# eq_band_mixer

eq_band_mixer/layer_met1.png
Supply wires on this layer in gray.
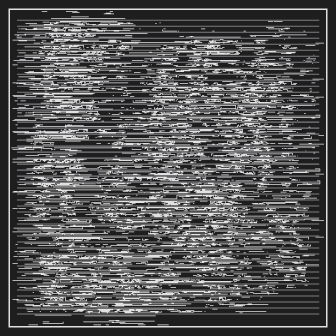
eq_band_mixer/layer_met2.png
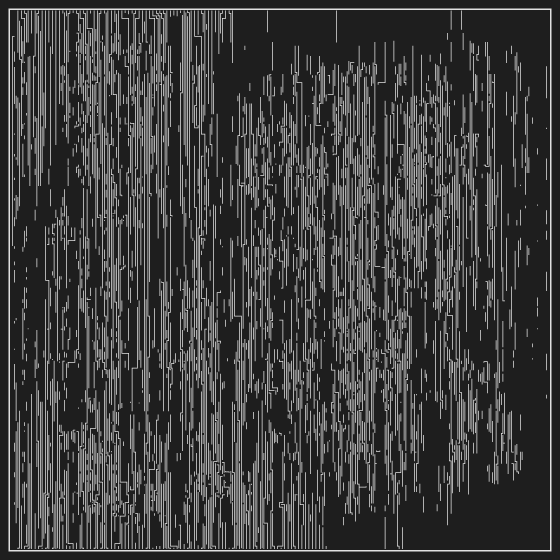
$ cat src/rtl/eq_band_mixer.sv
// eq_band_mixer
// -----------------------------------------------------------------------------
// Output stage of the per-band biquad equalizer bank. A rising edge on i_next
// starts a sample: the block waits SETTLE cycles for the band filters to
// settle. It then sums the Q15 band outputs one band per cycle. The sum is
// scaled by the master attenuation shift, converted to 16-bit PCM and pushed
// into a 2-entry output FIFO that feeds the DAC serializer.
//
// Build option:
//   EQ_MIX_SAT_EN  defined   -> PCM saturates to [-32768, 32767] and o_clip
//                               pulses on the push cycle of a clamped sample.
//                  undefined -> PCM is the low 16 bits (two's-complement wrap)
//                               and o_clip is tied 0.
//
// Ports:
//   i_clk        system clock
//   i_rst        synchronous, active-high reset
//   i_next       sample strobe (rising edge starts a sample)
//   i_bands      N_BANDS x 32-bit signed Q15 band outputs, band k at [k*32 +: 32]
//   i_shift      master attenuation, arithmetic right shift 0..7
//   o_data       signed 16-bit PCM sample (head of the output FIFO)
//   o_valid      o_data holds a buffered sample
//   i_ready      downstream accepts the sample
//   o_clip       pulse during the push cycle of a saturated sample
//   o_overrun    sticky: a finished sample was dropped because the FIFO was full
//   o_missed     sticky: an i_next edge arrived while not idle
//   o_dbg_state  current FSM state (0 idle, 1 wait, 2 accumulate)
//
// Handshake: a sample transfers on every clock edge where o_valid && i_ready
// are both high. o_data is stable while o_valid && !i_ready. o_valid never
// drops without a transfer.
// -----------------------------------------------------------------------------
module eq_band_mixer #(
  parameter int N_BANDS = 8,
  parameter int SETTLE  = 40,
  parameter int Q_FP    = 15
) (
  input  logic                   i_clk,
  input  logic                   i_rst,
  input  logic                   i_next,
  input  logic [N_BANDS*32-1:0]  i_bands,
  input  logic [2:0]             i_shift,
  output logic [15:0]            o_data,
  output logic                   o_valid,
  input  logic                   i_ready,
  output logic                   o_clip,
  output logic                   o_overrun,
  output logic                   o_missed,
  output logic [1:0]             o_dbg_state
);

  localparam int ACC_W = 32 + $clog2(N_BANDS);
  localparam int IDX_W = (N_BANDS > 1) ? $clog2(N_BANDS) : 1;
  localparam int CNT_W = $clog2(SETTLE + 1);

  localparam logic [IDX_W-1:0] LAST_IDX = IDX_W'(N_BANDS - 1);
  localparam logic [CNT_W-1:0] LAST_CNT = CNT_W'(SETTLE - 1);

  localparam logic signed [ACC_W-1:0] PCM_MAX = 32767;
  localparam logic signed [ACC_W-1:0] PCM_MIN = -32768;

  typedef enum logic [1:0] {
    S_IDLE = 2'd0,
    S_WAIT = 2'd1,
    S_ACC  = 2'd2
  } state_t;

  state_t                   r_state;
  logic                     r_next_d;
  logic [CNT_W-1:0]         r_cnt;
  logic [IDX_W-1:0]         r_idx;
  logic signed [ACC_W-1:0]  r_acc;
  logic                     r_missed;

  logic [15:0]              r_mem [0:1];
  logic                     r_rd;
  logic                     r_wr;
  logic [1:0]               r_count;
  logic                     r_overrun;

  logic                     w_edge;
  logic signed [31:0]       w_band;
  logic signed [ACC_W-1:0]  w_band_x;
  logic signed [ACC_W-1:0]  w_sum;
  logic signed [ACC_W-1:0]  w_v;
  logic [15:0]              w_pcm;
  logic                     w_clip;
  logic                     w_push;
  logic                     w_pop;
  logic                     w_full;
  logic                     w_wr_ok;

  assign w_edge = i_next & ~r_next_d;

  // Select the band addressed by the accumulate index.
  always_comb begin
    w_band = '0;
    for (int k = 0; k < N_BANDS; k++) begin
      if (r_idx == IDX_W'(k)) w_band = i_bands[k*32 +: 32];
    end
  end

  // Signed size cast sign-extends the band into accumulator width.
  assign w_band_x = ACC_W'(w_band);
  assign w_sum    = r_acc + w_band_x;

  // Both shifts are arithmetic, i.e. floor division by powers of two.
  assign w_v = (w_sum >>> Q_FP) >>> i_shift;

`ifdef EQ_MIX_SAT_EN
  always_comb begin
    w_pcm  = 16'(w_v);
    w_clip = 1'b0;
    if (w_v > PCM_MAX) begin
      w_pcm  = 16'h7FFF;
      w_clip = 1'b1;
    end else if (w_v < PCM_MIN) begin
      w_pcm  = 16'h8000;
      w_clip = 1'b1;
    end
  end
`else
  assign w_pcm  = 16'(w_v);
  assign w_clip = 1'b0;
`endif

  // The push is the last accumulate cycle; the converted value uses the sum
  // including the final band, so it never passes through r_acc.
  assign w_push = (r_state == S_ACC) && (r_idx == LAST_IDX);
  assign o_clip = w_push & w_clip;

  // Sequencer: idle -> settle wait -> one band per cycle.
  always_ff @(posedge i_clk) begin
    if (i_rst) begin
      r_state  <= S_IDLE;
      r_next_d <= 1'b0;
      r_cnt    <= '0;
      r_idx    <= '0;
      r_acc    <= '0;
      r_missed <= 1'b0;
    end else begin
      r_next_d <= i_next;
      case (r_state)
        S_IDLE: begin
          if (w_edge) begin
            r_state <= S_WAIT;
            r_cnt   <= '0;
          end
        end
        S_WAIT: begin
          if (w_edge) r_missed <= 1'b1;
          if (r_cnt == LAST_CNT) begin
            r_state <= S_ACC;
            r_idx   <= '0;
            r_acc   <= '0;
          end else begin
            r_cnt <= r_cnt + 1'b1;
          end
        end
        S_ACC: begin
          if (w_edge) r_missed <= 1'b1;
          r_acc <= w_sum;
          if (r_idx == LAST_IDX) begin
            r_state <= S_IDLE;
          end else begin
            r_idx <= r_idx + 1'b1;
          end
        end
        default: r_state <= S_IDLE;
      endcase
    end
  end

  // Output FIFO. When full, a simultaneous pop frees the head slot, which is
  // exactly the slot the write pointer addresses, so the push can land there.
  assign w_pop   = (r_count != 2'd0) && i_ready;
  assign w_full  = (r_count == 2'd2);
  assign w_wr_ok = w_push && (!w_full || w_pop);

  always_ff @(posedge i_clk) begin
    if (i_rst) begin
      r_mem[0]  <= '0;
      r_mem[1]  <= '0;
      r_rd      <= 1'b0;
      r_wr      <= 1'b0;
      r_count   <= 2'd0;
      r_overrun <= 1'b0;
    end else begin
      if (w_wr_ok) begin
        r_mem[r_wr] <= w_pcm;
        r_wr        <= ~r_wr;
      end
      if (w_pop) r_rd <= ~r_rd;
      case ({w_wr_ok, w_pop})
        2'b10:   r_count <= r_count + 2'd1;
        2'b01:   r_count <= r_count - 2'd1;
        default: r_count <= r_count;
      endcase
      if (w_push && w_full && !w_pop) r_overrun <= 1'b1;
    end
  end

  assign o_data      = r_mem[r_rd];
  assign o_valid     = (r_count != 2'd0);
  assign o_overrun   = r_overrun;
  assign o_missed    = r_missed;
  assign o_dbg_state = r_state;

endmodule
$ cat config.mk
export PLATFORM = sky130hd
export DESIGN_NAME = eq_band_mixer
export DESIGN_NICKNAME = d
export VERILOG_FILES = /design/src/rtl/eq_band_mixer.sv
export SDC_FILE = /design/constraint.sdc
export NUM_CORES = 1
export LEC_CHECK = 0
export CAP_MARGIN = 20
export CORE_MARGIN = 3
export CORE_UTILIZATION = 45
export CTS_CLUSTER_DIAMETER = 40
export DETAILED_ROUTE_END_ITERATION = 16
export GPL_TIMING_DRIVEN = 0
export PLACE_DENSITY_LB_ADDON = 0.25
export SLEW_MARGIN = 20
export SYNTH_ARGS = -nofsm -noshare
export SYNTH_HDL_FRONTEND = slang
export SYNTH_SLANG_ARGS = --single-unit
$ cat constraint.sdc
create_clock -name i_clk -period 6.47 [get_ports i_clk]
set_input_delay 0.647 -clock i_clk [delete_from_list [all_inputs] [get_ports i_clk]]
set_output_delay 0.647 -clock i_clk [all_outputs]
set_load 0.05 [all_outputs]
==> results_dict.tcl <==
# collected from the flow reports
set metrics [dict create \
    reg2reg_to "r_mem[0][10]" \
    drc_errors 0 \
    critPathCapture "r_mem[0][10]" \
    cp-startpoint "r_idx[1]" \
    worstPathMaxFanout 10 \
    top_area_frac 0.1273 \
    gp_congestion 1.030 \
    required_ps 6680 \
    p_leak_nw 4.304 \
    synth.distinct_cells 89 \
    status "completed" \
    drtIter0Drc 848 \
    cts_tree "yes" \
    p_per_area_nw_per_um2 226.6 \
    cp_data_arrival_time_ps 6330 \
]
Notes on eq_band_mixer/layer_met1.png above:
The layer holds 42% of the routed length. The layer carries 13,900 µm of wire.

Notes on eq_band_mixer/layer_met2.png above:
The layer holds 49% of the routed length. 1,398 nets have wire on it. The longest straight run is 89.4 µm.
routed via count: 9,818
Routed WL: 33.38 mm
met2 GRT Util: 0.5329

cell type report:
cell class	count	area [µm²]
Buffer	90	444.2
Clock inverter	5	40.04
Multi-Input combinational cell	908	5949
Clock buffer	11	254.0
Timing Repair Buffer	282	2823
Inverter	17	63.81
Tap cell	229	286.5
Fill cell	1635	6350
Antenna cell	7	17.52
Sequential cell	86	2042

# ram_burst_reader

**config.mk**
```make
export PLATFORM = sky130hd
export DESIGN_NAME = ram_burst_reader
export DESIGN_NICKNAME = d
export VERILOG_FILES = /design/src/rtl/ram_rd_pkg.sv /design/src/rtl/ram_burst_reader_fifo2.sv /design/src/rtl/ram_burst_reader.sv
export SDC_FILE = /design/constraint.sdc
export NUM_CORES = 1
export LEC_CHECK = 0
export ABC_AREA = 1
export CAP_MARGIN = 20
export CORE_ASPECT_RATIO = 2
export CORE_UTILIZATION = 25
export DETAILED_ROUTE_END_ITERATION = 12
export PLACE_DENSITY_LB_ADDON = 0.1
export SYNTH_ARGS = -nofsm -noshare
export SYNTH_HDL_FRONTEND = slang
export SYNTH_HIERARCHICAL = 1
export SYNTH_SLANG_ARGS = --single-unit
```
**constraint.sdc**
```tcl
create_clock -name clk -period 1.6 [get_ports clk]
set_input_delay 0.32 -clock clk [delete_from_list [all_inputs] [get_ports clk]]
set_output_delay 0.32 -clock clk [all_outputs]
set_load 0.1 [all_outputs]
```
**src/rtl/ram_rd_pkg.sv**
```systemverilog
// rtl/ram_rd_pkg.sv - shared types and constants for the RAM burst reader
package ram_rd_pkg;

  typedef enum logic [1:0] {
    ST_IDLE  = 2'd0,
    ST_ISSUE = 2'd1,
    ST_DRAIN = 2'd2,
    ST_DONE  = 2'd3
  } rd_state_t;

  // Capture buffer depth; also the read credit limit (buffered + in flight).
  localparam int RD_BUF_DEPTH = 2;

endpackage

```
**src/rtl/ram_burst_reader_fifo2.sv**
```systemverilog
// rtl/ram_burst_reader_fifo2.sv - 2-entry register FIFO with registered head and count
module fifo2
  import ram_rd_pkg::*;
#(
  parameter int DATA_WIDTH = 8
) (
  input  logic                  clk,
  input  logic                  rst,
  input  logic                  push,
  input  logic [DATA_WIDTH-1:0] push_data,
  input  logic                  pop,
  output logic [1:0]            count,
  output logic [DATA_WIDTH-1:0] head_data
);

  logic [DATA_WIDTH-1:0] mem [RD_BUF_DEPTH];
  logic                  wr_ptr;
  logic                  rd_ptr;
  logic [1:0]            count_q;

  // Callers never push into a full FIFO without popping in the same cycle.
  always_ff @(posedge clk) begin
    if (rst) begin
      for (int i = 0; i < RD_BUF_DEPTH; i++) mem[i] <= '0;
      wr_ptr  <= 1'b0;
      rd_ptr  <= 1'b0;
      count_q <= 2'd0;
    end else begin
      if (push) begin
        mem[wr_ptr] <= push_data;
        wr_ptr      <= ~wr_ptr;
      end
      if (pop) rd_ptr <= ~rd_ptr;
      case ({push, pop})
        2'b10:   count_q <= count_q + 2'd1;
        2'b01:   count_q <= count_q - 2'd1;
        default: count_q <= count_q;
      endcase
    end
  end

  assign count     = count_q;
  assign head_data = mem[rd_ptr];

endmodule

```
**src/rtl/ram_burst_reader.sv**
```systemverilog
// rtl/ram_burst_reader.sv - burst read master for the synchronous RAM, streams words out
module ram_burst_reader
  import ram_rd_pkg::*;
#(
  parameter int  DATA_WIDTH = 8,
  parameter int  DATA_DEPTH = 256,
  localparam int AW         = $clog2(DATA_DEPTH)
) (
  input  logic                  clk,
  input  logic                  rst,
  input  logic                  cmd_valid,
  output logic                  cmd_ready,
  input  logic [AW-1:0]         cmd_addr,
  input  logic [AW:0]           cmd_len,
  output logic                  rd_en,
  output logic [AW-1:0]         rd_addr,
  input  logic [DATA_WIDTH-1:0] rd_data,
  output logic                  out_valid,
  input  logic                  out_ready,
  output logic [DATA_WIDTH-1:0] out_data,
  output logic                  out_last,
  output logic                  busy,
  output logic                  done
);

  localparam logic [AW:0]   CNT_ONE  = 1;
  localparam logic [AW-1:0] ADDR_ONE = 1;

  rd_state_t      state_q, state_d;
  logic [AW-1:0]  addr_q;
  logic [AW:0]    issue_cnt_q;
  logic [AW:0]    beat_cnt_q;
  logic           inflight_q;
  logic           cmd_ready_q;
  logic [1:0]     buf_count;
  logic           cmd_fire;
  logic           pop;
  logic           credit;
  logic           issue;

  assign cmd_fire  = cmd_valid && cmd_ready_q;
  assign out_valid = (buf_count != 2'd0);
  assign pop       = out_valid && out_ready;

  // A pop this cycle frees a slot by the time the new word lands.
  assign credit = ((({1'b0, buf_count}) + {2'b00, inflight_q}) < 3'(RD_BUF_DEPTH)) || pop;
  assign issue  = (state_q == ST_ISSUE) && credit;

  assign rd_en     = issue;
  assign rd_addr   = addr_q;
  assign cmd_ready = cmd_ready_q;
  assign out_last  = out_valid && (beat_cnt_q == CNT_ONE);
  assign busy      = (state_q != ST_IDLE);
  assign done      = (state_q == ST_DONE);

  always_comb begin
    state_d = state_q;
    case (state_q)
      ST_IDLE: begin
        if (cmd_fire) state_d = (cmd_len == '0) ? ST_DONE : ST_ISSUE;
      end
      ST_ISSUE: begin
        if (issue && (issue_cnt_q == CNT_ONE)) state_d = ST_DRAIN;
      end
      ST_DRAIN: begin
        if (pop && (beat_cnt_q == CNT_ONE)) state_d = ST_DONE;
      end
      default: state_d = ST_IDLE;
    endcase
  end

  always_ff @(posedge clk) begin
    if (rst) begin
      state_q     <= ST_IDLE;
      addr_q      <= '0;
      issue_cnt_q <= '0;
      beat_cnt_q  <= '0;
      inflight_q  <= 1'b0;
      cmd_ready_q <= 1'b1;
    end else begin
      state_q     <= state_d;
      cmd_ready_q <= (state_d == ST_IDLE);
      inflight_q  <= issue;
      if (cmd_fire) begin
        addr_q      <= cmd_addr;
        issue_cnt_q <= cmd_len;
        beat_cnt_q  <= cmd_len;
      end else begin
        if (issue) begin
          addr_q      <= addr_q + ADDR_ONE;
          issue_cnt_q <= issue_cnt_q - CNT_ONE;
        end
        if (pop) beat_cnt_q <= beat_cnt_q - CNT_ONE;
      end
    end
  end

  fifo2 #(
    .DATA_WIDTH (DATA_WIDTH)
  ) u_buf (
    .clk       (clk),
    .rst       (rst),
    .push      (inflight_q),
    .push_data (rd_data),
    .pop       (pop),
    .count     (buf_count),
    .head_data (out_data)
  );

endmodule

```
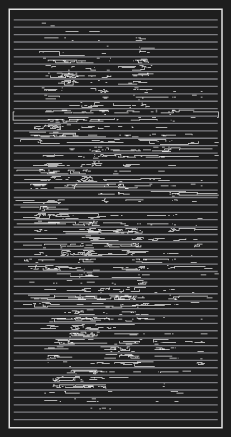
ram_burst_reader/layer_met1.png
Supply wires on this layer in gray.
The longest straight run is 24.2 µm. The wires run mostly horizontal. The layer carries 2,750 µm of wire. The layer holds 33% of the routed length.

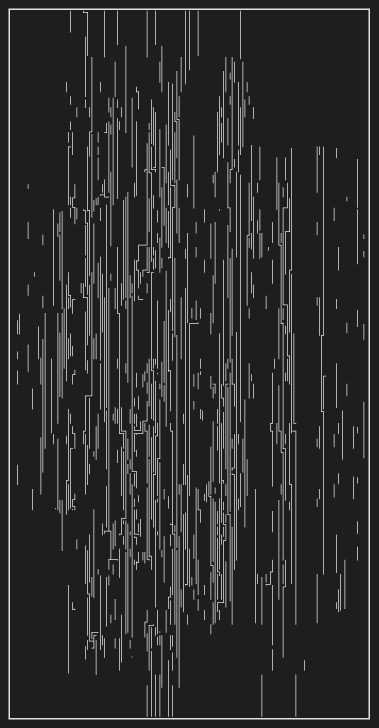
ram_burst_reader/layer_met2.png
420 nets have wire on it. The longest straight run is 53.4 µm. The layer holds 61% of the routed length.
met2 GRT Util: 0.3215
Routed WL: 8.303 mm
routed via count: 2,748

==> results_dict.tcl <==
# collected from the flow reports
set metrics [dict create \
    status "finished, violations left" \
    failed_checks "negative setup slack" \
    seq_power_mw 1.63 \
    synth.distinct_cells 33 \
    path_delay_family "flip-flops" \
    flop_cell "dfxtp_1" \
    met1_usage 0.1227 \
    p_leak_nw 1.920 \
    setup_viol 1 \
    power.switching_mw 1.865 \
    numCtsBuffers 5 \
    dieArea_um2 11890 \
    drtAntennaViolNets 0 \
    post-dp-hpwl_mm 6.734 \
    hold_violations 0 \
    postCtsSetupBuffers 4 \
    final.setup.worst_slack_ps -14.69 \
    sequentialPowerShare 0.344 \
    drtIter0Drc 101 \
]
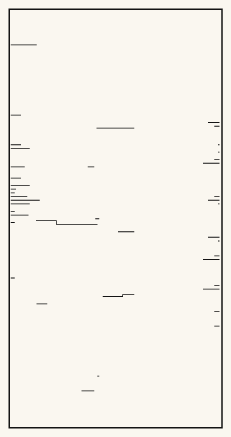
ram_burst_reader/layer_met3.png
37 nets have wire on it. The layer holds 2.2% of the routed length. The wires run mostly horizontal. The layer carries 181 µm of wire.

-- Yosys cell counts, types with 4 or more instances --
master	number
nand2_1	94
nor2_1	80
inv_1	51
dfxtp_1	35
nand3_1	32
a21oi_1	18
edfxtp_1	16
o21ai_0	14
mux2_4	8
ha_1	6
a31oi_1	4
o21ai_1	4
-- area by class of cell --
cell class	instances	area, µm²
clock buffer	6	128.9
clock inverter	2	7.507
fill	1119	6756
inverter	55	207.7
multi-input combinational	286	1495
sequential	51	1202
tap	140	175.2
timing repair buffer	85	1040

# t05_hist_reader

t05_hist_reader/layer_met1.png
Supply wires on this layer in gray.
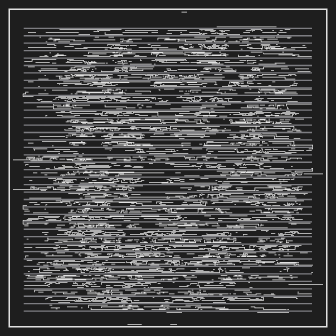
t05_hist_reader/layer_met2.png
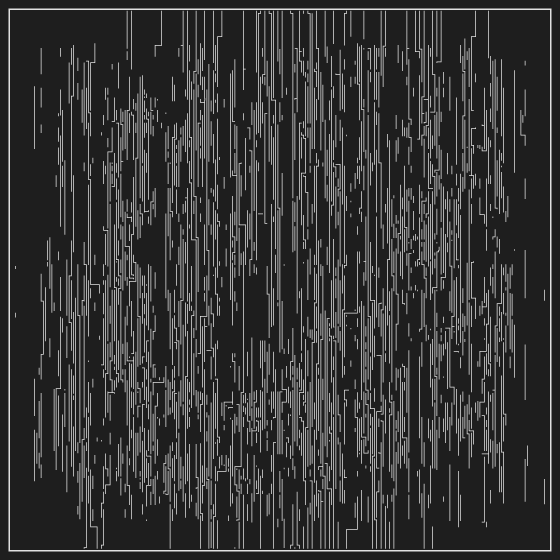
t05_hist_reader/layer_met3.png
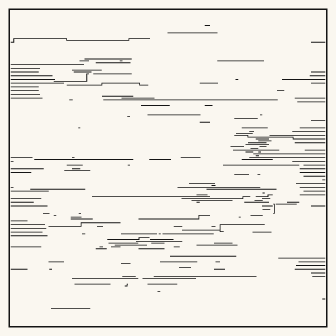
`config.mk`:
```
export PLATFORM = sky130hd
export DESIGN_NAME = t05_hist_reader
export DESIGN_NICKNAME = d
export VERILOG_FILES = /design/src/rtl/t05_pkg.sv /design/src/rtl/t05_hist_reader.sv
export SDC_FILE = /design/constraint.sdc
export NUM_CORES = 1
export LEC_CHECK = 0
export CAP_MARGIN = 40
export CORE_MARGIN = 5
export CORE_UTILIZATION = 65
export DETAILED_ROUTE_END_ITERATION = 10
export DONT_BUFFER_PORTS = 1
export PLACE_DENSITY = 0.81
export SLEW_MARGIN = 10
export SYNTH_ARGS = -nofsm -noshare
export SYNTH_HDL_FRONTEND = slang
export SYNTH_SLANG_ARGS = --single-unit
```
`constraint.sdc`:
```
create_clock -name i_clk -period 6.95 [get_ports i_clk]
set_input_delay 0.695 -clock i_clk [delete_from_list [all_inputs] [get_ports i_clk]]
set_output_delay 0.695 -clock i_clk [all_outputs]
set_load 0.01 [all_outputs]
```
`src/rtl/t05_pkg.sv`:
```
// Shared histogram-stage definitions: SRAM command codes, EOF marker, reader states.
package t05_pkg;

  localparam logic [1:0] WR_R_IDLE  = 2'b00;
  localparam logic [1:0] WR_R_READ  = 2'b01;
  localparam logic [1:0] WR_R_WRITE = 2'b10;

  localparam logic [7:0] EOF_CHAR = 8'h1A;

  typedef enum logic [2:0] {
    IDLE,
    REQ,
    WAIT,
    EMIT,
    NEXT,
    DONE
  } rd_state_t;

endpackage

```
`src/rtl/t05_hist_reader.sv`:
```
// Scans every histogram bin through the SRAM port and streams the nonzero (char, count) pairs.
// A zero bin costs 3 cycles with 1-cycle ack; a pending pair stalls the scan until out_ready.
module t05_hist_reader
  import t05_pkg::*;
#(
  parameter int NUM_BINS = 256,
  parameter int CNT_W    = 32,
  parameter int ADDR_W   = 8
) (
  input  logic              i_clk,
  input  logic              i_rst,
  input  logic              i_start,
  input  logic [CNT_W-1:0]  i_total_in,
  output logic [ADDR_W-1:0] o_hist_addr,
  output logic [1:0]        o_wr_r_en,
  input  logic [CNT_W-1:0]  i_sram_in,
  input  logic              i_sram_ack,
  output logic              o_out_valid,
  input  logic              i_out_ready,
  output logic [7:0]        o_out_char,
  output logic [CNT_W-1:0]  o_out_count,
  output logic              o_busy,
  output logic              o_done,
  output logic [ADDR_W:0]   o_num_symbols,
  output logic              o_sum_mismatch
);

  localparam logic [ADDR_W-1:0] LAST_ADDR = ADDR_W'(NUM_BINS - 1);

  rd_state_t         r_state;
  logic [ADDR_W-1:0] r_addr;
  logic [1:0]        r_wr_r_en;
  logic              r_out_valid;
  logic [7:0]        r_out_char;
  logic [CNT_W-1:0]  r_out_count;
  logic [CNT_W-1:0]  r_sum;
  logic [CNT_W-1:0]  r_total;
  logic              r_busy;
  logic              r_done;
  logic [ADDR_W:0]   r_num_symbols;
  logic              r_sum_mismatch;
  logic              r_armed;

  logic [CNT_W-1:0]  w_sum_next;

  assign w_sum_next = r_sum + i_sram_in;

  // r_armed keeps a start that coincides with reset release from launching a scan.
  always_ff @(posedge i_clk or negedge i_rst) begin
    if (!i_rst) begin
      r_state        <= IDLE;
      r_addr         <= '0;
      r_wr_r_en      <= WR_R_IDLE;
      r_out_valid    <= 1'b0;
      r_out_char     <= '0;
      r_out_count    <= '0;
      r_sum          <= '0;
      r_total        <= '0;
      r_busy         <= 1'b0;
      r_done         <= 1'b0;
      r_num_symbols  <= '0;
      r_sum_mismatch <= 1'b0;
      r_armed        <= 1'b0;
    end else begin
      r_armed <= 1'b1;
      r_done  <= 1'b0;
      case (r_state)
        IDLE: begin
          if (i_start && r_armed) begin
            r_total        <= i_total_in;
            r_sum          <= '0;
            r_num_symbols  <= '0;
            r_sum_mismatch <= 1'b0;
            r_addr         <= '0;
            r_busy         <= 1'b1;
            r_wr_r_en      <= WR_R_READ;
            r_state        <= REQ;
          end
        end
        REQ: r_state <= WAIT;
        WAIT: begin
          if (i_sram_ack) begin
            r_sum     <= w_sum_next;
            r_wr_r_en <= WR_R_IDLE;
            if (i_sram_in != '0) begin
              r_out_char    <= 8'(r_addr);
              r_out_count   <= i_sram_in;
              r_out_valid   <= 1'b1;
              r_num_symbols <= r_num_symbols + (ADDR_W + 1)'(1);
              r_state       <= EMIT;
            end else begin
              r_state <= NEXT;
            end
          end
        end
        EMIT: begin
          if (i_out_ready) begin
            r_out_valid <= 1'b0;
            r_state     <= NEXT;
          end
        end
        NEXT: begin
          if (r_addr == LAST_ADDR) begin
            r_done         <= 1'b1;
            r_sum_mismatch <= (r_sum != r_total);
            r_state        <= DONE;
          end else begin
            r_addr    <= r_addr + ADDR_W'(1);
            r_wr_r_en <= WR_R_READ;
            r_state   <= REQ;
          end
        end
        DONE: begin
          r_busy  <= 1'b0;
          r_state <= IDLE;
        end
        default: r_state <= IDLE;
      endcase
    end
  end

  assign o_hist_addr    = r_addr;
  assign o_wr_r_en      = r_wr_r_en;
  assign o_out_valid    = r_out_valid;
  assign o_out_char     = r_out_char;
  assign o_out_count    = r_out_count;
  assign o_busy         = r_busy;
  assign o_done         = r_done;
  assign o_num_symbols  = r_num_symbols;
  assign o_sum_mismatch = r_sum_mismatch;

endmodule

```
==> results_dict.tcl <==
# collected from the flow reports
set metrics [dict create \
    status "completed" \
    nClkBuffers 22 \
    power_mw 3.674 \
    r2r_setup_slack_ps 3930 \
    routedWlPerCell_um 21.15 \
    antennaDiodeCount 0 \
    layout_top_cells "nand2_1 (161), dfrtp_1 (130), a21oi_1 (52)" \
    worst-path-buf-inv 0 \
    path_cells "nand2b_1, nor2_1, and2_1, nor2_4, a21oi_1, nand4_1, nor2_1, xnor2_1, nor2_1" \
    rows 38 \
    logic_family "simple AND/OR/NAND/NOR gates" \
    dieArea_um2 13340 \
    setup_viol 0 \
    fmax_mhz 331.1 \
    hold_class "in -> async" \
    synth-simple-area-share 0.1825 \
    power_clock_uw 819 \
    grt.busiest_layer "met2" \
    final_core_util 0.7249 \
]
## Picture notes: t05_hist_reader/layer_met1.png
The wires run mostly horizontal. The longest straight run is 33.1 µm.

## Picture notes: t05_hist_reader/layer_met2.png
749 nets have wire on it. The longest straight run is 43.0 µm. The layer holds 49% of the routed length.
routed via count: 5,938
Routed WL: 19.40 mm

## Picture notes: t05_hist_reader/layer_met3.png
138 nets have wire on it. The wires run mostly horizontal.

worst paths after layout:
path                       depth (start not counted)            from          endpoint
setup / recovery                                   9      r_state[2]  o_num_symbols[8]
hold / removal                                     1           i_rst    o_out_count[3]
setup reg to reg                                   9      r_state[2]  o_num_symbols[8]
hold reg to reg                                    2     r_total[14]       r_total[14]
max in group asynchronous                          1           i_rst         r_sum[26]
min in group i_clk                                 2  i_total_in[16]       r_total[16]

# key_debounce

key_debounce/layer_met1.png
Supply wires on this layer in gray.
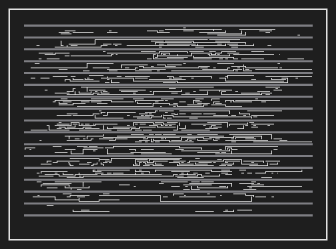
key_debounce/layer_met2.png
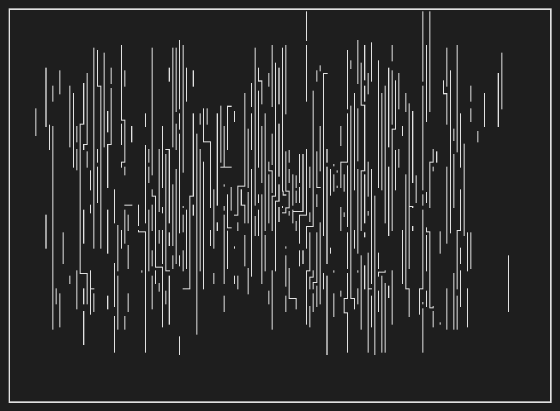
`config.mk`:
```
export PLATFORM = sky130hd
export DESIGN_NAME = key_debounce
export DESIGN_NICKNAME = d
export VERILOG_FILES = /design/src/rtl/key_debounce_pkg.sv /design/src/rtl/key_sync.sv /design/src/rtl/key_debounce.sv
export SDC_FILE = /design/constraint.sdc
export NUM_CORES = 1
export LEC_CHECK = 0
export CAP_MARGIN = 20
export CORE_ASPECT_RATIO = 0.7
export CORE_MARGIN = 3
export CORE_UTILIZATION = 48
export CTS_CLUSTER_SIZE = 40
export DETAILED_ROUTE_END_ITERATION = 6
export PLACE_DENSITY_LB_ADDON = 0.2
export SYNTH_ARGS = -nofsm -noshare
export SYNTH_HDL_FRONTEND = slang
export SYNTH_SLANG_ARGS = --single-unit
```
`constraint.sdc`:
```
create_clock -name clk -period 1.7 [get_ports clk]
set_clock_uncertainty 0.05 [all_clocks]
set_input_delay 0.34 -clock clk [delete_from_list [all_inputs] [get_ports clk]]
set_output_delay 0.34 -clock clk [all_outputs]
set_load 0.01 [all_outputs]
```
`src/rtl/key_debounce_pkg.sv`:
```
//------------------------------------------------------------------------------
// Module      : key_debounce_pkg
// Description : Shared state encoding, default filter length and counter sizing
//               for the push-button debouncer.
// Revision    : 1.0 - initial release
//------------------------------------------------------------------------------
`default_nettype none

package key_debounce_pkg;

    // 20 ms at 50 MHz
    localparam int unsigned C_DEB_CYCLES_DEFAULT = 1000000;

    localparam logic [1:0] IDLE    = 2'd0;
    localparam logic [1:0] FILT_DN = 2'd1;
    localparam logic [1:0] DOWN    = 2'd2;
    localparam logic [1:0] FILT_UP = 2'd3;

    function automatic int unsigned deb_cnt_width(input int unsigned cycles);
        return (cycles < 2) ? 1 : $clog2(cycles);
    endfunction

endpackage

`default_nettype wire

```
`src/rtl/key_sync.sv`:
```
//------------------------------------------------------------------------------
// Module      : key_sync
// Description : Three-flop synchroniser for the raw key level with falling and
//               rising edge detection on the settled end of the chain.
// Revision    : 1.0 - initial release
//------------------------------------------------------------------------------
`default_nettype none

module key_sync
    import key_debounce_pkg::*;
(
    input  logic clk,
    input  logic rst,
    input  logic key_in,
    output logic s2,
    output logic fall_det,
    output logic rise_det
);

    logic r_s1;
    logic r_s2;
    logic r_s3;

    // Chain resets to the released level so a key held through reset
    // still produces a fresh falling edge afterwards.
    always_ff @(posedge clk) begin
        if (rst) begin
            r_s1 <= 1'b1;
            r_s2 <= 1'b1;
            r_s3 <= 1'b1;
        end else begin
            r_s1 <= key_in;
            r_s2 <= r_s1;
            r_s3 <= r_s2;
        end
    end

    assign s2       = r_s2;
    assign fall_det = r_s3 & ~r_s2;
    assign rise_det = ~r_s3 & r_s2;

endmodule

`default_nettype wire

```
`src/rtl/key_debounce.sv`:
```
//------------------------------------------------------------------------------
// Module      : key_debounce
// Description : Active-low push-button debouncer: four-state filter FSM with a
//               stable-time counter, registered press/release pulses and level.
// Revision    : 1.0 - initial release
//------------------------------------------------------------------------------
`default_nettype none

module key_debounce
    import key_debounce_pkg::*;
#(
    parameter int unsigned DEB_CYCLES = C_DEB_CYCLES_DEFAULT
) (
    input  logic clk,
    input  logic rst,
    input  logic key_in,
    output logic key_flag,
    output logic key_rel_flag,
    output logic key_state
);

    localparam int unsigned     CNT_W      = deb_cnt_width(DEB_CYCLES);
    localparam logic [CNT_W-1:0] C_CNT_LAST = CNT_W'(DEB_CYCLES - 1);
    localparam logic [CNT_W-1:0] C_CNT_ONE  = CNT_W'(1);

    // Edges carry all the information the FSM needs; the level tap is unused.
    logic w_s2_unused;
    logic w_fall_det;
    logic w_rise_det;

    logic [1:0]       r_state;
    logic [CNT_W-1:0] r_cnt;
    logic             r_key_flag;
    logic             r_key_rel_flag;
    logic             r_key_state;

    logic [1:0]       w_state_nxt;
    logic [CNT_W-1:0] w_cnt_nxt;
    logic             w_key_flag_nxt;
    logic             w_key_rel_flag_nxt;
    logic             w_key_state_nxt;
    logic             w_cnt_last;

    key_sync u_key_sync (
        .clk      (clk),
        .rst      (rst),
        .key_in   (key_in),
        .s2       (w_s2_unused),
        .fall_det (w_fall_det),
        .rise_det (w_rise_det)
    );

    assign w_cnt_last = (r_cnt == C_CNT_LAST);

    // A bounce edge is tested before the terminal count so it always wins.
    always_comb begin
        w_state_nxt        = r_state;
        w_cnt_nxt          = r_cnt;
        w_key_flag_nxt     = 1'b0;
        w_key_rel_flag_nxt = 1'b0;
        w_key_state_nxt    = r_key_state;
        case (r_state)
            IDLE: begin
                if (w_fall_det) begin
                    w_state_nxt = FILT_DN;
                    w_cnt_nxt   = '0;
                end
            end
            FILT_DN: begin
                if (w_rise_det) begin
                    w_state_nxt = IDLE;
                    w_cnt_nxt   = '0;
                end else if (w_cnt_last) begin
                    w_state_nxt     = DOWN;
                    w_cnt_nxt       = '0;
                    w_key_flag_nxt  = 1'b1;
                    w_key_state_nxt = 1'b0;
                end else begin
                    w_cnt_nxt = r_cnt + C_CNT_ONE;
                end
            end
            DOWN: begin
                if (w_rise_det) begin
                    w_state_nxt = FILT_UP;
                    w_cnt_nxt   = '0;
                end
            end
            FILT_UP: begin
                if (w_fall_det) begin
                    w_state_nxt = DOWN;
                    w_cnt_nxt   = '0;
                end else if (w_cnt_last) begin
                    w_state_nxt        = IDLE;
                    w_cnt_nxt          = '0;
                    w_key_rel_flag_nxt = 1'b1;
                    w_key_state_nxt    = 1'b1;
                end else begin
                    w_cnt_nxt = r_cnt + C_CNT_ONE;
                end
            end
            default: begin
                w_state_nxt = IDLE;
                w_cnt_nxt   = '0;
            end
        endcase
    end

    always_ff @(posedge clk) begin
        if (rst) begin
            r_state        <= IDLE;
            r_cnt          <= '0;
            r_key_flag     <= 1'b0;
            r_key_rel_flag <= 1'b0;
            r_key_state    <= 1'b1;
        end else begin
            r_state        <= w_state_nxt;
            r_cnt          <= w_cnt_nxt;
            r_key_flag     <= w_key_flag_nxt;
            r_key_rel_flag <= w_key_rel_flag_nxt;
            r_key_state    <= w_key_state_nxt;
        end
    end

    assign key_flag     = r_key_flag;
    assign key_rel_flag = r_key_rel_flag;
    assign key_state    = r_key_state;

endmodule

`default_nettype wire

```
==> results_dict.tcl <==
# collected from the flow reports
set metrics [dict create \
    setup_viol 21 \
    synth-simple-area-share 0.3724 \
    wl_met2_mm 1.978 \
    swShare 0.2374 \
    seq_area_um2 575.6 \
    cts-root-buf "clkbuf_8" \
    failed_checks "negative setup slack" \
    nets 219 \
    end_kind "flip-flop" \
    combAreaFraction 0.4855 \
    combPwrFrac 0.105 \
    grt_max_degree 15 \
    warnings 29 \
    cts_sinks 28 \
    status "finished, violations left" \
    die_x_um 72.49 \
    grt_first_pass_wirelength_mm 6.624 \
    dp_slack_ps -105.6 \
    route.layer.met1.wl_mm 1.975 \
    nonClkBufAreaFrac 0.1874 \
    sequentialPowerShare 0.585 \
    avgSynthCellArea_um2 8.947 \
    yosysChipArea_um2 1485 \
    drtAntennaViolNets 0 \
    final.setup.worst_slack_ps -147.9 \
    drv_slew 0 \
]
Notes on key_debounce/layer_met1.png above:
The longest straight run is 30.4 µm. The layer carries 1,980 µm of wire. The layer holds 45% of the routed length. The wires run mostly horizontal.
routed via count: 1,462
Routed WL: 4.378 mm

Notes on key_debounce/layer_met2.png above:
The longest straight run is 27.2 µm. 199 nets have wire on it.

-- flip-flops by register name, summed over array words and instances (netlist names) --
signal and count:
u_key_sync.s2 1, r_state 2, u_key_sync.r_s1 1, u_key_sync.r_s3 1, key_state 1, r_cnt 20, key_flag 1, key_rel_flag 1
-- cell families (layout without fill, tap and decap cells) --
family,Yosys count,count (layout)
simple gates,86,86
mux,2,2
fa+ha+maj,1,1
xor+xnor,8,8
flops,28,28
compound gates,31,32
buf+inv,10,56

# escalonador_display

escalonador_display/layer_met1.png
Supply wires on this layer in gray.
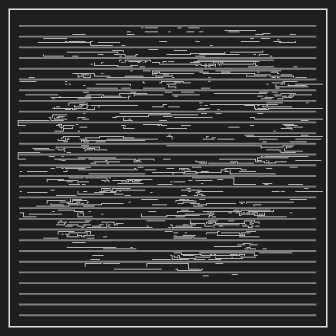
escalonador_display/layer_met2.png
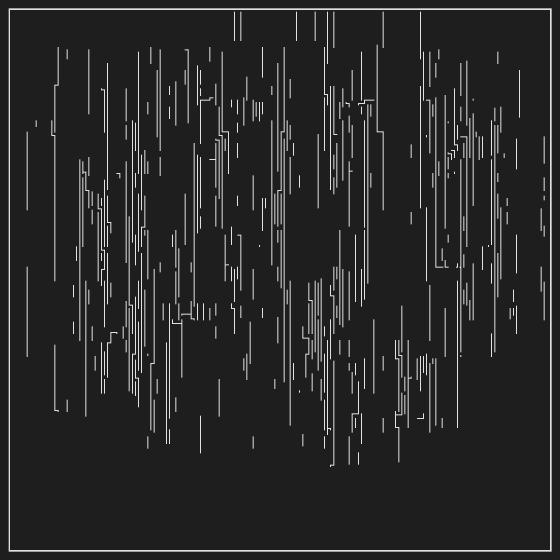
`src/rtl/escalonador_display.sv`:
```
// Seven-segment scan controller: slot rotation plus scoreboard/timer phases.
// Optional ESCALONADOR_ZERO_BLANK_EN suppresses leading-zero tens digits.
module escalonador_display #(
  parameter int CLK_HZ        = 50000000,
  parameter int SCAN_HZ       = 480,
  parameter int PHASE_SECONDS = 2
) (
  input  logic       clock,
  input  logic       reset,
  input  logic [7:0] placar_t1,
  input  logic [7:0] placar_t2,
  input  logic [7:0] cronometro,
  input  logic       travar,
  output logic [3:0] anodo,
  output logic [3:0] digito,
  output logic       fase
);

  localparam int DIV = CLK_HZ / SCAN_HZ;
  localparam int PF  = PHASE_SECONDS * SCAN_HZ / 4;
  localparam int PW  = $clog2(DIV);
  localparam int FW  = (PF > 1) ? $clog2(PF) : 1;

  localparam logic [PW-1:0] PRE_TOP = PW'(DIV - 1);
  localparam logic [FW-1:0] FRM_TOP = FW'(PF - 1);

  logic [PW-1:0] presc;
  logic [1:0]    slot;
  logic [FW-1:0] frames;
  logic          ph;
  logic          tick;
  logic          frame_end;
  logic [3:0]    an_n;
  logic [3:0]    dg_n;
  logic          blank;

  assign tick      = (presc == PRE_TOP);
  assign frame_end = tick && (slot == 2'd3);

  always_comb begin
    an_n = 4'b1111;
    dg_n = 4'h0;
    unique case ({ph, slot})
      3'b000: begin an_n = 4'b0111; dg_n = placar_t1[7:4];  end
      3'b001: begin an_n = 4'b1011; dg_n = placar_t1[3:0];  end
      3'b010: begin an_n = 4'b1101; dg_n = placar_t2[7:4];  end
      3'b011: begin an_n = 4'b1110; dg_n = placar_t2[3:0];  end
      3'b101: begin an_n = 4'b1011; dg_n = cronometro[7:4]; end
      3'b110: begin an_n = 4'b1101; dg_n = cronometro[3:0]; end
      default: begin an_n = 4'b1111; dg_n = 4'h0; end
    endcase
  end

`ifdef ESCALONADOR_ZERO_BLANK_EN
  always_comb begin
    blank = 1'b0;
    unique case ({ph, slot})
      3'b000:  blank = (placar_t1[7:4] == 4'h0);
      3'b010:  blank = (placar_t2[7:4] == 4'h0);
      3'b101:  blank = (cronometro[7:4] == 4'h0);
      default: blank = 1'b0;
    endcase
  end
`else
  assign blank = 1'b0;
`endif

  always_ff @(posedge clock or negedge reset) begin
    if (!reset) begin
      presc <= '0;
    end else if (tick) begin
      presc <= '0;
    end else begin
      presc <= presc + 1'b1;
    end
  end

  // Outputs load the current slot; slot then points at the next one.
  always_ff @(posedge clock or negedge reset) begin
    if (!reset) begin
      slot   <= 2'd0;
      anodo  <= 4'b1111;
      digito <= 4'h0;
      fase   <= 1'b0;
    end else if (tick) begin
      slot   <= slot + 2'd1;
      anodo  <= blank ? 4'b1111 : an_n;
      digito <= blank ? 4'h0 : dg_n;
      fase   <= ph;
    end
  end

  // Phase flips on the slot-3 load, so the next slot-0 load starts the new phase.
  always_ff @(posedge clock or negedge reset) begin
    if (!reset) begin
      frames <= '0;
      ph     <= 1'b0;
    end else if (frame_end && !travar) begin
      if (frames == FRM_TOP) begin
        frames <= '0;
        ph     <= ~ph;
      end else begin
        frames <= frames + 1'b1;
      end
    end
  end

endmodule

```
`config.mk`:
```
export PLATFORM = sky130hd
export DESIGN_NAME = escalonador_display
export DESIGN_NICKNAME = d
export VERILOG_FILES = /design/src/rtl/escalonador_display.sv
export SDC_FILE = /design/constraint.sdc
export NUM_CORES = 1
export LEC_CHECK = 0
export CORE_MARGIN = 2
export CORE_UTILIZATION = 35
export DETAILED_ROUTE_END_ITERATION = 10
export GPL_ROUTABILITY_DRIVEN = 0
export GPL_TIMING_DRIVEN = 0
export SLEW_MARGIN = 15
export SYNTH_ARGS = -nofsm -noshare
export SYNTH_HDL_FRONTEND = slang
export SYNTH_SLANG_ARGS = --single-unit
```
`constraint.sdc`:
```
create_clock -name clock -period 5 [get_ports clock]
set_input_delay 0.75 -clock clock [delete_from_list [all_inputs] [get_ports clock]]
set_output_delay 0.75 -clock clock [all_outputs]
set_load 0.005 [all_outputs]
```
==> results_dict.tcl <==
# collected from the flow reports
set metrics [dict create \
    synthesis.area_um2 2032 \
    logic_family "simple AND/OR/NAND/NOR gates" \
    async_flop_share 1.000 \
    required_ps 5190 \
    hold_violations 0 \
    combAreaFraction 0.3924 \
    seq_share 0.3565 \
    final.setup.worst_slack_ps 2850 \
    synthTopCellsByCount "dfrtp_1 (33), nor2_1 (21), nand2_1 (14)" \
    routed_via_density 5.249 \
    nClkBuffers 7 \
    peakVddDrop_mv 0.2104 \
    htreeDepth 2 \
    ys_cells 197 \
    nonClkBufAreaFrac 0.1605 \
    skew_ps 11.05 \
    compound_area_frac 0.1145 \
    avgSynthCellArea_um2 10.31 \
    r2r_start "presc[1]" \
    final_common_cell "clkdlybuf4s50_1" \
    antenna_found_initial 0 \
    setup_viol 0 \
    cts_tree "yes" \
    ys_sh_mux 0.04433 \
    status "completed" \
    grt_first_pass_wirelength_mm 7.569 \
]
## Picture notes: escalonador_display/layer_met1.png
The layer holds 46% of the routed length. The layer carries 2,070 µm of wire.

## Picture notes: escalonador_display/layer_met2.png
The layer carries 2,040 µm of wire. The longest straight run is 36.0 µm.
met2 GRT Util: 0.2483
routed via count: 1,643
Routed WL: 4.474 mm

stage by stage:
step             util  hold slack [ps]
2_1_floorplan       -            454.4
3_3_place_gp   0.4463            468.7
3_5_place_dp   0.4503            480.1
4_1_cts        0.4713            370.9
5_1_grt        0.4713            389.4
6_report       0.4713            362.3
power breakdown:
group / internal (mW) / switching (mW)
clock: 0.163 / 0.107
sequential: 0.299 / 0
combinational: 0.0213 / 0.00996
registers in the layout, summed over array words and instances (netlist names):
name,cells
slot,2
presc,17
digito,4
anodo,4
ph,1
frames,8
fase,1

# hier_fanout_ctrl_flat

### config.mk
export PLATFORM = sky130hd
export DESIGN_NAME = hier_fanout_ctrl_flat
export DESIGN_NICKNAME = d
export VERILOG_FILES = /design/src/rtl/hier_fanout_pkg.sv /design/src/rtl/hier_fanout_if.sv /design/src/rtl/hier_fanout_timer.sv /design/src/rtl/hier_fanout_ctrl.sv /design/src/flat_wrapper.sv
export SDC_FILE = /design/constraint.sdc
export NUM_CORES = 1
export LEC_CHECK = 0
export CORE_MARGIN = 2
export CORE_UTILIZATION = 56
export CTS_CLUSTER_DIAMETER = 80
export DETAILED_ROUTE_END_ITERATION = 10
export GPL_ROUTABILITY_DRIVEN = 0
export HOLD_SLACK_MARGIN = 0.15
export PLACE_DENSITY = 0.85
export SETUP_SLACK_MARGIN = 0.5
export SYNTH_ARGS = -nofsm -noshare
export SYNTH_HDL_FRONTEND = slang
export SYNTH_SLANG_ARGS = --single-unit
### constraint.sdc
create_clock -name clk -period 3.25 [get_ports clk]
set_input_delay 0.65 -clock clk [delete_from_list [all_inputs] [get_ports clk]]
set_output_delay 0.65 -clock clk [all_outputs]
set_load 0.1 [all_outputs]
### src/rtl/hier_fanout_pkg.sv
// Shared types and defaults for the hierarchical fan-out/fan-in controller.
package hier_fanout_pkg;

  localparam int DEF_N_CHILD = 5;
  localparam int DEF_TAG_W   = 8;
  localparam int DEF_TO_W    = 8;
  localparam int DEF_TIMEOUT = 200;

  typedef enum logic [1:0] {
    ST_IDLE,
    ST_DISPATCH,
    ST_WAIT,
    ST_RESP
  } state_t;

  // Aggregated response at the default geometry, for callers that use it.
  typedef struct packed {
    logic [DEF_TAG_W-1:0]   tag;
    logic [DEF_N_CHILD-1:0] done_mask;
    logic [DEF_N_CHILD-1:0] err_mask;
    logic                   timeout;
  } rsp_t;

endpackage

### src/rtl/hier_fanout_if.sv
// Command, child and response signals between a parent sequencer (master)
// and the fan-out controller (slave).
interface hier_fanout_if #(
  parameter int N_CHILD = 5,
  parameter int TAG_W   = 8
);
  logic               start_valid;
  logic               start_ready;
  logic [N_CHILD-1:0] start_mask;
  logic [TAG_W-1:0]   start_tag;
  logic [N_CHILD-1:0] child_go;
  logic [N_CHILD-1:0] child_done;
  logic [N_CHILD-1:0] child_err;
  logic               rsp_valid;
  logic               rsp_ready;
  logic [TAG_W-1:0]   rsp_tag;
  logic [N_CHILD-1:0] rsp_done_mask;
  logic [N_CHILD-1:0] rsp_err_mask;
  logic               rsp_timeout;

  modport master (
    output start_valid, start_mask, start_tag, child_done, child_err, rsp_ready,
    input  start_ready, child_go, rsp_valid, rsp_tag, rsp_done_mask,
           rsp_err_mask, rsp_timeout
  );

  modport slave (
    input  start_valid, start_mask, start_tag, child_done, child_err, rsp_ready,
    output start_ready, child_go, rsp_valid, rsp_tag, rsp_done_mask,
           rsp_err_mask, rsp_timeout
  );
endinterface

### src/rtl/hier_fanout_timer.sv
// Saturating cycle timer: clear wins over enable, expire flags the last
// allowed cycle (count == TIMEOUT-1) and stays high while saturated.
module hier_fanout_timer
  import hier_fanout_pkg::*;
#(
  parameter int TO_W    = DEF_TO_W,
  parameter int TIMEOUT = DEF_TIMEOUT
) (
  input  logic clk,
  input  logic rst,
  input  logic clear,
  input  logic enable,
  output logic expire
);
  localparam logic [TO_W-1:0] LAST = TO_W'(TIMEOUT - 1);

  logic [TO_W-1:0] count;

  // Count enabled cycles, holding at all-ones instead of wrapping.
  // NOTE: state registers use non-blocking assignments so every flop samples pre-edge values.
  always_ff @(posedge clk or posedge rst) begin
    if (rst) begin
      count <= '0;
    end else if (clear) begin
      count <= '0;
    end else if (enable && (count != '1)) begin
      count <= count + TO_W'(1);
    end
  end

  assign expire = (count >= LAST);
endmodule

### src/rtl/hier_fanout_ctrl.sv
// Broadcasts a tagged go to a subset of child slots, collects done/err
// completions under a timeout and returns one aggregated response.
module hier_fanout_ctrl
  import hier_fanout_pkg::*;
#(
  parameter int N_CHILD = DEF_N_CHILD,
  parameter int TAG_W   = DEF_TAG_W,
  parameter int TO_W    = DEF_TO_W,
  parameter int TIMEOUT = DEF_TIMEOUT
) (
  input  logic          clk,
  input  logic          rst,
  hier_fanout_if.slave  bus,
  output logic          busy
);
  typedef struct packed {
    logic [TAG_W-1:0]   tag;
    logic [N_CHILD-1:0] done_mask;
    logic [N_CHILD-1:0] err_mask;
    logic               timeout;
  } rsp_fields_t;

  state_t             state;
  logic [N_CHILD-1:0] mask_q;
  logic [TAG_W-1:0]   tag_q;
  logic [N_CHILD-1:0] done_q;
  logic [N_CHILD-1:0] err_q;
  logic [N_CHILD-1:0] go_q;
  logic               start_ready_q;
  logic               rsp_valid_q;
  rsp_fields_t        rsp_q;

  // First completions this cycle: masked children that have not finished yet.
  logic [N_CHILD-1:0] new_hits;
  logic [N_CHILD-1:0] done_nxt;
  logic [N_CHILD-1:0] err_nxt;
  logic [N_CHILD-1:0] pending;
  logic               expire;

  assign new_hits = bus.child_done & mask_q & ~done_q;
  assign done_nxt = done_q | new_hits;
  assign err_nxt  = err_q | (new_hits & bus.child_err);
  assign pending  = mask_q & ~done_nxt;

  hier_fanout_timer #(
    .TO_W   (TO_W),
    .TIMEOUT(TIMEOUT)
  ) u_timer (
    .clk   (clk),
    .rst   (rst),
    .clear (state == ST_DISPATCH),
    .enable((state == ST_WAIT) && (pending != '0)),
    .expire(expire)
  );

  // Command sequencer with registered handshake, go and response outputs.
  always_ff @(posedge clk or posedge rst) begin
    if (rst) begin
      state         <= ST_IDLE;
      mask_q        <= '0;
      tag_q         <= '0;
      done_q        <= '0;
      err_q         <= '0;
      go_q          <= '0;
      start_ready_q <= 1'b0;
      rsp_valid_q   <= 1'b0;
      rsp_q         <= '0;
      busy          <= 1'b0;
    end else begin
      case (state)
        ST_IDLE: begin
          start_ready_q <= 1'b1;
          if (start_ready_q && bus.start_valid) begin
            mask_q        <= bus.start_mask;
            tag_q         <= bus.start_tag;
            done_q        <= '0;
            err_q         <= '0;
            start_ready_q <= 1'b0;
            busy          <= 1'b1;
            if (bus.start_mask != '0) begin
              go_q  <= bus.start_mask;
              state <= ST_DISPATCH;
            end else begin
              // Empty selection completes at once with an empty response.
              rsp_valid_q <= 1'b1;
              rsp_q       <= '{tag: bus.start_tag, done_mask: '0, err_mask: '0, timeout: 1'b0};
              state       <= ST_RESP;
            end
          end
        end
        ST_DISPATCH: begin
          go_q  <= '0;
          state <= ST_WAIT;
        end
        ST_WAIT: begin
          done_q <= done_nxt;
          err_q  <= err_nxt;
          // Completion in the expiry cycle wins: timeout only if work remains.
          if ((pending == '0) || expire) begin
            rsp_valid_q <= 1'b1;
            rsp_q       <= '{tag: tag_q, done_mask: done_nxt, err_mask: err_nxt,
                             timeout: (pending != '0)};
            state       <= ST_RESP;
          end
        end
        ST_RESP: begin
          if (bus.rsp_ready) begin
            rsp_valid_q   <= 1'b0;
            rsp_q         <= '0;
            busy          <= 1'b0;
            start_ready_q <= 1'b1;
            state         <= ST_IDLE;
          end
        end
        default: state <= ST_IDLE;
      endcase
    end
  end

  assign bus.start_ready   = start_ready_q;
  assign bus.child_go      = go_q;
  assign bus.rsp_valid     = rsp_valid_q;
  assign bus.rsp_tag       = rsp_q.tag;
  assign bus.rsp_done_mask = rsp_q.done_mask;
  assign bus.rsp_err_mask  = rsp_q.err_mask;
  assign bus.rsp_timeout   = rsp_q.timeout;
endmodule

### src/flat_wrapper.sv
// flat-port wrapper written by rule: the top's interface ports become plain ports
module hier_fanout_ctrl_flat import hier_fanout_pkg::*;
#(
  parameter int N_CHILD = DEF_N_CHILD,
  parameter int TAG_W   = DEF_TAG_W,
  parameter int TO_W    = DEF_TO_W,
  parameter int TIMEOUT = DEF_TIMEOUT
)
  (clk, rst, busy, bus_start_valid, bus_start_mask, bus_start_tag, bus_child_done, bus_child_err, bus_rsp_ready, bus_start_ready, bus_child_go, bus_rsp_valid, bus_rsp_tag, bus_rsp_done_mask, bus_rsp_err_mask, bus_rsp_timeout);
  hier_fanout_if #(.N_CHILD(N_CHILD), .TAG_W(TAG_W)) bus_i ();
  input  logic clk;
  input  logic rst;
  output logic busy;
  input wire logic [$bits(bus_i.start_valid)-1:0] bus_start_valid;
  input wire logic [$bits(bus_i.start_mask)-1:0] bus_start_mask;
  input wire logic [$bits(bus_i.start_tag)-1:0] bus_start_tag;
  input wire logic [$bits(bus_i.child_done)-1:0] bus_child_done;
  input wire logic [$bits(bus_i.child_err)-1:0] bus_child_err;
  input wire logic [$bits(bus_i.rsp_ready)-1:0] bus_rsp_ready;
  output wire logic [$bits(bus_i.start_ready)-1:0] bus_start_ready;
  output wire logic [$bits(bus_i.child_go)-1:0] bus_child_go;
  output wire logic [$bits(bus_i.rsp_valid)-1:0] bus_rsp_valid;
  output wire logic [$bits(bus_i.rsp_tag)-1:0] bus_rsp_tag;
  output wire logic [$bits(bus_i.rsp_done_mask)-1:0] bus_rsp_done_mask;
  output wire logic [$bits(bus_i.rsp_err_mask)-1:0] bus_rsp_err_mask;
  output wire logic [$bits(bus_i.rsp_timeout)-1:0] bus_rsp_timeout;
  assign bus_i.start_valid = bus_start_valid;
  assign bus_i.start_mask = bus_start_mask;
  assign bus_i.start_tag = bus_start_tag;
  assign bus_i.child_done = bus_child_done;
  assign bus_i.child_err = bus_child_err;
  assign bus_i.rsp_ready = bus_rsp_ready;
  assign bus_start_ready = bus_i.start_ready;
  assign bus_child_go = bus_i.child_go;
  assign bus_rsp_valid = bus_i.rsp_valid;
  assign bus_rsp_tag = bus_i.rsp_tag;
  assign bus_rsp_done_mask = bus_i.rsp_done_mask;
  assign bus_rsp_err_mask = bus_i.rsp_err_mask;
  assign bus_rsp_timeout = bus_i.rsp_timeout;
  hier_fanout_ctrl #(.N_CHILD(N_CHILD), .TAG_W(TAG_W), .TO_W(TO_W), .TIMEOUT(TIMEOUT)) u_core (.clk(clk), .rst(rst), .bus(bus_i), .busy(busy));
endmodule
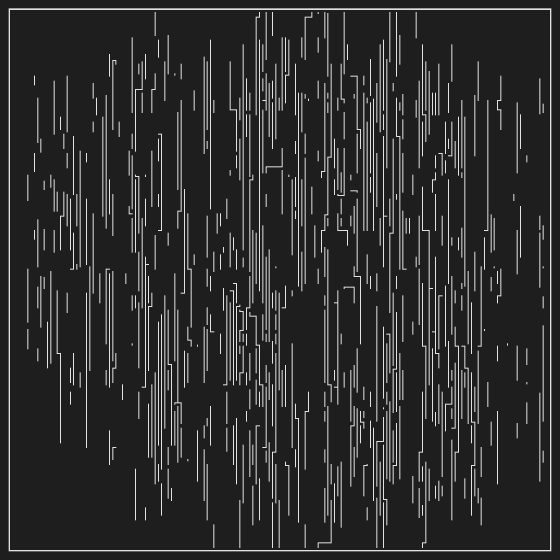
hier_fanout_ctrl_flat/layer_met2.png
The longest straight run is 35.4 µm. 321 nets have wire on it. The layer carries 3,200 µm of wire. The layer holds 49% of the routed length.
routed via count: 2,378
Routed WL: 6.481 mm
met2 GRT Util: 0.4107

==> results_dict.tcl <==
# collected from the flow reports
set metrics [dict create \
    hold_buffers 0 \
    cp-start-kind "primary input" \
    numCtsBuffers 9 \
    status "completed" \
    synthCells 293 \
    seq_power_mw 1.20 \
    end_kind "flip-flop" \
    drc_errors 0 \
    hold_end "u_core.tag_q[2]" \
    combPwrFrac 0.555 \
    r2r_start "u_core.u_timer.count[0]" \
    postCtsSetupBuffers 0 \
    async_flop_share 1.000 \
    reg2reg_to "u_core.bus.rsp_done_mask[2]" \
    compound_area_frac 0.1952 \
    design_area_um2 3598 \
    wl_met2_mm 3.200 \
    pg_comb_mw 2.22 \
    cts-root-buf "clkbuf_8" \
    yosysChipArea_um2 2917 \
    nets 377 \
    cp-startpoint "bus_child_done[4]" \
    drive_gt1_frac 0.1948 \
    die_h_um 76.17 \
    avgSynthCellArea_um2 9.954 \
    required_ps 3460 \
    warnings 29 \
    synthTopCellsByCount "dfrtp_1 (60), o21ai_0 (36), nor2_1 (32)" \
    worst_pin_slew_ps 733.4 \
    flop_cell "dfrtp_1" \
]
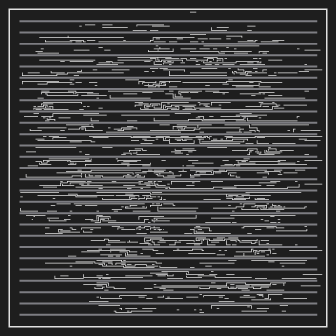
hier_fanout_ctrl_flat/layer_met1.png
Supply wires on this layer in gray.
The layer carries 2,850 µm of wire. The longest straight run is 23.9 µm. The layer holds 44% of the routed length. 329 nets have wire on it. The wires run mostly horizontal.
GRT met1 Usage: 0.3192

==> critical path: stages <==
cell and delay [ps]:
clkdlybuf4s50_1 480, nor3b_1 250, a21oi_2 110, a211oi_4 660
or2_2 450, o21ai_1 130
==> final cells by class <==
cell class / count / area [µm²]
inverter: 11 / 41.29
sequential: 60 / 1501
timing repair buffer: 58 / 500.5
clock inverter: 2 / 10.01
clock buffer: 13 / 158.9
tap: 70 / 87.58
fill: 394 / 1476
multi-input combinational: 205 / 1299

# tx

tx/layer_met1.png
Supply wires on this layer in gray.
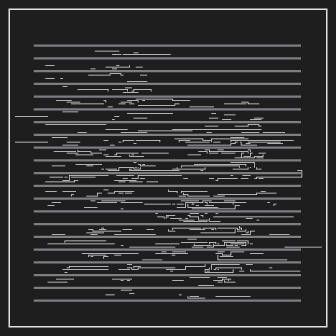
==> config.mk <==
export PLATFORM = sky130hd
export DESIGN_NAME = tx
export DESIGN_NICKNAME = d
export VERILOG_FILES = /design/src/rtl/tx.sv
export SDC_FILE = /design/constraint.sdc
export NUM_CORES = 1
export LEC_CHECK = 0
export CAP_MARGIN = 20
export CORE_MARGIN = 5
export CORE_UTILIZATION = 39
export CTS_CLUSTER_SIZE = 25
export DETAILED_ROUTE_END_ITERATION = 7
export GPL_TIMING_DRIVEN = 0
export PLACE_DENSITY = 0.61
export SYNTH_ARGS = -nofsm -noshare
export SYNTH_HDL_FRONTEND = slang
export SYNTH_SLANG_ARGS = --single-unit
==> constraint.sdc <==
create_clock -name clk -period 1.75 [get_ports clk]
set_input_delay 0.175 -clock clk [delete_from_list [all_inputs] [get_ports clk]]
set_output_delay 0.175 -clock clk [all_outputs]
set_load 0.02 [all_outputs]
==> src/rtl/tx.sv <==
// -----------------------------------------------------------------------------
// tx : serial frame transmitter (sending end of the single-wire RX link)
//
// Takes one parallel word at a time over a valid/ready handshake and sends it
// as one frame, one bit per clock:
//   start (1), BIT_LEN data bits LSB first, even parity, stop (1),
//   then at least GAP_LEN+1 low cycles before the next start bit.
// A one-deep holding register lets the next word be queued while a frame is
// on the wire.
//
// Ports:
//   clk         in   rising-edge clock
//   rstn        in   asynchronous active-low reset
//   data_in     in   [BIT_LEN] word to send
//   data_valid  in   data_in is valid
//   data_ready  out  holding register free (transfer on valid && ready)
//   channel_out out  serial line, idle low, registered
//   busy        out  FSM is not in IDLE
//   frame_done  out  one-cycle pulse, high while the stop bit is driven
// -----------------------------------------------------------------------------
module tx #(
  parameter int BIT_LEN = 7,
  parameter int GAP_LEN = 2
) (
  input  logic               clk,
  input  logic               rstn,
  input  logic [BIT_LEN-1:0] data_in,
  input  logic               data_valid,
  output logic               data_ready,
  output logic               channel_out,
  output logic               busy,
  output logic               frame_done
);

  localparam int BCW = $clog2(BIT_LEN + 1);
  localparam int GCW = $clog2(GAP_LEN + 1);
  localparam logic [BCW-1:0] BIT_LAST = BCW'(BIT_LEN);
  localparam logic [GCW-1:0] GAP_LAST = GCW'(GAP_LEN);

  typedef enum logic [2:0] {
    IDLE,
    START,
    DATA,
    PARITY,
    STOP,
    GAP
  } state_t;

  state_t             state_reg, state_next;

  // Holding register.
  logic [BIT_LEN-1:0] pend_data_reg;
  logic               pend_valid_reg;

  // Frame in flight: only these registers drive the line, so a new accept
  // into the holding register never disturbs the current frame.
  logic [BIT_LEN-1:0] shift_reg, shift_next;
  logic               par_reg, par_next;
  logic [BCW-1:0]     bit_cnt_reg, bit_cnt_next;
  logic [GCW-1:0]     gap_cnt_reg, gap_cnt_next;

  logic               channel_out_reg, channel_next;
  logic               frame_done_reg, frame_done_next;

  logic               accept;
  logic               load;

  assign data_ready  = !pend_valid_reg;
  assign accept      = data_valid && !pend_valid_reg;
  assign load        = (state_reg == IDLE) && pend_valid_reg;

  assign channel_out = channel_out_reg;
  assign frame_done  = frame_done_reg;
  assign busy        = (state_reg != IDLE);

  // ---------------------------------------------------------------------------
  // Holding register. accept and load are mutually exclusive because
  // data_ready is low whenever a word is pending.
  // ---------------------------------------------------------------------------
  always_ff @(posedge clk or negedge rstn) begin
    if (!rstn) begin
      pend_data_reg  <= '0;
      pend_valid_reg <= 1'b0;
    end else begin
      if (accept) begin
        pend_data_reg  <= data_in;
        pend_valid_reg <= 1'b1;
      end else if (load) begin
        pend_valid_reg <= 1'b0;
      end
    end
  end

  // ---------------------------------------------------------------------------
  // State and line registers.
  // ---------------------------------------------------------------------------
  always_ff @(posedge clk or negedge rstn) begin
    if (!rstn) begin
      state_reg       <= IDLE;
      shift_reg       <= '0;
      par_reg         <= 1'b0;
      bit_cnt_reg     <= '0;
      gap_cnt_reg     <= '0;
      channel_out_reg <= 1'b0;
      frame_done_reg  <= 1'b0;
    end else begin
      state_reg       <= state_next;
      shift_reg       <= shift_next;
      par_reg         <= par_next;
      bit_cnt_reg     <= bit_cnt_next;
      gap_cnt_reg     <= gap_cnt_next;
      channel_out_reg <= channel_next;
      frame_done_reg  <= frame_done_next;
    end
  end

  // ---------------------------------------------------------------------------
  // Next-state logic. The line value is computed for the state being entered,
  // so channel_out/frame_done are registered together with state_reg and the
  // line changes only on clock edges.
  //
  // bit_cnt counts data bits already put on the line; the first data bit is
  // emitted on the START->DATA transition, so DATA exits once BIT_LEN bits
  // have been sent. gap_cnt likewise counts GAP cycles already entered.
  // ---------------------------------------------------------------------------
  always_comb begin
    state_next      = state_reg;
    shift_next      = shift_reg;
    par_next        = par_reg;
    bit_cnt_next    = bit_cnt_reg;
    gap_cnt_next    = gap_cnt_reg;
    channel_next    = 1'b0;
    frame_done_next = 1'b0;

    unique case (state_reg)
      IDLE: begin
        if (pend_valid_reg) begin
          shift_next   = pend_data_reg;
          par_next     = ^pend_data_reg;
          state_next   = START;
          channel_next = 1'b1;
        end
      end

      START: begin
        state_next   = DATA;
        channel_next = shift_reg[0];
        shift_next   = shift_reg >> 1;
        bit_cnt_next = BCW'(1);
      end

      DATA: begin
        if (bit_cnt_reg == BIT_LAST) begin
          state_next   = PARITY;
          channel_next = par_reg;
        end else begin
          channel_next = shift_reg[0];
          shift_next   = shift_reg >> 1;
          bit_cnt_next = bit_cnt_reg + BCW'(1);
        end
      end

      PARITY: begin
        state_next      = STOP;
        channel_next    = 1'b1;
        frame_done_next = 1'b1;
      end

      STOP: begin
        state_next   = GAP;
        gap_cnt_next = GCW'(1);
      end

      GAP: begin
        // The single IDLE cycle that follows adds one more low cycle, so a
        // queued word starts GAP_LEN+1 cycles after the stop bit.
        if (gap_cnt_reg == GAP_LAST) begin
          state_next = IDLE;
        end else begin
          gap_cnt_next = gap_cnt_reg + GCW'(1);
        end
      end

      default: begin
        state_next = IDLE;
      end
    endcase
  end

endmodule

==> results_dict.tcl <==
# collected from the flow reports
set metrics [dict create \
    status "completed" \
    fillers 313 \
    cp_slowest_cell "dfrtp_1" \
    fp_nets 129 \
    cts-root-buf "clkbuf_4" \
    xor_share 0.04762 \
    skew_ps 2.295 \
    coreArea_um2 3103 \
    numCtsBuffers 3 \
    drv_cap 0 \
    async_flop_share 1.000 \
    grt_first_pass_wirelength_mm 4.264 \
    cts_tree "yes" \
    dp_cells 174 \
    gp_congestion 0.7548 \
    htreeDepth 1 \
    dp_slack_ps -124.3 \
    routed_via_density 4.925 \
    crit_cells 6 \
    antenna_found_initial 0 \
    p_per_area_nw_per_um2 2018 \
    cts_sinks 26 \
    grt.busiest_layer "met2" \
    drive_gt1_frac 0.2746 \
]
Notes on tx/layer_met1.png above:
The layer carries 1,080 µm of wire. The wires run mostly horizontal. The longest straight run is 18.9 µm.
GRT met1 Usage: 0.1534
Routed WL: 2.384 mm
routed via count: 916

timing repair:
item / in CTS / in global routing
hold buffers: 0 / 0
endpoints found under the setup margin: 8 / 8
buffers inserted: 4 / 3
gates cloned: 1 / 0
resized: 9 / 6
pin swaps: 2 / 2
layout make-up:
cell class,count,area share
clock buffers,4,0.02236
well taps,44,0.03392
multi-input cells,79,0.3847
inverters,5,0.01157
flip-flops and latches,26,0.4009
plain buffers,6,0.02082
repair buffers,22,0.1257

# period_meter

<file path="src/rtl/period_meter_pkg.sv">
// Shared definitions for period_meter: FSM state encoding and averaging constants.
package period_meter_pkg;

   localparam logic [1:0] ST_IDLE    = 2'd0;
   localparam logic [1:0] ST_ARM     = 2'd1;
   localparam logic [1:0] ST_MEASURE = 2'd2;

   typedef enum logic [1:0] {
      IDLE    = ST_IDLE,
      ARM     = ST_ARM,
      MEASURE = ST_MEASURE
   } state_e;

   localparam int unsigned AVG_DEPTH = 4;
   localparam int unsigned AVG_SHIFT = 2;

endpackage

</file>
<file path="src/rtl/period_meter_edge_sync.sv">
// Multi-flop synchroniser for the asynchronous input plus a rising-edge detector
// on the synchronised level.
module edge_sync #(
   parameter int unsigned SYNC_STAGES = 2
) (
   input  logic clk,
   input  logic rst,
   input  logic sig_in,
   output logic s,
   output logic rise
);

   logic [SYNC_STAGES-1:0] sync_q;
   logic                   s_d;

   always_ff @(posedge clk) begin
      if (rst) begin
         sync_q <= '0;
         s_d    <= 1'b0;
      end else begin
         sync_q <= {sync_q[SYNC_STAGES-2:0], sig_in};
         s_d    <= s;
      end
   end

   assign s    = sync_q[SYNC_STAGES-1];
   assign rise = s & ~s_d;

endmodule

</file>
<file path="src/rtl/period_meter.sv">
// Measures period and high time of sig_in in clk cycles, with a valid/ready result
// register. Optional 4-period averaging is enabled by defining PERIOD_METER_AVG_EN.
module period_meter
   import period_meter_pkg::*;
#(
   parameter int unsigned CNT_W       = 28,
   parameter int unsigned SYNC_STAGES = 2
) (
   input  logic             clk,
   input  logic             rst,
   input  logic             en,
   input  logic             sig_in,
   output logic [CNT_W-1:0] period,
   output logic [CNT_W-1:0] high_time,
   output logic             out_valid,
   input  logic             out_ready,
   output logic             overrun,
   output logic             timeout
);

   localparam logic [CNT_W-1:0] CNT_MAX = '1;

   logic             s;
   logic             rise;
   state_e           state;
   logic [CNT_W-1:0] cnt;
   logic [CNT_W-1:0] hcnt;
   logic             at_max;
   logic             meas_rise;
   logic             timeout_evt;
   logic             pub_fire;
   logic [CNT_W-1:0] pub_period;
   logic [CNT_W-1:0] pub_high;

   edge_sync #(
      .SYNC_STAGES(SYNC_STAGES)
   ) u_edge_sync (
      .clk    (clk),
      .rst    (rst),
      .sig_in (sig_in),
      .s      (s),
      .rise   (rise)
   );

   assign at_max      = (cnt == CNT_MAX);
   assign meas_rise   = en && (state == MEASURE) && rise;
   // An edge coinciding with the terminal count still wins over the timeout.
   assign timeout_evt = en && ((state == ARM) || (state == MEASURE)) && !rise && at_max;

`ifdef PERIOD_METER_AVG_EN
   logic [CNT_W+1:0] acc_p;
   logic [CNT_W+1:0] acc_h;
   logic [CNT_W+1:0] sum_p;
   logic [CNT_W+1:0] sum_h;
   logic [1:0]       avg_idx;
   logic             avg_last;

   always_comb begin
      sum_p      = acc_p + {2'b00, cnt};
      sum_h      = acc_h + {2'b00, hcnt};
      avg_last   = (avg_idx == 2'(AVG_DEPTH - 1));
      pub_fire   = meas_rise && avg_last;
      pub_period = sum_p[AVG_SHIFT +: CNT_W];
      pub_high   = sum_h[AVG_SHIFT +: CNT_W];
   end

   always_ff @(posedge clk) begin
      if (rst || !en || timeout_evt || (state != MEASURE)) begin
         acc_p   <= '0;
         acc_h   <= '0;
         avg_idx <= '0;
      end else if (meas_rise) begin
         if (avg_last) begin
            acc_p   <= '0;
            acc_h   <= '0;
            avg_idx <= '0;
         end else begin
            acc_p   <= sum_p;
            acc_h   <= sum_h;
            avg_idx <= avg_idx + 2'd1;
         end
      end
   end
`else
   always_comb begin
      pub_fire   = meas_rise;
      pub_period = cnt;
      pub_high   = hcnt;
   end
`endif

   always_ff @(posedge clk) begin
      if (rst) begin
         period    <= '0;
         high_time <= '0;
         out_valid <= 1'b0;
         overrun   <= 1'b0;
         timeout   <= 1'b0;
      end else begin
         if (pub_fire) begin
            period    <= pub_period;
            high_time <= pub_high;
            out_valid <= 1'b1;
            timeout   <= 1'b0;
            if (out_valid && !out_ready)
               overrun <= 1'b1;
         end else if (out_valid && out_ready) begin
            out_valid <= 1'b0;
         end
         if (timeout_evt)
            timeout <= 1'b1;
      end
   end

   always_ff @(posedge clk) begin
      if (rst || !en) begin
         state <= IDLE;
         cnt   <= '0;
         hcnt  <= '0;
      end else begin
         case (state)
            IDLE: begin
               state <= ARM;
               cnt   <= '0;
               hcnt  <= '0;
            end
            ARM: begin
               if (rise) begin
                  state <= MEASURE;
                  cnt   <= CNT_W'(1);
                  hcnt  <= CNT_W'(1);
               end else if (at_max) begin
                  cnt  <= '0;
                  hcnt <= '0;
               end else begin
                  cnt <= cnt + 1'b1;
               end
            end
            MEASURE: begin
               if (rise) begin
                  cnt  <= CNT_W'(1);
                  hcnt <= CNT_W'(1);
               end else if (at_max) begin
                  state <= ARM;
                  cnt   <= '0;
                  hcnt  <= '0;
               end else begin
                  cnt <= cnt + 1'b1;
                  if (s)
                     hcnt <= hcnt + 1'b1;
               end
            end
            default: begin
               state <= IDLE;
               cnt   <= '0;
               hcnt  <= '0;
            end
         endcase
      end
   end

endmodule

</file>
<file path="config.mk">
export PLATFORM = sky130hd
export DESIGN_NAME = period_meter
export DESIGN_NICKNAME = d
export VERILOG_FILES = /design/src/rtl/period_meter_pkg.sv /design/src/rtl/period_meter_edge_sync.sv /design/src/rtl/period_meter.sv
export SDC_FILE = /design/constraint.sdc
export NUM_CORES = 1
export LEC_CHECK = 0
export CORE_MARGIN = 4
export CORE_UTILIZATION = 55
export DETAILED_ROUTE_END_ITERATION = 8
export PLACE_DENSITY_LB_ADDON = 0.3
export SYNTH_ARGS = -nofsm -noshare
export SYNTH_HDL_FRONTEND = slang
export SYNTH_HIERARCHICAL = 1
export SYNTH_SLANG_ARGS = --single-unit
</file>
<file path="constraint.sdc">
create_clock -name clk -period 2.5 [get_ports clk]
set_input_delay 0.5 -clock clk [delete_from_list [all_inputs] [get_ports clk]]
set_output_delay 0.5 -clock clk [all_outputs]
set_load 0.005 [all_outputs]
</file>
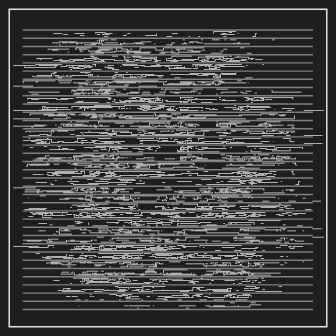
period_meter/layer_met1.png
Supply wires on this layer in gray.
The layer carries 5,530 µm of wire. The wires run mostly horizontal. 626 nets have wire on it. The layer holds 46% of the routed length. The longest straight run is 21.6 µm.
Routed WL: 12.14 mm
GRT met1 Usage: 0.2987
routed via count: 4,605

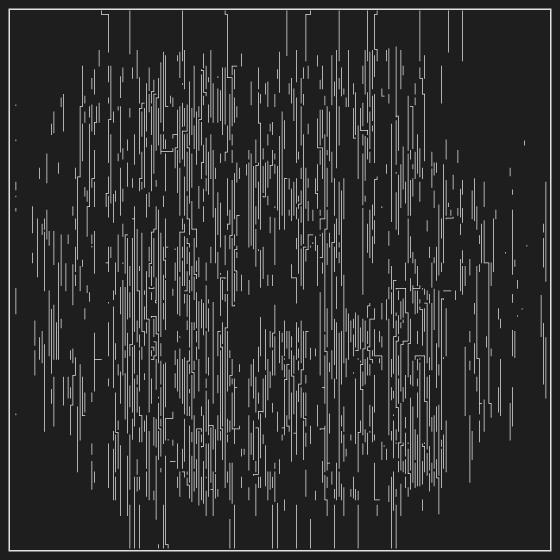
period_meter/layer_met2.png
The layer carries 5,820 µm of wire. 573 nets have wire on it. The layer holds 48% of the routed length.
met2 GRT Util: 0.3695

==> results_dict.tcl <==
# collected from the flow reports
set metrics [dict create \
    grt_first_pass_wirelength_mm 21.06 \
    seq_power_mw 1.92 \
    synth_area_leader_cell "dfxtp_1" \
    power_clock_mw 2.26 \
    path_cells "ha_1, nand4_1, nor4_4, a21boi_2, buf_12, or4_1, a21oi_1" \
    p_leak_nw 2.061 \
    synthCells 616 \
    tap_cells 108 \
    sequentialPowerShare 0.449 \
    yosys.area_share.adder 0.01709 \
    top_area_frac 0.4686 \
    synth.distinct_cells 45 \
    grt-ovfl-total 0 \
    hold_class "in -> reg" \
    path_delay_family "simple AND/OR/NAND/NOR gates" \
    yosys_warnings 6 \
    end_kind "flip-flop" \
    drtIter0Drc 292 \
    async_flop_share 0 \
    grt_pass1_vias 4509 \
    clk_pin_slew_worst_paths_ps 50 \
    avgSynthCellArea_um2 8.322 \
    synth-simple-area-share 0.2807 \
    rsz0062_at_grt "false" \
    most_common_cell "nand2_1" \
    drv_slew 0 \
    area_leaders "dfxtp_1 (47%), nand2_1 (9.7%), a21oi_1 (8.9%), o31ai_1 (3.4%), or4_1 (3.2%)" \
    status "completed" \
]
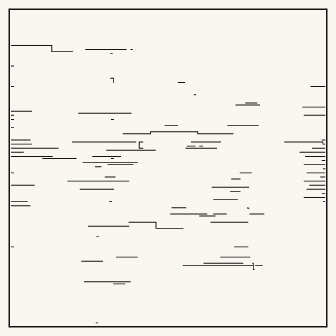
period_meter/layer_met3.png
The longest straight run is 23.2 µm. The wires run mostly horizontal. The layer holds 5.2% of the routed length.

## metrics by stage
| step | instances | util | instance area, µm² | hold slack, ps | setup slack [ps] |
|---|---|---|---|---|---|
| after floorplan | 616 | - | 5126 | 413.8 | 470.7 |
| after global placement | 760 | 0.6596 | 5864 | 419.7 | 345.8 |
| after detailed placement | 760 | 0.6596 | 5864 | 446.9 | 238.4 |
| after CTS | 791 | 0.7208 | 6409 | 371.5 | 218.3 |
| after global routing | 791 | 0.7208 | 6409 | 405.2 | 42.69 |
| final | 791 | 0.7208 | 6409 | 393.9 | 215.4 |

# pll_v1_gen

pll_v1_gen/metal_density.png
Scale bar: 20 µm. 14 x 14 tiles, from dark purple (low) to yellow (high), scaled to the fullest tile. Values are wire area over tile area, all layers added.
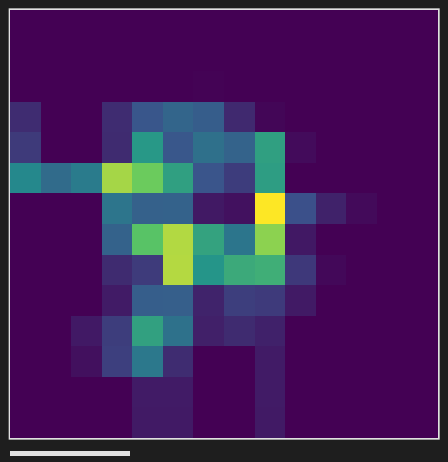
pll_v1_gen/layer_met2.png
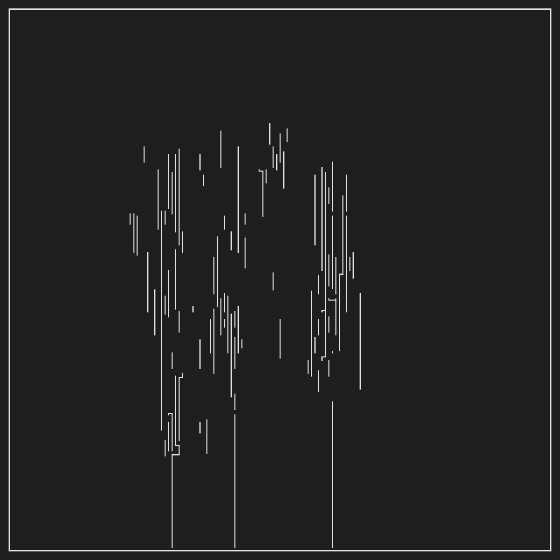
===== config.mk =====
export PLATFORM = sky130hd
export DESIGN_NAME = pll_v1_gen
export DESIGN_NICKNAME = d
export VERILOG_FILES = /design/src/rtl/pll_v1_pkg.sv /design/src/rtl/pll_v1_lock_timer.sv /design/src/rtl/pll_v1_gen.sv
export SDC_FILE = /design/constraint.sdc
export NUM_CORES = 1
export LEC_CHECK = 0
export CAP_MARGIN = 15
export CORE_MARGIN = 10
export CORE_UTILIZATION = 25
export CTS_BUF_LIST = sky130_fd_sc_hd__clkbuf_8
export CTS_CLUSTER_SIZE = 14
export DETAILED_ROUTE_END_ITERATION = 7
export DONT_BUFFER_PORTS = 1
export PLACE_DENSITY = 0.38
export SYNTH_ARGS = -nofsm -noshare
export SYNTH_HDL_FRONTEND = slang
export SYNTH_HIERARCHICAL = 1
export SYNTH_SLANG_ARGS = --single-unit
export TNS_END_PERCENT = 1

===== constraint.sdc =====
create_clock -name clkin1 -period 2.5 [get_ports clkin1]
set_input_delay 0.375 -clock clkin1 [delete_from_list [all_inputs] [get_ports clkin1]]
set_output_delay 0.375 -clock clkin1 [all_outputs]
set_load 0.05 [all_outputs]

===== src/rtl/pll_v1_pkg.sv =====
// Shared constants for the pll_v1 clock-IP stand-in.
package pll_v1_pkg;

    localparam int PLL_OUT_DIV_DEF     = 4;
    localparam int PLL_DUTY_HIGH_DEF   = 2;
    localparam int PLL_PHASE_DEF       = 0;
    localparam int PLL_LOCK_CYCLES_DEF = 1024;
    localparam int PLL_CLKIN_MHZ       = 50;

endpackage


===== src/rtl/pll_v1_lock_timer.sv =====
// Saturating settle counter; pll_lock rises on the LOCK_CYCLES-th edge out of reset.
module pll_v1_lock_timer
    import pll_v1_pkg::*;
#(
    parameter int LOCK_CYCLES = PLL_LOCK_CYCLES_DEF
) (
    input  logic clkin1,
    input  logic rst_n,
    output logic pll_lock
);

    localparam int CW = $clog2(LOCK_CYCLES + 1);
    localparam logic [CW-1:0] LOCK_TERM = CW'(LOCK_CYCLES - 1);

    logic [CW-1:0] lock_cnt_q, lock_cnt_d;
    logic          lock_q, lock_d;

    // Lock is set on the same edge the count lands on LOCK_CYCLES, then both hold.
    always_comb begin
        lock_cnt_d = lock_cnt_q;
        lock_d     = lock_q;
        if (!lock_q) begin
            lock_cnt_d = lock_cnt_q + CW'(1);
            if (lock_cnt_q == LOCK_TERM) begin
                lock_d = 1'b1;
            end
        end
    end

    always_ff @(posedge clkin1) begin
        if (!rst_n) begin
            lock_cnt_q <= '0;
            lock_q     <= 1'b0;
        end else begin
            lock_cnt_q <= lock_cnt_d;
            lock_q     <= lock_d;
        end
    end

    assign pll_lock = lock_q;

endmodule


===== src/rtl/pll_v1_gen.sv =====
// Digital stand-in for the pll_v1 clock IP: lock after a settle interval, then a
// registered divided clock with programmable ratio, duty and phase.
module pll_v1_gen
    import pll_v1_pkg::*;
#(
    parameter int OUT_DIV     = PLL_OUT_DIV_DEF,
    parameter int DUTY_HIGH   = PLL_DUTY_HIGH_DEF,
    parameter int PHASE       = PLL_PHASE_DEF,
    parameter int LOCK_CYCLES = PLL_LOCK_CYCLES_DEF
) (
    input  logic clkin1,
    input  logic rst_n,
    input  logic clkout0_gate,
    output logic clkout0,
    output logic pll_lock
);

    if (OUT_DIV < 2) begin : g_bad_div
        $error("pll_v1_gen: OUT_DIV must be at least 2");
    end
    if (DUTY_HIGH < 1 || DUTY_HIGH > OUT_DIV - 1) begin : g_bad_duty
        $error("pll_v1_gen: DUTY_HIGH must be in 1..OUT_DIV-1");
    end
    if (PHASE < 0 || PHASE > OUT_DIV - 1) begin : g_bad_phase
        $error("pll_v1_gen: PHASE must be in 0..OUT_DIV-1");
    end
    if (LOCK_CYCLES < 1) begin : g_bad_lock
        $error("pll_v1_gen: LOCK_CYCLES must be at least 1");
    end

    localparam int DW = $clog2(OUT_DIV);
    localparam logic [DW-1:0] DIV_LAST  = DW'(OUT_DIV - 1);
    localparam logic [DW-1:0] DUTY_CNT  = DW'(DUTY_HIGH);
    localparam logic [DW-1:0] PHASE_CNT = DW'(PHASE);

    logic          lock;
    logic [DW-1:0] div_cnt_q, div_cnt_d;
    logic          clkout0_q, clkout0_d;

    pll_v1_lock_timer #(
        .LOCK_CYCLES (LOCK_CYCLES)
    ) u_lock_timer (
        .clkin1   (clkin1),
        .rst_n    (rst_n),
        .pll_lock (lock)
    );

    // The gate only masks the output; the count keeps running so ungating stays in phase.
    always_comb begin
        div_cnt_d = PHASE_CNT;
        clkout0_d = 1'b0;
        if (lock) begin
            div_cnt_d = (div_cnt_q == DIV_LAST) ? '0 : div_cnt_q + DW'(1);
            clkout0_d = (div_cnt_q < DUTY_CNT) && !clkout0_gate;
        end
    end

    always_ff @(posedge clkin1) begin
        if (!rst_n) begin
            div_cnt_q <= PHASE_CNT;
            clkout0_q <= 1'b0;
        end else begin
            div_cnt_q <= div_cnt_d;
            clkout0_q <= clkout0_d;
        end
    end

    assign clkout0  = clkout0_q;
    assign pll_lock = lock;

endmodule


==> results_dict.tcl <==
# collected from the flow reports
set metrics [dict create \
    hold_violations 0 \
    status "completed" \
    dp_slack_ps 832.0 \
    clock_path_buffers 2 \
    clkLatencyLatePin_ps 250 \
    area_leaders "dfxtp_1 (46%), a21oi_1 (4.6%), o31ai_1 (4.6%), or4_1 (4.6%), xor2_1 (4.0%)" \
    edf_count 0 \
    synthTopCellsByCount "dfxtp_1 (15), a21oi_1 (6), nor2_1 (5)" \
    combPwrFrac 0.027 \
    grt_usage 0.05455 \
    grt_max_degree 12 \
    ys_cells 64 \
    nets 72 \
    largest-register "u_lock_timer/lock_cnt_q" \
    p_int_uw 359.2 \
    coreArea_um2 2500 \
    seq_area_um2 300.3 \
    cts_tree "yes" \
    drtPass1Iterations 3 \
    antennaDiodeCount 0 \
    combAreaFraction 0.4603 \
    fin_crit_ps 1686 \
]
Notes on pll_v1_gen/metal_density.png above:
The emptiest ninth of the die: top right. 63% of the tiles are nearly empty. The mean over all tiles is 0.037.

Notes on pll_v1_gen/layer_met2.png above:
61 nets have wire on it. The longest straight run is 28.9 µm. The wires run mostly vertical. The layer carries 514 µm of wire.
Routed WL: 1.179 mm
routed via count: 463

## cell families after synthesis
kind of cell             count (synthesis)  share of synthesized area
AND-OR/OR-AND                           13                     0.1181
buffers and inverters                    4                    0.03428
multiplexers                             1                    0.01524
flip-flops                              15                     0.4571
adder cells (fa/ha/maj)                  2                    0.03809
XOR/XNOR                                 4                    0.05334
AND/OR/NAND/NOR                         25                     0.2838
## routing by layer
layer  share of wire  global-route usage  up-vias
li1                -                   -      239
met2            0.44             0.07549        5
met3           0.059             0.03581        4
met5               0                   0        -
met1            0.49             0.06313      215
met4           0.017             0.02581        0

# fetch_stage

`src/rtl/fetch_stage.sv`:
```
// IF stage: PC register, instruction-memory request handshake, one-entry
// hold buffer and the IF/ID pipeline register.
module fetch_stage #(
  parameter int              XLEN      = 32,
  parameter logic [XLEN-1:0] RESET_PC  = '0,
  parameter logic [31:0]     NOP_INSTR = 32'h0000_0013
) (
  input  logic            clk,
  input  logic            rst_n,
  input  logic            StallF,
  input  logic            StallD,
  input  logic            FlushD,
  input  logic            PCSrcE,
  input  logic [XLEN-1:0] PCTargetE,
  output logic            ImemReq,
  output logic [XLEN-1:0] ImemAddr,
  input  logic            ImemAck,
  input  logic [31:0]     ImemRdata,
  output logic [31:0]     InstrD,
  output logic [XLEN-1:0] PCD,
  output logic [XLEN-1:0] PCPlus4D,
  output logic            ValidD
);

  typedef enum logic [1:0] {
    S_REQ,
    S_DROP,
    S_HOLD
  } state_t;

  state_t          state, state_n;
  logic [XLEN-1:0] pc_f, pc_n;
  logic [XLEN-1:0] req_addr, req_n;
  logic [31:0]     buf_instr, buf_instr_n;
  logic [XLEN-1:0] buf_pc, buf_pc_n;
  logic            hold;

  // Value IF/ID takes when it is neither flushed nor held; a bubble unless a
  // state rule supplies a real instruction.
  logic [31:0]     ifid_instr_n;
  logic [XLEN-1:0] ifid_pc_n;
  logic [XLEN-1:0] ifid_pc4_n;
  logic            ifid_valid_n;

  assign hold     = StallF | StallD;
  assign ImemReq  = rst_n && (state != S_HOLD);
  assign ImemAddr = req_addr;

  // Next-state, PC/request-address and IF/ID load selection.
  always_comb begin
    state_n      = state;
    pc_n         = pc_f;
    req_n        = req_addr;
    buf_instr_n  = buf_instr;
    buf_pc_n     = buf_pc;
    ifid_instr_n = NOP_INSTR;
    ifid_pc_n    = '0;
    ifid_pc4_n   = '0;
    ifid_valid_n = 1'b0;

    unique case (state)
      S_REQ: begin
        if (PCSrcE) begin
          pc_n = PCTargetE;
          if (ImemAck) req_n   = PCTargetE;
          else         state_n = S_DROP;
        end else if (ImemAck && !hold) begin
          ifid_instr_n = ImemRdata;
          ifid_pc_n    = req_addr;
          ifid_pc4_n   = req_addr + XLEN'(4);
          ifid_valid_n = 1'b1;
          pc_n         = pc_f + XLEN'(4);
          req_n        = pc_f + XLEN'(4);
        end else if (ImemAck) begin
          buf_instr_n = ImemRdata;
          buf_pc_n    = req_addr;
          pc_n        = pc_f + XLEN'(4);
          state_n     = S_HOLD;
        end
      end
      S_DROP: begin
        // A repeated redirect updates PCF first so the ack picks it up.
        if (PCSrcE) pc_n = PCTargetE;
        if (ImemAck) begin
          req_n   = PCSrcE ? PCTargetE : pc_f;
          state_n = S_REQ;
        end
      end
      S_HOLD: begin
        if (PCSrcE) begin
          pc_n    = PCTargetE;
          req_n   = PCTargetE;
          state_n = S_REQ;
        end else if (!hold) begin
          ifid_instr_n = buf_instr;
          ifid_pc_n    = buf_pc;
          ifid_pc4_n   = buf_pc + XLEN'(4);
          ifid_valid_n = 1'b1;
          req_n        = pc_f;
          state_n      = S_REQ;
        end
      end
      default: state_n = S_REQ;
    endcase
  end

  // Fetch-side state registers.
  always_ff @(posedge clk or negedge rst_n) begin
    if (!rst_n) begin
      state     <= S_REQ;
      pc_f      <= RESET_PC;
      req_addr  <= RESET_PC;
      buf_instr <= NOP_INSTR;
      buf_pc    <= '0;
    end else begin
      state     <= state_n;
      pc_f      <= pc_n;
      req_addr  <= req_n;
      buf_instr <= buf_instr_n;
      buf_pc    <= buf_pc_n;
    end
  end

  // IF/ID register: flush beats hold beats load.
  always_ff @(posedge clk or negedge rst_n) begin
    if (!rst_n) begin
      InstrD   <= NOP_INSTR;
      PCD      <= '0;
      PCPlus4D <= '0;
      ValidD   <= 1'b0;
    end else if (FlushD) begin
      InstrD   <= NOP_INSTR;
      PCD      <= '0;
      PCPlus4D <= '0;
      ValidD   <= 1'b0;
    end else if (!hold) begin
      InstrD   <= ifid_instr_n;
      PCD      <= ifid_pc_n;
      PCPlus4D <= ifid_pc4_n;
      ValidD   <= ifid_valid_n;
    end
  end

endmodule

```
`config.mk`:
```
export PLATFORM = sky130hd
export DESIGN_NAME = fetch_stage
export DESIGN_NICKNAME = d
export VERILOG_FILES = /design/src/rtl/fetch_stage.sv
export SDC_FILE = /design/constraint.sdc
export NUM_CORES = 1
export LEC_CHECK = 0
export CAP_MARGIN = 20
export CORE_UTILIZATION = 54
export DETAILED_ROUTE_END_ITERATION = 10
export PLACE_DENSITY = 0.87
export SYNTH_ARGS = -nofsm -noshare
export SYNTH_HDL_FRONTEND = slang
export SYNTH_SLANG_ARGS = --single-unit
```
`constraint.sdc`:
```
create_clock -name clk -period 3 [get_ports clk]
set_input_delay 0.6 -clock clk [delete_from_list [all_inputs] [get_ports clk]]
set_output_delay 0.6 -clock clk [all_outputs]
set_load 0.01 [all_outputs]
```
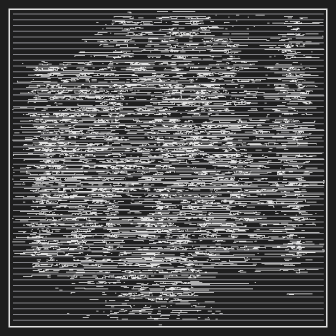
fetch_stage/layer_met1.png
Supply wires on this layer in gray.
The layer carries 13,300 µm of wire. The longest straight run is 51.1 µm.
routed via count: 10,750
Routed WL: 34.61 mm
GRT met1 Usage: 0.4129

[path summary, 6_finish.rpt]
path,slack [ps],endpoint,start,cells past startpoint
max,150,PCPlus4D[24],ImemAddr[2],6
min,460,PCD[10],rst_n,2
max reg2reg,150,PCPlus4D[24],ImemAddr[2],6
min reg2reg,470,InstrD[13],InstrD[13],2
max in group asynchronous,1410,InstrD[9],rst_n,3
min in group clk,470,InstrD[13],InstrD[13],2
[per-layer routing]
layer,vias up,track usage,part of all wire
li1,4774,-,-
met1,5194,0.4129,0.38
met2,669,0.5171,0.47
met3,113,0.06147,0.11
met4,0,0.1327,0.036
met5,-,0,0
==> results_dict.tcl <==
# collected from the flow reports
set metrics [dict create \
    status "completed" \
    tap_cells 275 \
    hold_class "in -> async" \
    drtPass1Iterations 6 \
    routed_via_density 6.410 \
    nets 1461 \
    setup_viol 0 \
    drc_errors 0 \
    p_leak_nw 5.952 \
    yosysChipArea_um2 11630 \
    clk_pin_slew_worst_paths_ps 60 \
    fillers 1492 \
    antenna_found_initial 1 \
    final_core_util 0.7092 \
    seq_power_mw 5.13 \
    layout_top_cells "dfrtp_1 (219), clkdlybuf4s50_1 (198), nand2_1 (164)" \
    num-multi-input-gates 867 \
    min_period_over_period 0.9484 \
    ys_seq_elements 225 \
    seq_area_um2 5638 \
]

# gcd_binary

### src/rtl/gcd_pkg.sv
// Shared types and helpers for the binary GCD unit.
package gcd_pkg;

  typedef enum logic [2:0] {
    IDLE,
    STRIP,
    REDUCE,
    FIXUP,
    DONE
  } gcd_state_e;

  // Width of the optional accept-to-DONE cycle counter (worst case 2*XLEN+3).
  function automatic int unsigned cyc_width(input int unsigned xlen);
    return $clog2(2 * xlen + 4);
  endfunction

endpackage

### src/rtl/gcd_reduce_step.sv
// One combinational REDUCE iteration of Stein's algorithm.
module gcd_reduce_step #(
  parameter int unsigned XLEN = 32
) (
  input  logic [XLEN-1:0] a_i,
  input  logic [XLEN-1:0] b_i,
  output logic [XLEN-1:0] a_nxt_o,
  output logic [XLEN-1:0] b_nxt_o,
  output logic            equal_o
);

  logic [XLEN-1:0] a_minus_b;
  logic [XLEN-1:0] b_minus_a;

  assign a_minus_b = a_i - b_i;
  assign b_minus_a = b_i - a_i;

  // Equality only terminates once both operands are odd.
  assign equal_o = a_i[0] && b_i[0] && (a_i == b_i);

  always_comb begin
    a_nxt_o = a_i;
    b_nxt_o = b_i;
    if (!a_i[0]) begin
      a_nxt_o = a_i >> 1;
    end else if (!b_i[0]) begin
      b_nxt_o = b_i >> 1;
    end else if (a_i > b_i) begin
      a_nxt_o = a_minus_b >> 1;
    end else if (b_i > a_i) begin
      b_nxt_o = b_minus_a >> 1;
    end
  end

endmodule

### src/rtl/gcd_binary.sv
// Streaming binary (Stein) GCD with valid/ready on both sides.
// Optional GCD_BINARY_CYCLES_EN adds cycles_o, the accept-to-DONE cycle count.
module gcd_binary
  import gcd_pkg::*;
#(
  parameter int unsigned XLEN = 32,
  parameter int unsigned KW   = $clog2(XLEN)
) (
  input  logic            clk_i,
  input  logic            resetn_i,
  input  logic            in_valid_i,
  output logic            in_ready_o,
  input  logic [XLEN-1:0] a_i,
  input  logic [XLEN-1:0] b_i,
  output logic            out_valid_o,
  input  logic            out_ready_i,
  output logic [XLEN-1:0] gcd_o
`ifdef GCD_BINARY_CYCLES_EN
  ,
  output logic [cyc_width(XLEN)-1:0] cycles_o
`endif
);

  gcd_state_e      state_q, state_d;
  logic [XLEN-1:0] a_q, a_d;
  logic [XLEN-1:0] b_q, b_d;
  logic [KW-1:0]   k_q, k_d;
  logic [XLEN-1:0] res_q, res_d;
  logic            in_ready_q, in_ready_d;
  logic            out_valid_q, out_valid_d;

  logic [XLEN-1:0] a_nxt, b_nxt;
  logic            equal;

  gcd_reduce_step #(
    .XLEN(XLEN)
  ) u_reduce_step (
    .a_i    (a_q),
    .b_i    (b_q),
    .a_nxt_o(a_nxt),
    .b_nxt_o(b_nxt),
    .equal_o(equal)
  );

  always_comb begin
    state_d = state_q;
    a_d     = a_q;
    b_d     = b_q;
    k_d     = k_q;
    res_d   = res_q;
    unique case (state_q)
      IDLE: begin
        if (in_valid_i && in_ready_q) begin
          a_d = a_i;
          b_d = b_i;
          k_d = '0;
          if (a_i == '0 || b_i == '0) begin
            res_d   = a_i | b_i;
            state_d = DONE;
          end else begin
            state_d = STRIP;
          end
        end
      end
      STRIP: begin
        if (!a_q[0] && !b_q[0]) begin
          a_d = a_q >> 1;
          b_d = b_q >> 1;
          k_d = k_q + KW'(1);
        end else begin
          state_d = REDUCE;
        end
      end
      REDUCE: begin
        if (equal) begin
          state_d = FIXUP;
        end else begin
          a_d = a_nxt;
          b_d = b_nxt;
        end
      end
      FIXUP: begin
        res_d   = a_q << k_q;
        state_d = DONE;
      end
      DONE: begin
        if (out_ready_i) begin
          state_d = IDLE;
        end
      end
      default: state_d = IDLE;
    endcase
    in_ready_d  = (state_d == IDLE);
    out_valid_d = (state_d == DONE);
  end

  always_ff @(posedge clk_i or negedge resetn_i) begin
    if (!resetn_i) begin
      state_q     <= IDLE;
      a_q         <= '0;
      b_q         <= '0;
      k_q         <= '0;
      res_q       <= '0;
      in_ready_q  <= 1'b0;
      out_valid_q <= 1'b0;
    end else begin
      state_q     <= state_d;
      a_q         <= a_d;
      b_q         <= b_d;
      k_q         <= k_d;
      res_q       <= res_d;
      in_ready_q  <= in_ready_d;
      out_valid_q <= out_valid_d;
    end
  end

  assign in_ready_o  = in_ready_q;
  assign out_valid_o = out_valid_q;
  assign gcd_o       = res_q;

`ifdef GCD_BINARY_CYCLES_EN
  localparam int unsigned CW = cyc_width(XLEN);

  logic [CW-1:0] cyc_q, cyc_d;

  // Accept edge counts as cycle 1; every busy-state edge up to DONE entry adds one.
  always_comb begin
    cyc_d = cyc_q;
    unique case (state_q)
      IDLE:                 if (in_valid_i && in_ready_q) cyc_d = CW'(1);
      STRIP, REDUCE, FIXUP: cyc_d = cyc_q + CW'(1);
      default:              cyc_d = cyc_q;
    endcase
  end

  always_ff @(posedge clk_i or negedge resetn_i) begin
    if (!resetn_i) begin
      cyc_q <= '0;
    end else begin
      cyc_q <= cyc_d;
    end
  end

  assign cycles_o = cyc_q;
`endif

endmodule

### config.mk
export PLATFORM = sky130hd
export DESIGN_NAME = gcd_binary
export DESIGN_NICKNAME = d
export VERILOG_FILES = /design/src/rtl/gcd_pkg.sv /design/src/rtl/gcd_reduce_step.sv /design/src/rtl/gcd_binary.sv
export SDC_FILE = /design/constraint.sdc
export NUM_CORES = 1
export LEC_CHECK = 0
export ABC_CLOCK_PERIOD_IN_PS = 8650
export CAP_MARGIN = 20
export CORE_ASPECT_RATIO = 0.7
export CORE_MARGIN = 2
export CORE_UTILIZATION = 55
export DETAILED_ROUTE_END_ITERATION = 16
export PLACE_DENSITY = 0.77
export SLEW_MARGIN = 20
export SYNTH_ARGS = -nofsm -noshare
export SYNTH_HDL_FRONTEND = slang
export SYNTH_HIERARCHICAL = 1
export SYNTH_SLANG_ARGS = --single-unit
### constraint.sdc
create_clock -name clk_i -period 8.65 [get_ports clk_i]
set_input_delay 0.865 -clock clk_i [delete_from_list [all_inputs] [get_ports clk_i]]
set_output_delay 0.865 -clock clk_i [all_outputs]
set_load 0.05 [all_outputs]
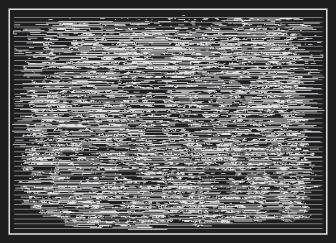
gcd_binary/layer_met1.png
Supply wires on this layer in gray.
The wires run mostly horizontal. The layer holds 43% of the routed length. The longest straight run is 49.2 µm. 1,469 nets have wire on it.
routed via count: 12,430
Routed WL: 42.71 mm

-- where the power goes --
| group | switching (mW) | total (mW) | leakage (nW) | internal (mW) |
|---|---|---|---|---|
| logic | 0.0401 | 0.0723 | 3.57 | 0.0322 |
| clock network | 0.211 | 0.413 | 0.144 | 0.202 |
| registers | 0 | 0.495 | 1.32 | 0.495 |
| total | 0.252 | 0.980 | 5.04 | 0.729 |
-- kinds of logic after synthesis --
family,count (synthesis),share of synthesized area
compound gates,615,0.3294
xor+xnor,56,0.04153
fa+ha+maj,68,0.07332
buf+inv,201,0.07141
flops,106,0.2246
mux,101,0.1261
simple gates,334,0.1336
==> results_dict.tcl <==
# collected from the flow reports
set metrics [dict create \
    path_cells "inv_1, ha_1, fa_1, nor2b_1, o2111ai_1, a21o_1, nand3_1, o211a_1, nor3_4, nand2_4, nor2_1, a222oi_1, a22o_1, a21oi_1, o21ai_0" \
    synth_area_leader_cell "dfrtp_1" \
    drc_errors 0 \
    cts_sinks 106 \
    signal_buffers 117 \
    final-comb-area_um2 8353 \
    io_pins 102 \
    met2_usage 0.5489 \
    status "completed" \
    synthesis.area_um2 11810 \
    most_common_cell "a21oi_1" \
    worst_pin_slew_ps 1092 \
    ys_seq_elements 106 \
    hold_buffers 0 \
    cts-root-buf "clkbuf_16" \
    r2r_start "a_q[0]" \
    rsz0062_at_grt "false" \
    fin_hold_ws_ps 458.7 \
    worst-path-buf-inv 1 \
    power_uw 980.5 \
    fin_setup_tns_ps 0 \
    io_buffers 101 \
]

# serdes_rx_ctrl

serdes_rx_ctrl/layer_met1.png
Supply wires on this layer in gray.
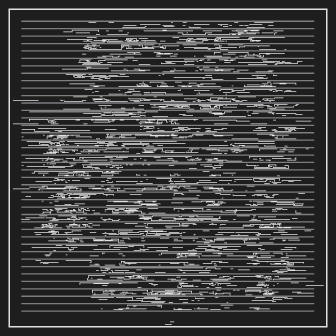
`src/rtl/serdes_rx_ctrl.sv`:
```
// Serial receive controller: finds a 32-bit sync marker, tracks frame slots,
// and hands data words to a consumer through a 2-entry output FIFO.
module serdes_rx_ctrl #(
  parameter logic [31:0] SYNC_WORD   = 32'hA5A5_5A5A,
  parameter int unsigned SYNC_PERIOD = 16,
  parameter int unsigned MISS_LIMIT  = 3
) (
  input  logic        clk,
  input  logic        rst,
  input  logic        din,
  input  logic        enable,
  output logic [31:0] out_data,
  output logic        out_valid,
  input  logic        out_ready,
  output logic        locked,
  output logic        overflow,
  output logic [7:0]  drop_cnt
);

  localparam int unsigned SLOT_W = $clog2(SYNC_PERIOD);
  localparam logic [SLOT_W-1:0] SLOT_LAST = SLOT_W'(SYNC_PERIOD - 1);
  localparam logic [SLOT_W-1:0] SLOT_ZERO = SLOT_W'(0);
  localparam logic [SLOT_W-1:0] SLOT_ONE  = SLOT_W'(1);
  localparam logic [3:0]        MISS_MAX  = 4'(MISS_LIMIT);

  typedef enum logic [1:0] {
    IDLE   = 2'd0,
    HUNT   = 2'd1,
    LOCKED = 2'd2
  } state_t;

  state_t             state_r;
  state_t             state_next_s;
  logic [31:0]        sr_r;
  logic [4:0]         bit_cnt_r;
  logic [SLOT_W-1:0]  slot_cnt_r;
  logic [3:0]         miss_cnt_r;
  logic               pend_valid_r;
  logic [31:0]        pend_data_r;
  logic [31:0]        tail_data_r;
  logic               tail_valid_r;

  logic               sync_hit_s;
  logic               word_end_s;
  logic               sync_slot_s;
  logic               lose_s;
  logic               pop_s;
  logic               drop_s;
  logic [31:0]        head_data_next_s;
  logic               head_valid_next_s;
  logic [31:0]        tail_data_next_s;
  logic               tail_valid_next_s;

  // word_end_s marks the cycle in which sr_r holds all 32 bits of a framed word
  assign sync_hit_s  = (sr_r == SYNC_WORD);
  assign word_end_s  = enable && (state_r == LOCKED) && (bit_cnt_r == 5'd31);
  assign sync_slot_s = (slot_cnt_r == SLOT_ZERO);
  assign lose_s      = word_end_s && sync_slot_s && !sync_hit_s &&
                       ((miss_cnt_r + 4'd1) == MISS_MAX);
  assign pop_s       = out_valid && out_ready;

  // Next-state logic: enable low overrides every state
  always_comb begin
    state_next_s = state_r;
    if (!enable) begin
      state_next_s = IDLE;
    end else begin
      case (state_r)
        IDLE:    state_next_s = HUNT;
        HUNT:    state_next_s = sync_hit_s ? LOCKED : HUNT;
        LOCKED:  state_next_s = lose_s ? HUNT : LOCKED;
        default: state_next_s = IDLE;
      endcase
    end
  end

  // State register with lock indicator
  always_ff @(posedge clk or negedge rst) begin
    if (!rst) begin
      state_r <= IDLE;
      locked  <= 1'b0;
    end else begin
      state_r <= state_next_s;
      locked  <= (state_next_s == LOCKED);
    end
  end

  // LSB-first deserialiser, frozen while idle
  always_ff @(posedge clk or negedge rst) begin
    if (!rst) begin
      sr_r <= 32'h0000_0000;
    end else if (state_r != IDLE) begin
      sr_r <= {din, sr_r[31:1]};
    end
  end

  // Bit, slot and missed-marker counters
  always_ff @(posedge clk or negedge rst) begin
    if (!rst) begin
      bit_cnt_r  <= 5'd0;
      slot_cnt_r <= SLOT_ZERO;
      miss_cnt_r <= 4'd0;
    end else if (!enable) begin
      bit_cnt_r  <= 5'd0;
      slot_cnt_r <= SLOT_ZERO;
      miss_cnt_r <= 4'd0;
    end else begin
      case (state_r)
        HUNT: begin
          bit_cnt_r  <= 5'd0;
          slot_cnt_r <= sync_hit_s ? SLOT_ONE : SLOT_ZERO;
          miss_cnt_r <= 4'd0;
        end
        LOCKED: begin
          bit_cnt_r <= bit_cnt_r + 5'd1;
          if (word_end_s) begin
            slot_cnt_r <= (slot_cnt_r == SLOT_LAST) ? SLOT_ZERO : (slot_cnt_r + SLOT_ONE);
            if (sync_slot_s) begin
              miss_cnt_r <= sync_hit_s ? 4'd0 : (miss_cnt_r + 4'd1);
            end
          end
        end
        default: begin
          bit_cnt_r  <= 5'd0;
          slot_cnt_r <= SLOT_ZERO;
          miss_cnt_r <= 4'd0;
        end
      endcase
    end
  end

  // Capture stage: latches each completed data word before it enters the FIFO
  always_ff @(posedge clk or negedge rst) begin
    if (!rst) begin
      pend_valid_r <= 1'b0;
      pend_data_r  <= 32'h0000_0000;
    end else begin
      pend_valid_r <= word_end_s && !sync_slot_s;
      if (word_end_s) begin
        pend_data_r <= sr_r;
      end
    end
  end

  // FIFO update: pop first, then the push lands in the first free entry
  always_comb begin
    head_data_next_s  = out_data;
    head_valid_next_s = out_valid;
    tail_data_next_s  = tail_data_r;
    tail_valid_next_s = tail_valid_r;
    drop_s            = 1'b0;
    if (pop_s) begin
      head_data_next_s  = tail_data_r;
      head_valid_next_s = tail_valid_r;
      tail_valid_next_s = 1'b0;
    end else begin
      head_valid_next_s = out_valid;
    end
    if (pend_valid_r) begin
      if (!head_valid_next_s) begin
        head_data_next_s  = pend_data_r;
        head_valid_next_s = 1'b1;
      end else if (!tail_valid_next_s) begin
        tail_data_next_s  = pend_data_r;
        tail_valid_next_s = 1'b1;
      end else begin
        drop_s = 1'b1;
      end
    end else begin
      drop_s = 1'b0;
    end
  end

  // FIFO head doubles as the registered output port
  always_ff @(posedge clk or negedge rst) begin
    if (!rst) begin
      out_data     <= 32'h0000_0000;
      out_valid    <= 1'b0;
      tail_data_r  <= 32'h0000_0000;
      tail_valid_r <= 1'b0;
    end else begin
      out_data     <= head_data_next_s;
      out_valid    <= head_valid_next_s;
      tail_data_r  <= tail_data_next_s;
      tail_valid_r <= tail_valid_next_s;
    end
  end

  // Drop reporting with saturating counter
  always_ff @(posedge clk or negedge rst) begin
    if (!rst) begin
      overflow <= 1'b0;
      drop_cnt <= 8'd0;
    end else begin
      overflow <= drop_s;
      if (drop_s && (drop_cnt != 8'hFF)) begin
        drop_cnt <= drop_cnt + 8'd1;
      end
    end
  end

endmodule

```
`config.mk`:
```
export PLATFORM = sky130hd
export DESIGN_NAME = serdes_rx_ctrl
export DESIGN_NICKNAME = d
export VERILOG_FILES = /design/src/rtl/serdes_rx_ctrl.sv
export SDC_FILE = /design/constraint.sdc
export NUM_CORES = 1
export LEC_CHECK = 0
export CAP_MARGIN = 20
export CORE_MARGIN = 4
export CORE_UTILIZATION = 58
export CTS_CLUSTER_DIAMETER = 120
export DETAILED_ROUTE_END_ITERATION = 16
export PLACE_DENSITY = 0.79
export SLEW_MARGIN = 20
export SYNTH_ARGS = -nofsm -noshare
export SYNTH_HDL_FRONTEND = slang
export SYNTH_SLANG_ARGS = --single-unit
```
`constraint.sdc`:
```
create_clock -name clk -period 2.7 [get_ports clk]
set_input_delay 0.405 -clock clk [delete_from_list [all_inputs] [get_ports clk]]
set_output_delay 0.405 -clock clk [all_outputs]
set_load 0.02 [all_outputs]
```
==> results_dict.tcl <==
# collected from the flow reports
set metrics [dict create \
    post-dp-hpwl_mm 7.742 \
    xor_share 0.01564 \
    synthTopCellsByCount "dfrtp_1 (156), mux2_2 (68), nand2_1 (42)" \
    wl_met2_mm 5.912 \
    status "completed" \
    dp_slack_ps 533.1 \
    hold_buffers 1 \
    final-comb-area_um2 2626 \
    r2r_start "bit_cnt_r[0]" \
    area_growth_pct 18.53 \
    critPathKind "reg -> reg" \
    reg2reg_to "state_r[1]" \
    critical_path.max_stage_delay_ps 370 \
    fin_crit_ps 2222 \
    synth.distinct_cells 40 \
    layout_top_cells "dfrtp_1 (156), mux2_2 (68), clkdlybuf4s50_1 (46)" \
    gp_congestion 0.7785 \
    fin_setup_tns_ps 0 \
    clock_path_buffers 2 \
    cp_slowest_cell "dfrtp_1" \
    drv_cap 0 \
    routed_via_density 5.659 \
    required_ps 3000 \
]
## Picture notes: serdes_rx_ctrl/layer_met1.png
The layer carries 5,470 µm of wire. The longest straight run is 52.4 µm. The layer holds 45% of the routed length. The wires run mostly horizontal.
routed via count: 3,950
Routed WL: 12.03 mm
GRT met1 Usage: 0.2657

per-stage QoR:
stage | hold slack [ps] | util | instance area [µm²] | std cells
detailed placement | 409.8 | 0.6453 | 7337 | 665
global placement | 408.0 | 0.6453 | 7337 | 665
CTS | 468.1 | 0.7005 | 7964 | 698
finish | 466.5 | 0.7005 | 7964 | 698
floorplan | 109.4 | - | 6719 | 489
global route | 486.7 | 0.7005 | 7964 | 698
layout make-up:
type                    count  share of cell area
multi-input cells         302              0.3298
well taps                 143             0.02247
repair buffers             56             0.07588
flip-flops and latches    156              0.4902
clock buffers              20             0.05609
inverters                   9            0.004242
clock inverters            12             0.02137

# rf8088_bus_arb

rf8088_bus_arb/layer_met1.png
Supply wires on this layer in gray.
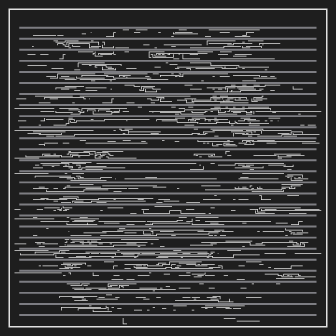
rf8088_bus_arb/layer_met2.png
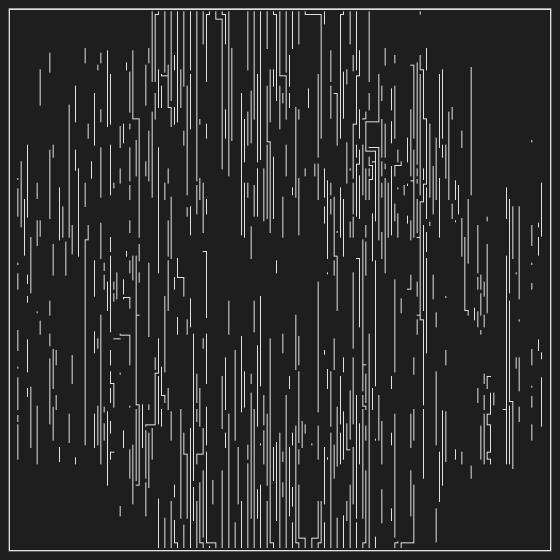
<file path="src/rtl/rf8088_pkg.sv">
// Shared bus-cycle types, arbiter states and inactive-bus constants for the rf8088 core.
package rf8088_pkg;

    typedef enum logic [2:0] {
        CT_PASSIVE = 3'd0,
        CT_CODE    = 3'd1,
        CT_RDMEM   = 3'd2,
        CT_WRMEM   = 3'd3,
        CT_RDIO    = 3'd4,
        CT_WRIO    = 3'd5,
        CT_INTA    = 3'd6
    } e_cyc_type;

    typedef enum logic [1:0] {
        ST_IDLE,
        ST_CODE,
        ST_DATA,
        ST_DONE
    } e_arb_state;

    // Wide enough for the big-segment build; narrower buses take the low bits.
    localparam logic [23:0] ADDRESS_INACTIVE = 24'hFF_FFFF;
    localparam logic [7:0]  DATA_INACTIVE    = 8'hFF;

    function automatic e_cyc_type data_cyc_type(input logic we, input logic io);
        case ({io, we})
            2'b00:   return CT_RDMEM;
            2'b01:   return CT_WRMEM;
            2'b10:   return CT_RDIO;
            default: return CT_WRIO;
        endcase
    endfunction

endpackage

</file>
<file path="src/rtl/rf8088_bus_arb.sv">
// Two-port (code fetch / execution data) arbiter for the rf8088 8-bit external bus.
// Optional wait-state timeout with berr_o: define RF8088_BUS_TIMEOUT_EN.
module rf8088_bus_arb
    import rf8088_pkg::*;
#(
    parameter int         AMSB     = 19,
    parameter logic [7:0] DFLT_DAT = 8'hFF
) (
    input  logic          rst_i,
    input  logic          clk_i,

    input  logic          creq_i,
    input  logic [AMSB:0] cadr_i,
    input  logic          cflush_i,
    output logic          cack_o,
    output logic [7:0]    cdat_o,

    input  logic          dreq_i,
    input  logic          dwe_i,
    input  logic          dio_i,
    input  logic          dlock_i,
    input  logic [AMSB:0] dadr_i,
    input  logic [7:0]    ddat_i,
    output logic          dack_o,
    output logic [7:0]    ddat_o,

    output logic          cyc_o,
    output logic          stb_o,
    output logic          we_o,
    output logic          lock_o,
    output logic [2:0]    cyc_type_o,
    output logic [AMSB:0] adr_o,
    output logic [7:0]    dat_o,
    input  logic [7:0]    dat_i,
    input  logic          ack_i
`ifdef RF8088_BUS_TIMEOUT_EN
    ,
    output logic          berr_o
`endif
);

    localparam logic [AMSB:0] ADR_IDLE = ADDRESS_INACTIVE[AMSB:0];

    e_arb_state state;
    e_cyc_type  cyc_type;
    logic       cack_q;
    logic       flushed;
    logic       unlock;

    logic       idle_like;
    logic       in_cycle;
    logic       grant_d;
    logic       grant_c;
    logic       term;
    logic       timeout;
    logic [7:0] bus_dat;

    assign cyc_type_o = cyc_type;

    // Grant decisions are also taken in DONE so back-to-back cycles lose no extra clock.
    assign idle_like = (state == ST_IDLE) || (state == ST_DONE);
    assign in_cycle  = (state == ST_CODE) || (state == ST_DATA);
    assign grant_d   = idle_like && dreq_i;
    assign grant_c   = idle_like && !dreq_i && creq_i && !cflush_i && !lock_o;

`ifdef RF8088_BUS_TIMEOUT_EN
    logic [7:0] wait_cnt;
    logic       berr_q;

    assign timeout = in_cycle && !ack_i && (wait_cnt == 8'hFF);
    assign term    = (in_cycle && ack_i) || timeout;
    assign bus_dat = ack_i ? dat_i : DATA_INACTIVE;
    assign berr_o  = berr_q && (cack_o || dack_o);

    always_ff @(posedge clk_i) begin
        if (rst_i || grant_d || grant_c) begin
            wait_cnt <= 8'd0;
        end else if (in_cycle && wait_cnt != 8'hFF) begin
            wait_cnt <= wait_cnt + 8'd1;
        end
        berr_q <= !rst_i && timeout;
    end
`else
    assign timeout = 1'b0;
    assign term    = in_cycle && ack_i;
    assign bus_dat = dat_i;
`endif

    // A flush arriving in the DONE cycle still cancels the fetch as seen by the core.
    assign cack_o = cack_q && !cflush_i;

    always_ff @(posedge clk_i) begin
        if (rst_i) begin
            state    <= ST_IDLE;
            cyc_o    <= 1'b0;
            stb_o    <= 1'b0;
            we_o     <= 1'b0;
            lock_o   <= 1'b0;
            cyc_type <= CT_PASSIVE;
            adr_o    <= ADR_IDLE;
            dat_o    <= DFLT_DAT;
            cack_q   <= 1'b0;
            dack_o   <= 1'b0;
            cdat_o   <= DATA_INACTIVE;
            ddat_o   <= DATA_INACTIVE;
            flushed  <= 1'b0;
            unlock   <= 1'b0;
        end else begin
            // NOTE: non-blocking defaults make the acks one-cycle pulses; a later
            // assignment in the same block overrides them for this edge only.
            cack_q <= 1'b0;
            dack_o <= 1'b0;

            case (state)
                ST_IDLE, ST_DONE: begin
                    state <= ST_IDLE;
                    if (grant_d) begin
                        state    <= ST_DATA;
                        cyc_o    <= 1'b1;
                        stb_o    <= 1'b1;
                        we_o     <= dwe_i;
                        adr_o    <= dadr_i;
                        dat_o    <= dwe_i ? ddat_i : DFLT_DAT;
                        cyc_type <= data_cyc_type(dwe_i, dio_i);
                        unlock   <= !dlock_i;
                        if (dlock_i) begin
                            lock_o <= 1'b1;
                        end
                    end else if (grant_c) begin
                        state    <= ST_CODE;
                        cyc_o    <= 1'b1;
                        stb_o    <= 1'b1;
                        we_o     <= 1'b0;
                        adr_o    <= cadr_i;
                        dat_o    <= DFLT_DAT;
                        cyc_type <= CT_CODE;
                        flushed  <= 1'b0;
                    end
                end

                ST_CODE, ST_DATA: begin
                    if (state == ST_CODE && cflush_i) begin
                        flushed <= 1'b1;
                    end
                    if (term) begin
                        state    <= ST_DONE;
                        cyc_o    <= 1'b0;
                        stb_o    <= 1'b0;
                        we_o     <= 1'b0;
                        cyc_type <= CT_PASSIVE;
                        adr_o    <= ADR_IDLE;
                        dat_o    <= DFLT_DAT;
                        if (state == ST_CODE) begin
                            // A flushed fetch finishes on the bus but its byte is discarded.
                            if (!(flushed || cflush_i)) begin
                                cdat_o <= bus_dat;
                                cack_q <= 1'b1;
                            end
                        end else begin
                            ddat_o <= bus_dat;
                            dack_o <= 1'b1;
                            if (unlock) begin
                                lock_o <= 1'b0;
                            end
                        end
                        if (timeout) begin
                            lock_o <= 1'b0;
                        end
                    end
                end

                default: state <= ST_IDLE;
            endcase
        end
    end

endmodule

</file>
<file path="config.mk">
export PLATFORM = sky130hd
export DESIGN_NAME = rf8088_bus_arb
export DESIGN_NICKNAME = d
export VERILOG_FILES = /design/src/rtl/rf8088_pkg.sv /design/src/rtl/rf8088_bus_arb.sv
export SDC_FILE = /design/constraint.sdc
export NUM_CORES = 1
export LEC_CHECK = 0
export ABC_CLOCK_PERIOD_IN_PS = 3800
export CORE_MARGIN = 2
export CORE_UTILIZATION = 43
export DETAILED_ROUTE_END_ITERATION = 7
export PLACE_DENSITY = 0.93
export SLEW_MARGIN = 20
export SYNTH_ARGS = -nofsm -noshare
export SYNTH_HDL_FRONTEND = slang
export SYNTH_SLANG_ARGS = --single-unit
</file>
<file path="constraint.sdc">
create_clock -name clk_i -period 3.8 [get_ports clk_i]
set_clock_uncertainty 0.05 [all_clocks]
set_input_delay 0.38 -clock clk_i [delete_from_list [all_inputs] [get_ports clk_i]]
set_output_delay 0.38 -clock clk_i [all_outputs]
set_load 0.02 [all_outputs]
</file>
==> results_dict.tcl <==
# collected from the flow reports
set metrics [dict create \
    rows 26 \
    p_leak_nw 1.334 \
    fp_nets 301 \
    fin_setup_tns_ps 0 \
    largest-register "adr_o" \
    drive_gt1_frac 0.04692 \
    final_common_cell "clkdlybuf4s50_1" \
    r2r_start "state[0]" \
    drtPass1Iterations 4 \
    postPlaceCellArea_um2 3536 \
    worst-path-buf-inv 2 \
    seq_power_uw 692 \
    nets 407 \
    fp-utilization 0.4528 \
    yosys.area_share.adder 0.01068 \
    grt_usage 0.2156 \
    drc_errors 0 \
    status "completed" \
    routed_via_density 5.411 \
    power_clock_uw 319 \
    gp_congestion 0.7509 \
    swShare 0.3053 \
    area_leaders "dfxtp_1 (48%), mux2i_1 (12%), nor4_1 (5.6%), a31oi_1 (5.3%), o32a_1 (3.4%)" \
    setup_viol 0 \
    dp_cells 402 \
]
About rf8088_bus_arb/layer_met1.png:
The layer carries 2,770 µm of wire. 358 nets have wire on it. The longest straight run is 29.9 µm. The layer holds 43% of the routed length. The wires run mostly horizontal.

About rf8088_bus_arb/layer_met2.png:
The layer carries 3,210 µm of wire. The longest straight run is 30.8 µm. The wires run mostly vertical.

[area by class of cell]
cell class,instances,area [µm²]
repair buffers,122,1224
multi-input cells,151,1116
well taps,70,87.58
inverters,4,15.01
fillers,393,1519
flip-flops and latches,56,1121
clock buffers,8,90.09
[how the worst max path moves through the flow]
stage          startpoint            end  slack, ps  cells after the start
6_report         state[0]       dat_o[1]       1310                      6
5_1_grt          state[0]      ddat_o[5]       1140                      5
4_1_cts          state[0]           we_o       1020                      6
3_5_place_dp     state[0]       adr_o[0]       1010                      6
3_3_place_gp     cflush_i  cyc_type_o[1]       1110                      5
2_1_floorplan    state[0]       dat_o[0]       1880                      7


==> screenshots <==
The clock network.
picture 1
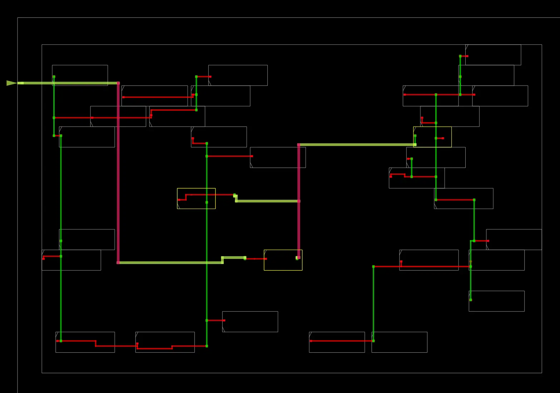
picture 2
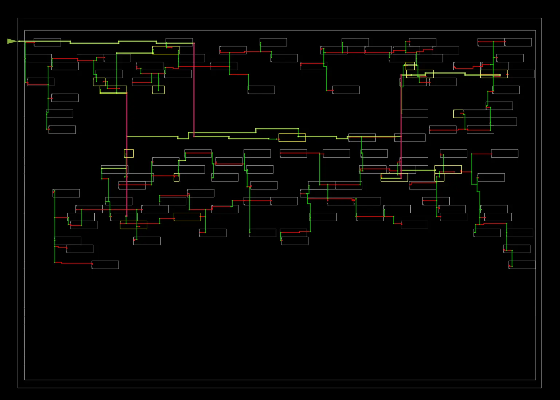
picture 3
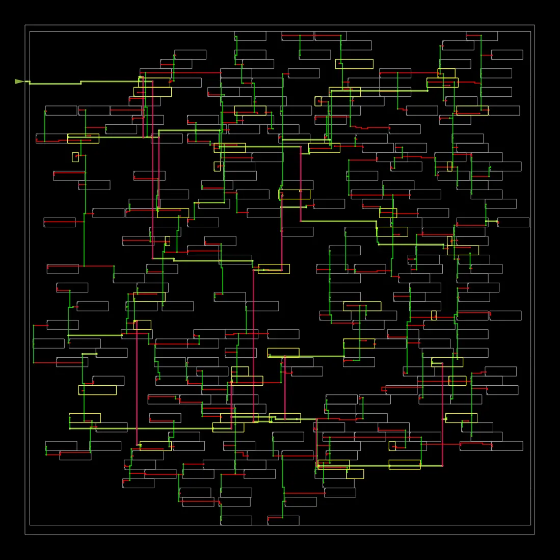
picture 4
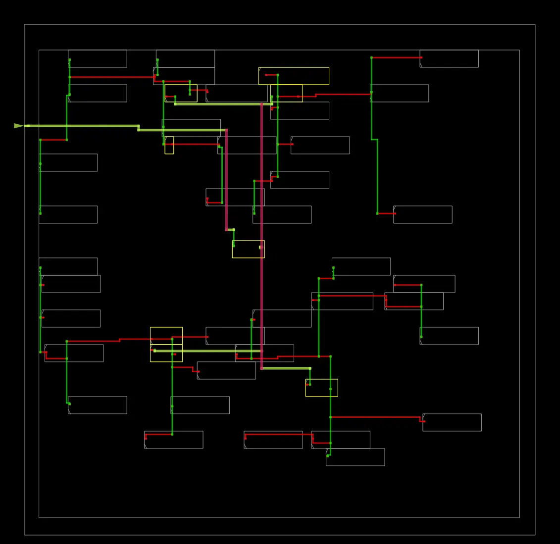
picture 5
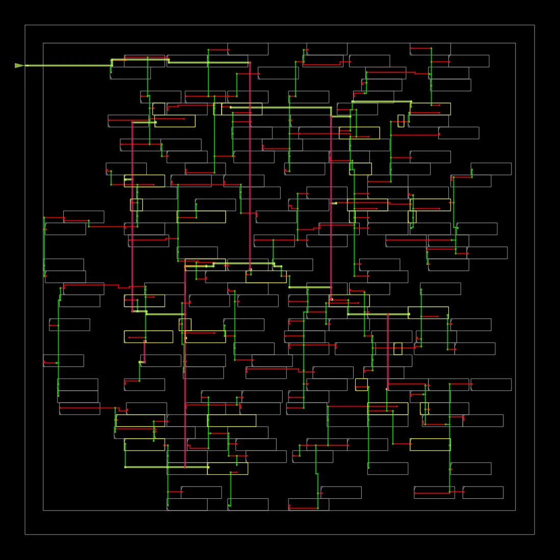
picture 6
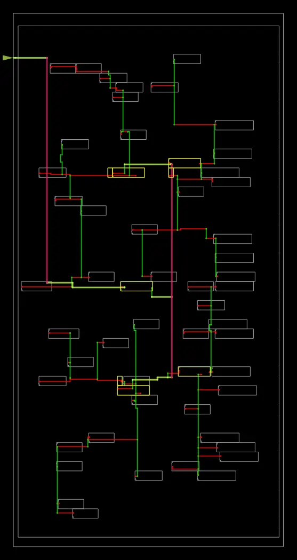
picture 1: key_debounce
picture 3: fetch_stage
picture 5: serdes_rx_ctrl
picture 4: escalonador_display
picture 6: ram_burst_reader
picture 2: gcd_binary


==> layout pictures side by side <==
The metal 4 layer.
Plate I
Scale bar: 50 µm. Supply wires on this layer in gray. Cells faint in the background.
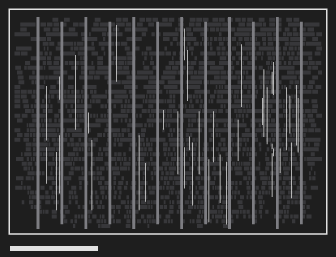
Plate II
Scale bar: 50 µm. Supply wires on this layer in gray. Cells faint in the background.
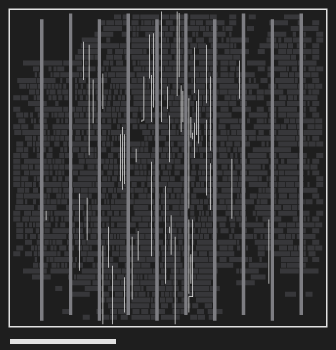
Plate III
Scale bar: 50 µm. Supply wires on this layer in gray. Cells faint in the background.
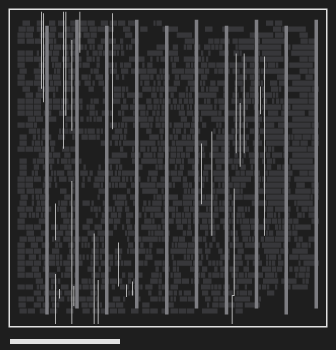
Plate IV
Scale bar: 20 µm. Supply wires on this layer in gray. Cells faint in the background.
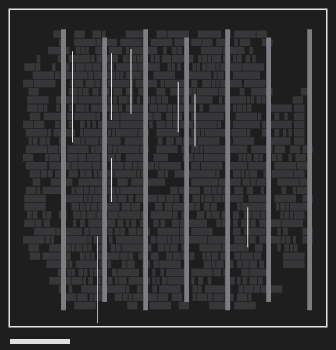
Plate V
Scale bar: 20 µm. Supply wires on this layer in gray. Cells faint in the background.
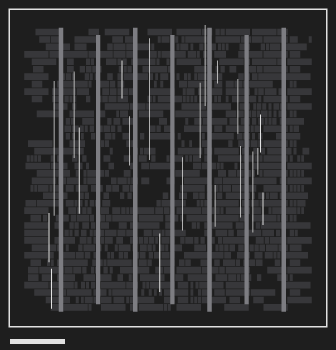
Plate VI
Scale bar: 20 µm. Supply wires on this layer in gray. Cells faint in the background.
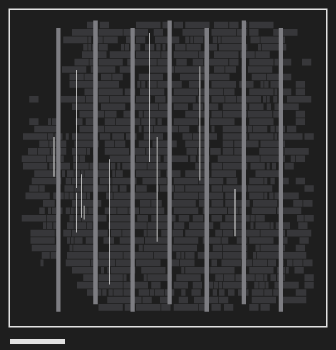
Plate V is t05_hist_reader.
Plate III is eq_band_mixer.
Plate II is fetch_stage.
Plate IV is period_meter.
Plate VI is serdes_rx_ctrl.
Plate I is gcd_binary.

Key to Plate VI:
7 nets have wire on it. The wires run mostly vertical.

Power and IR drop assume default switching activity.
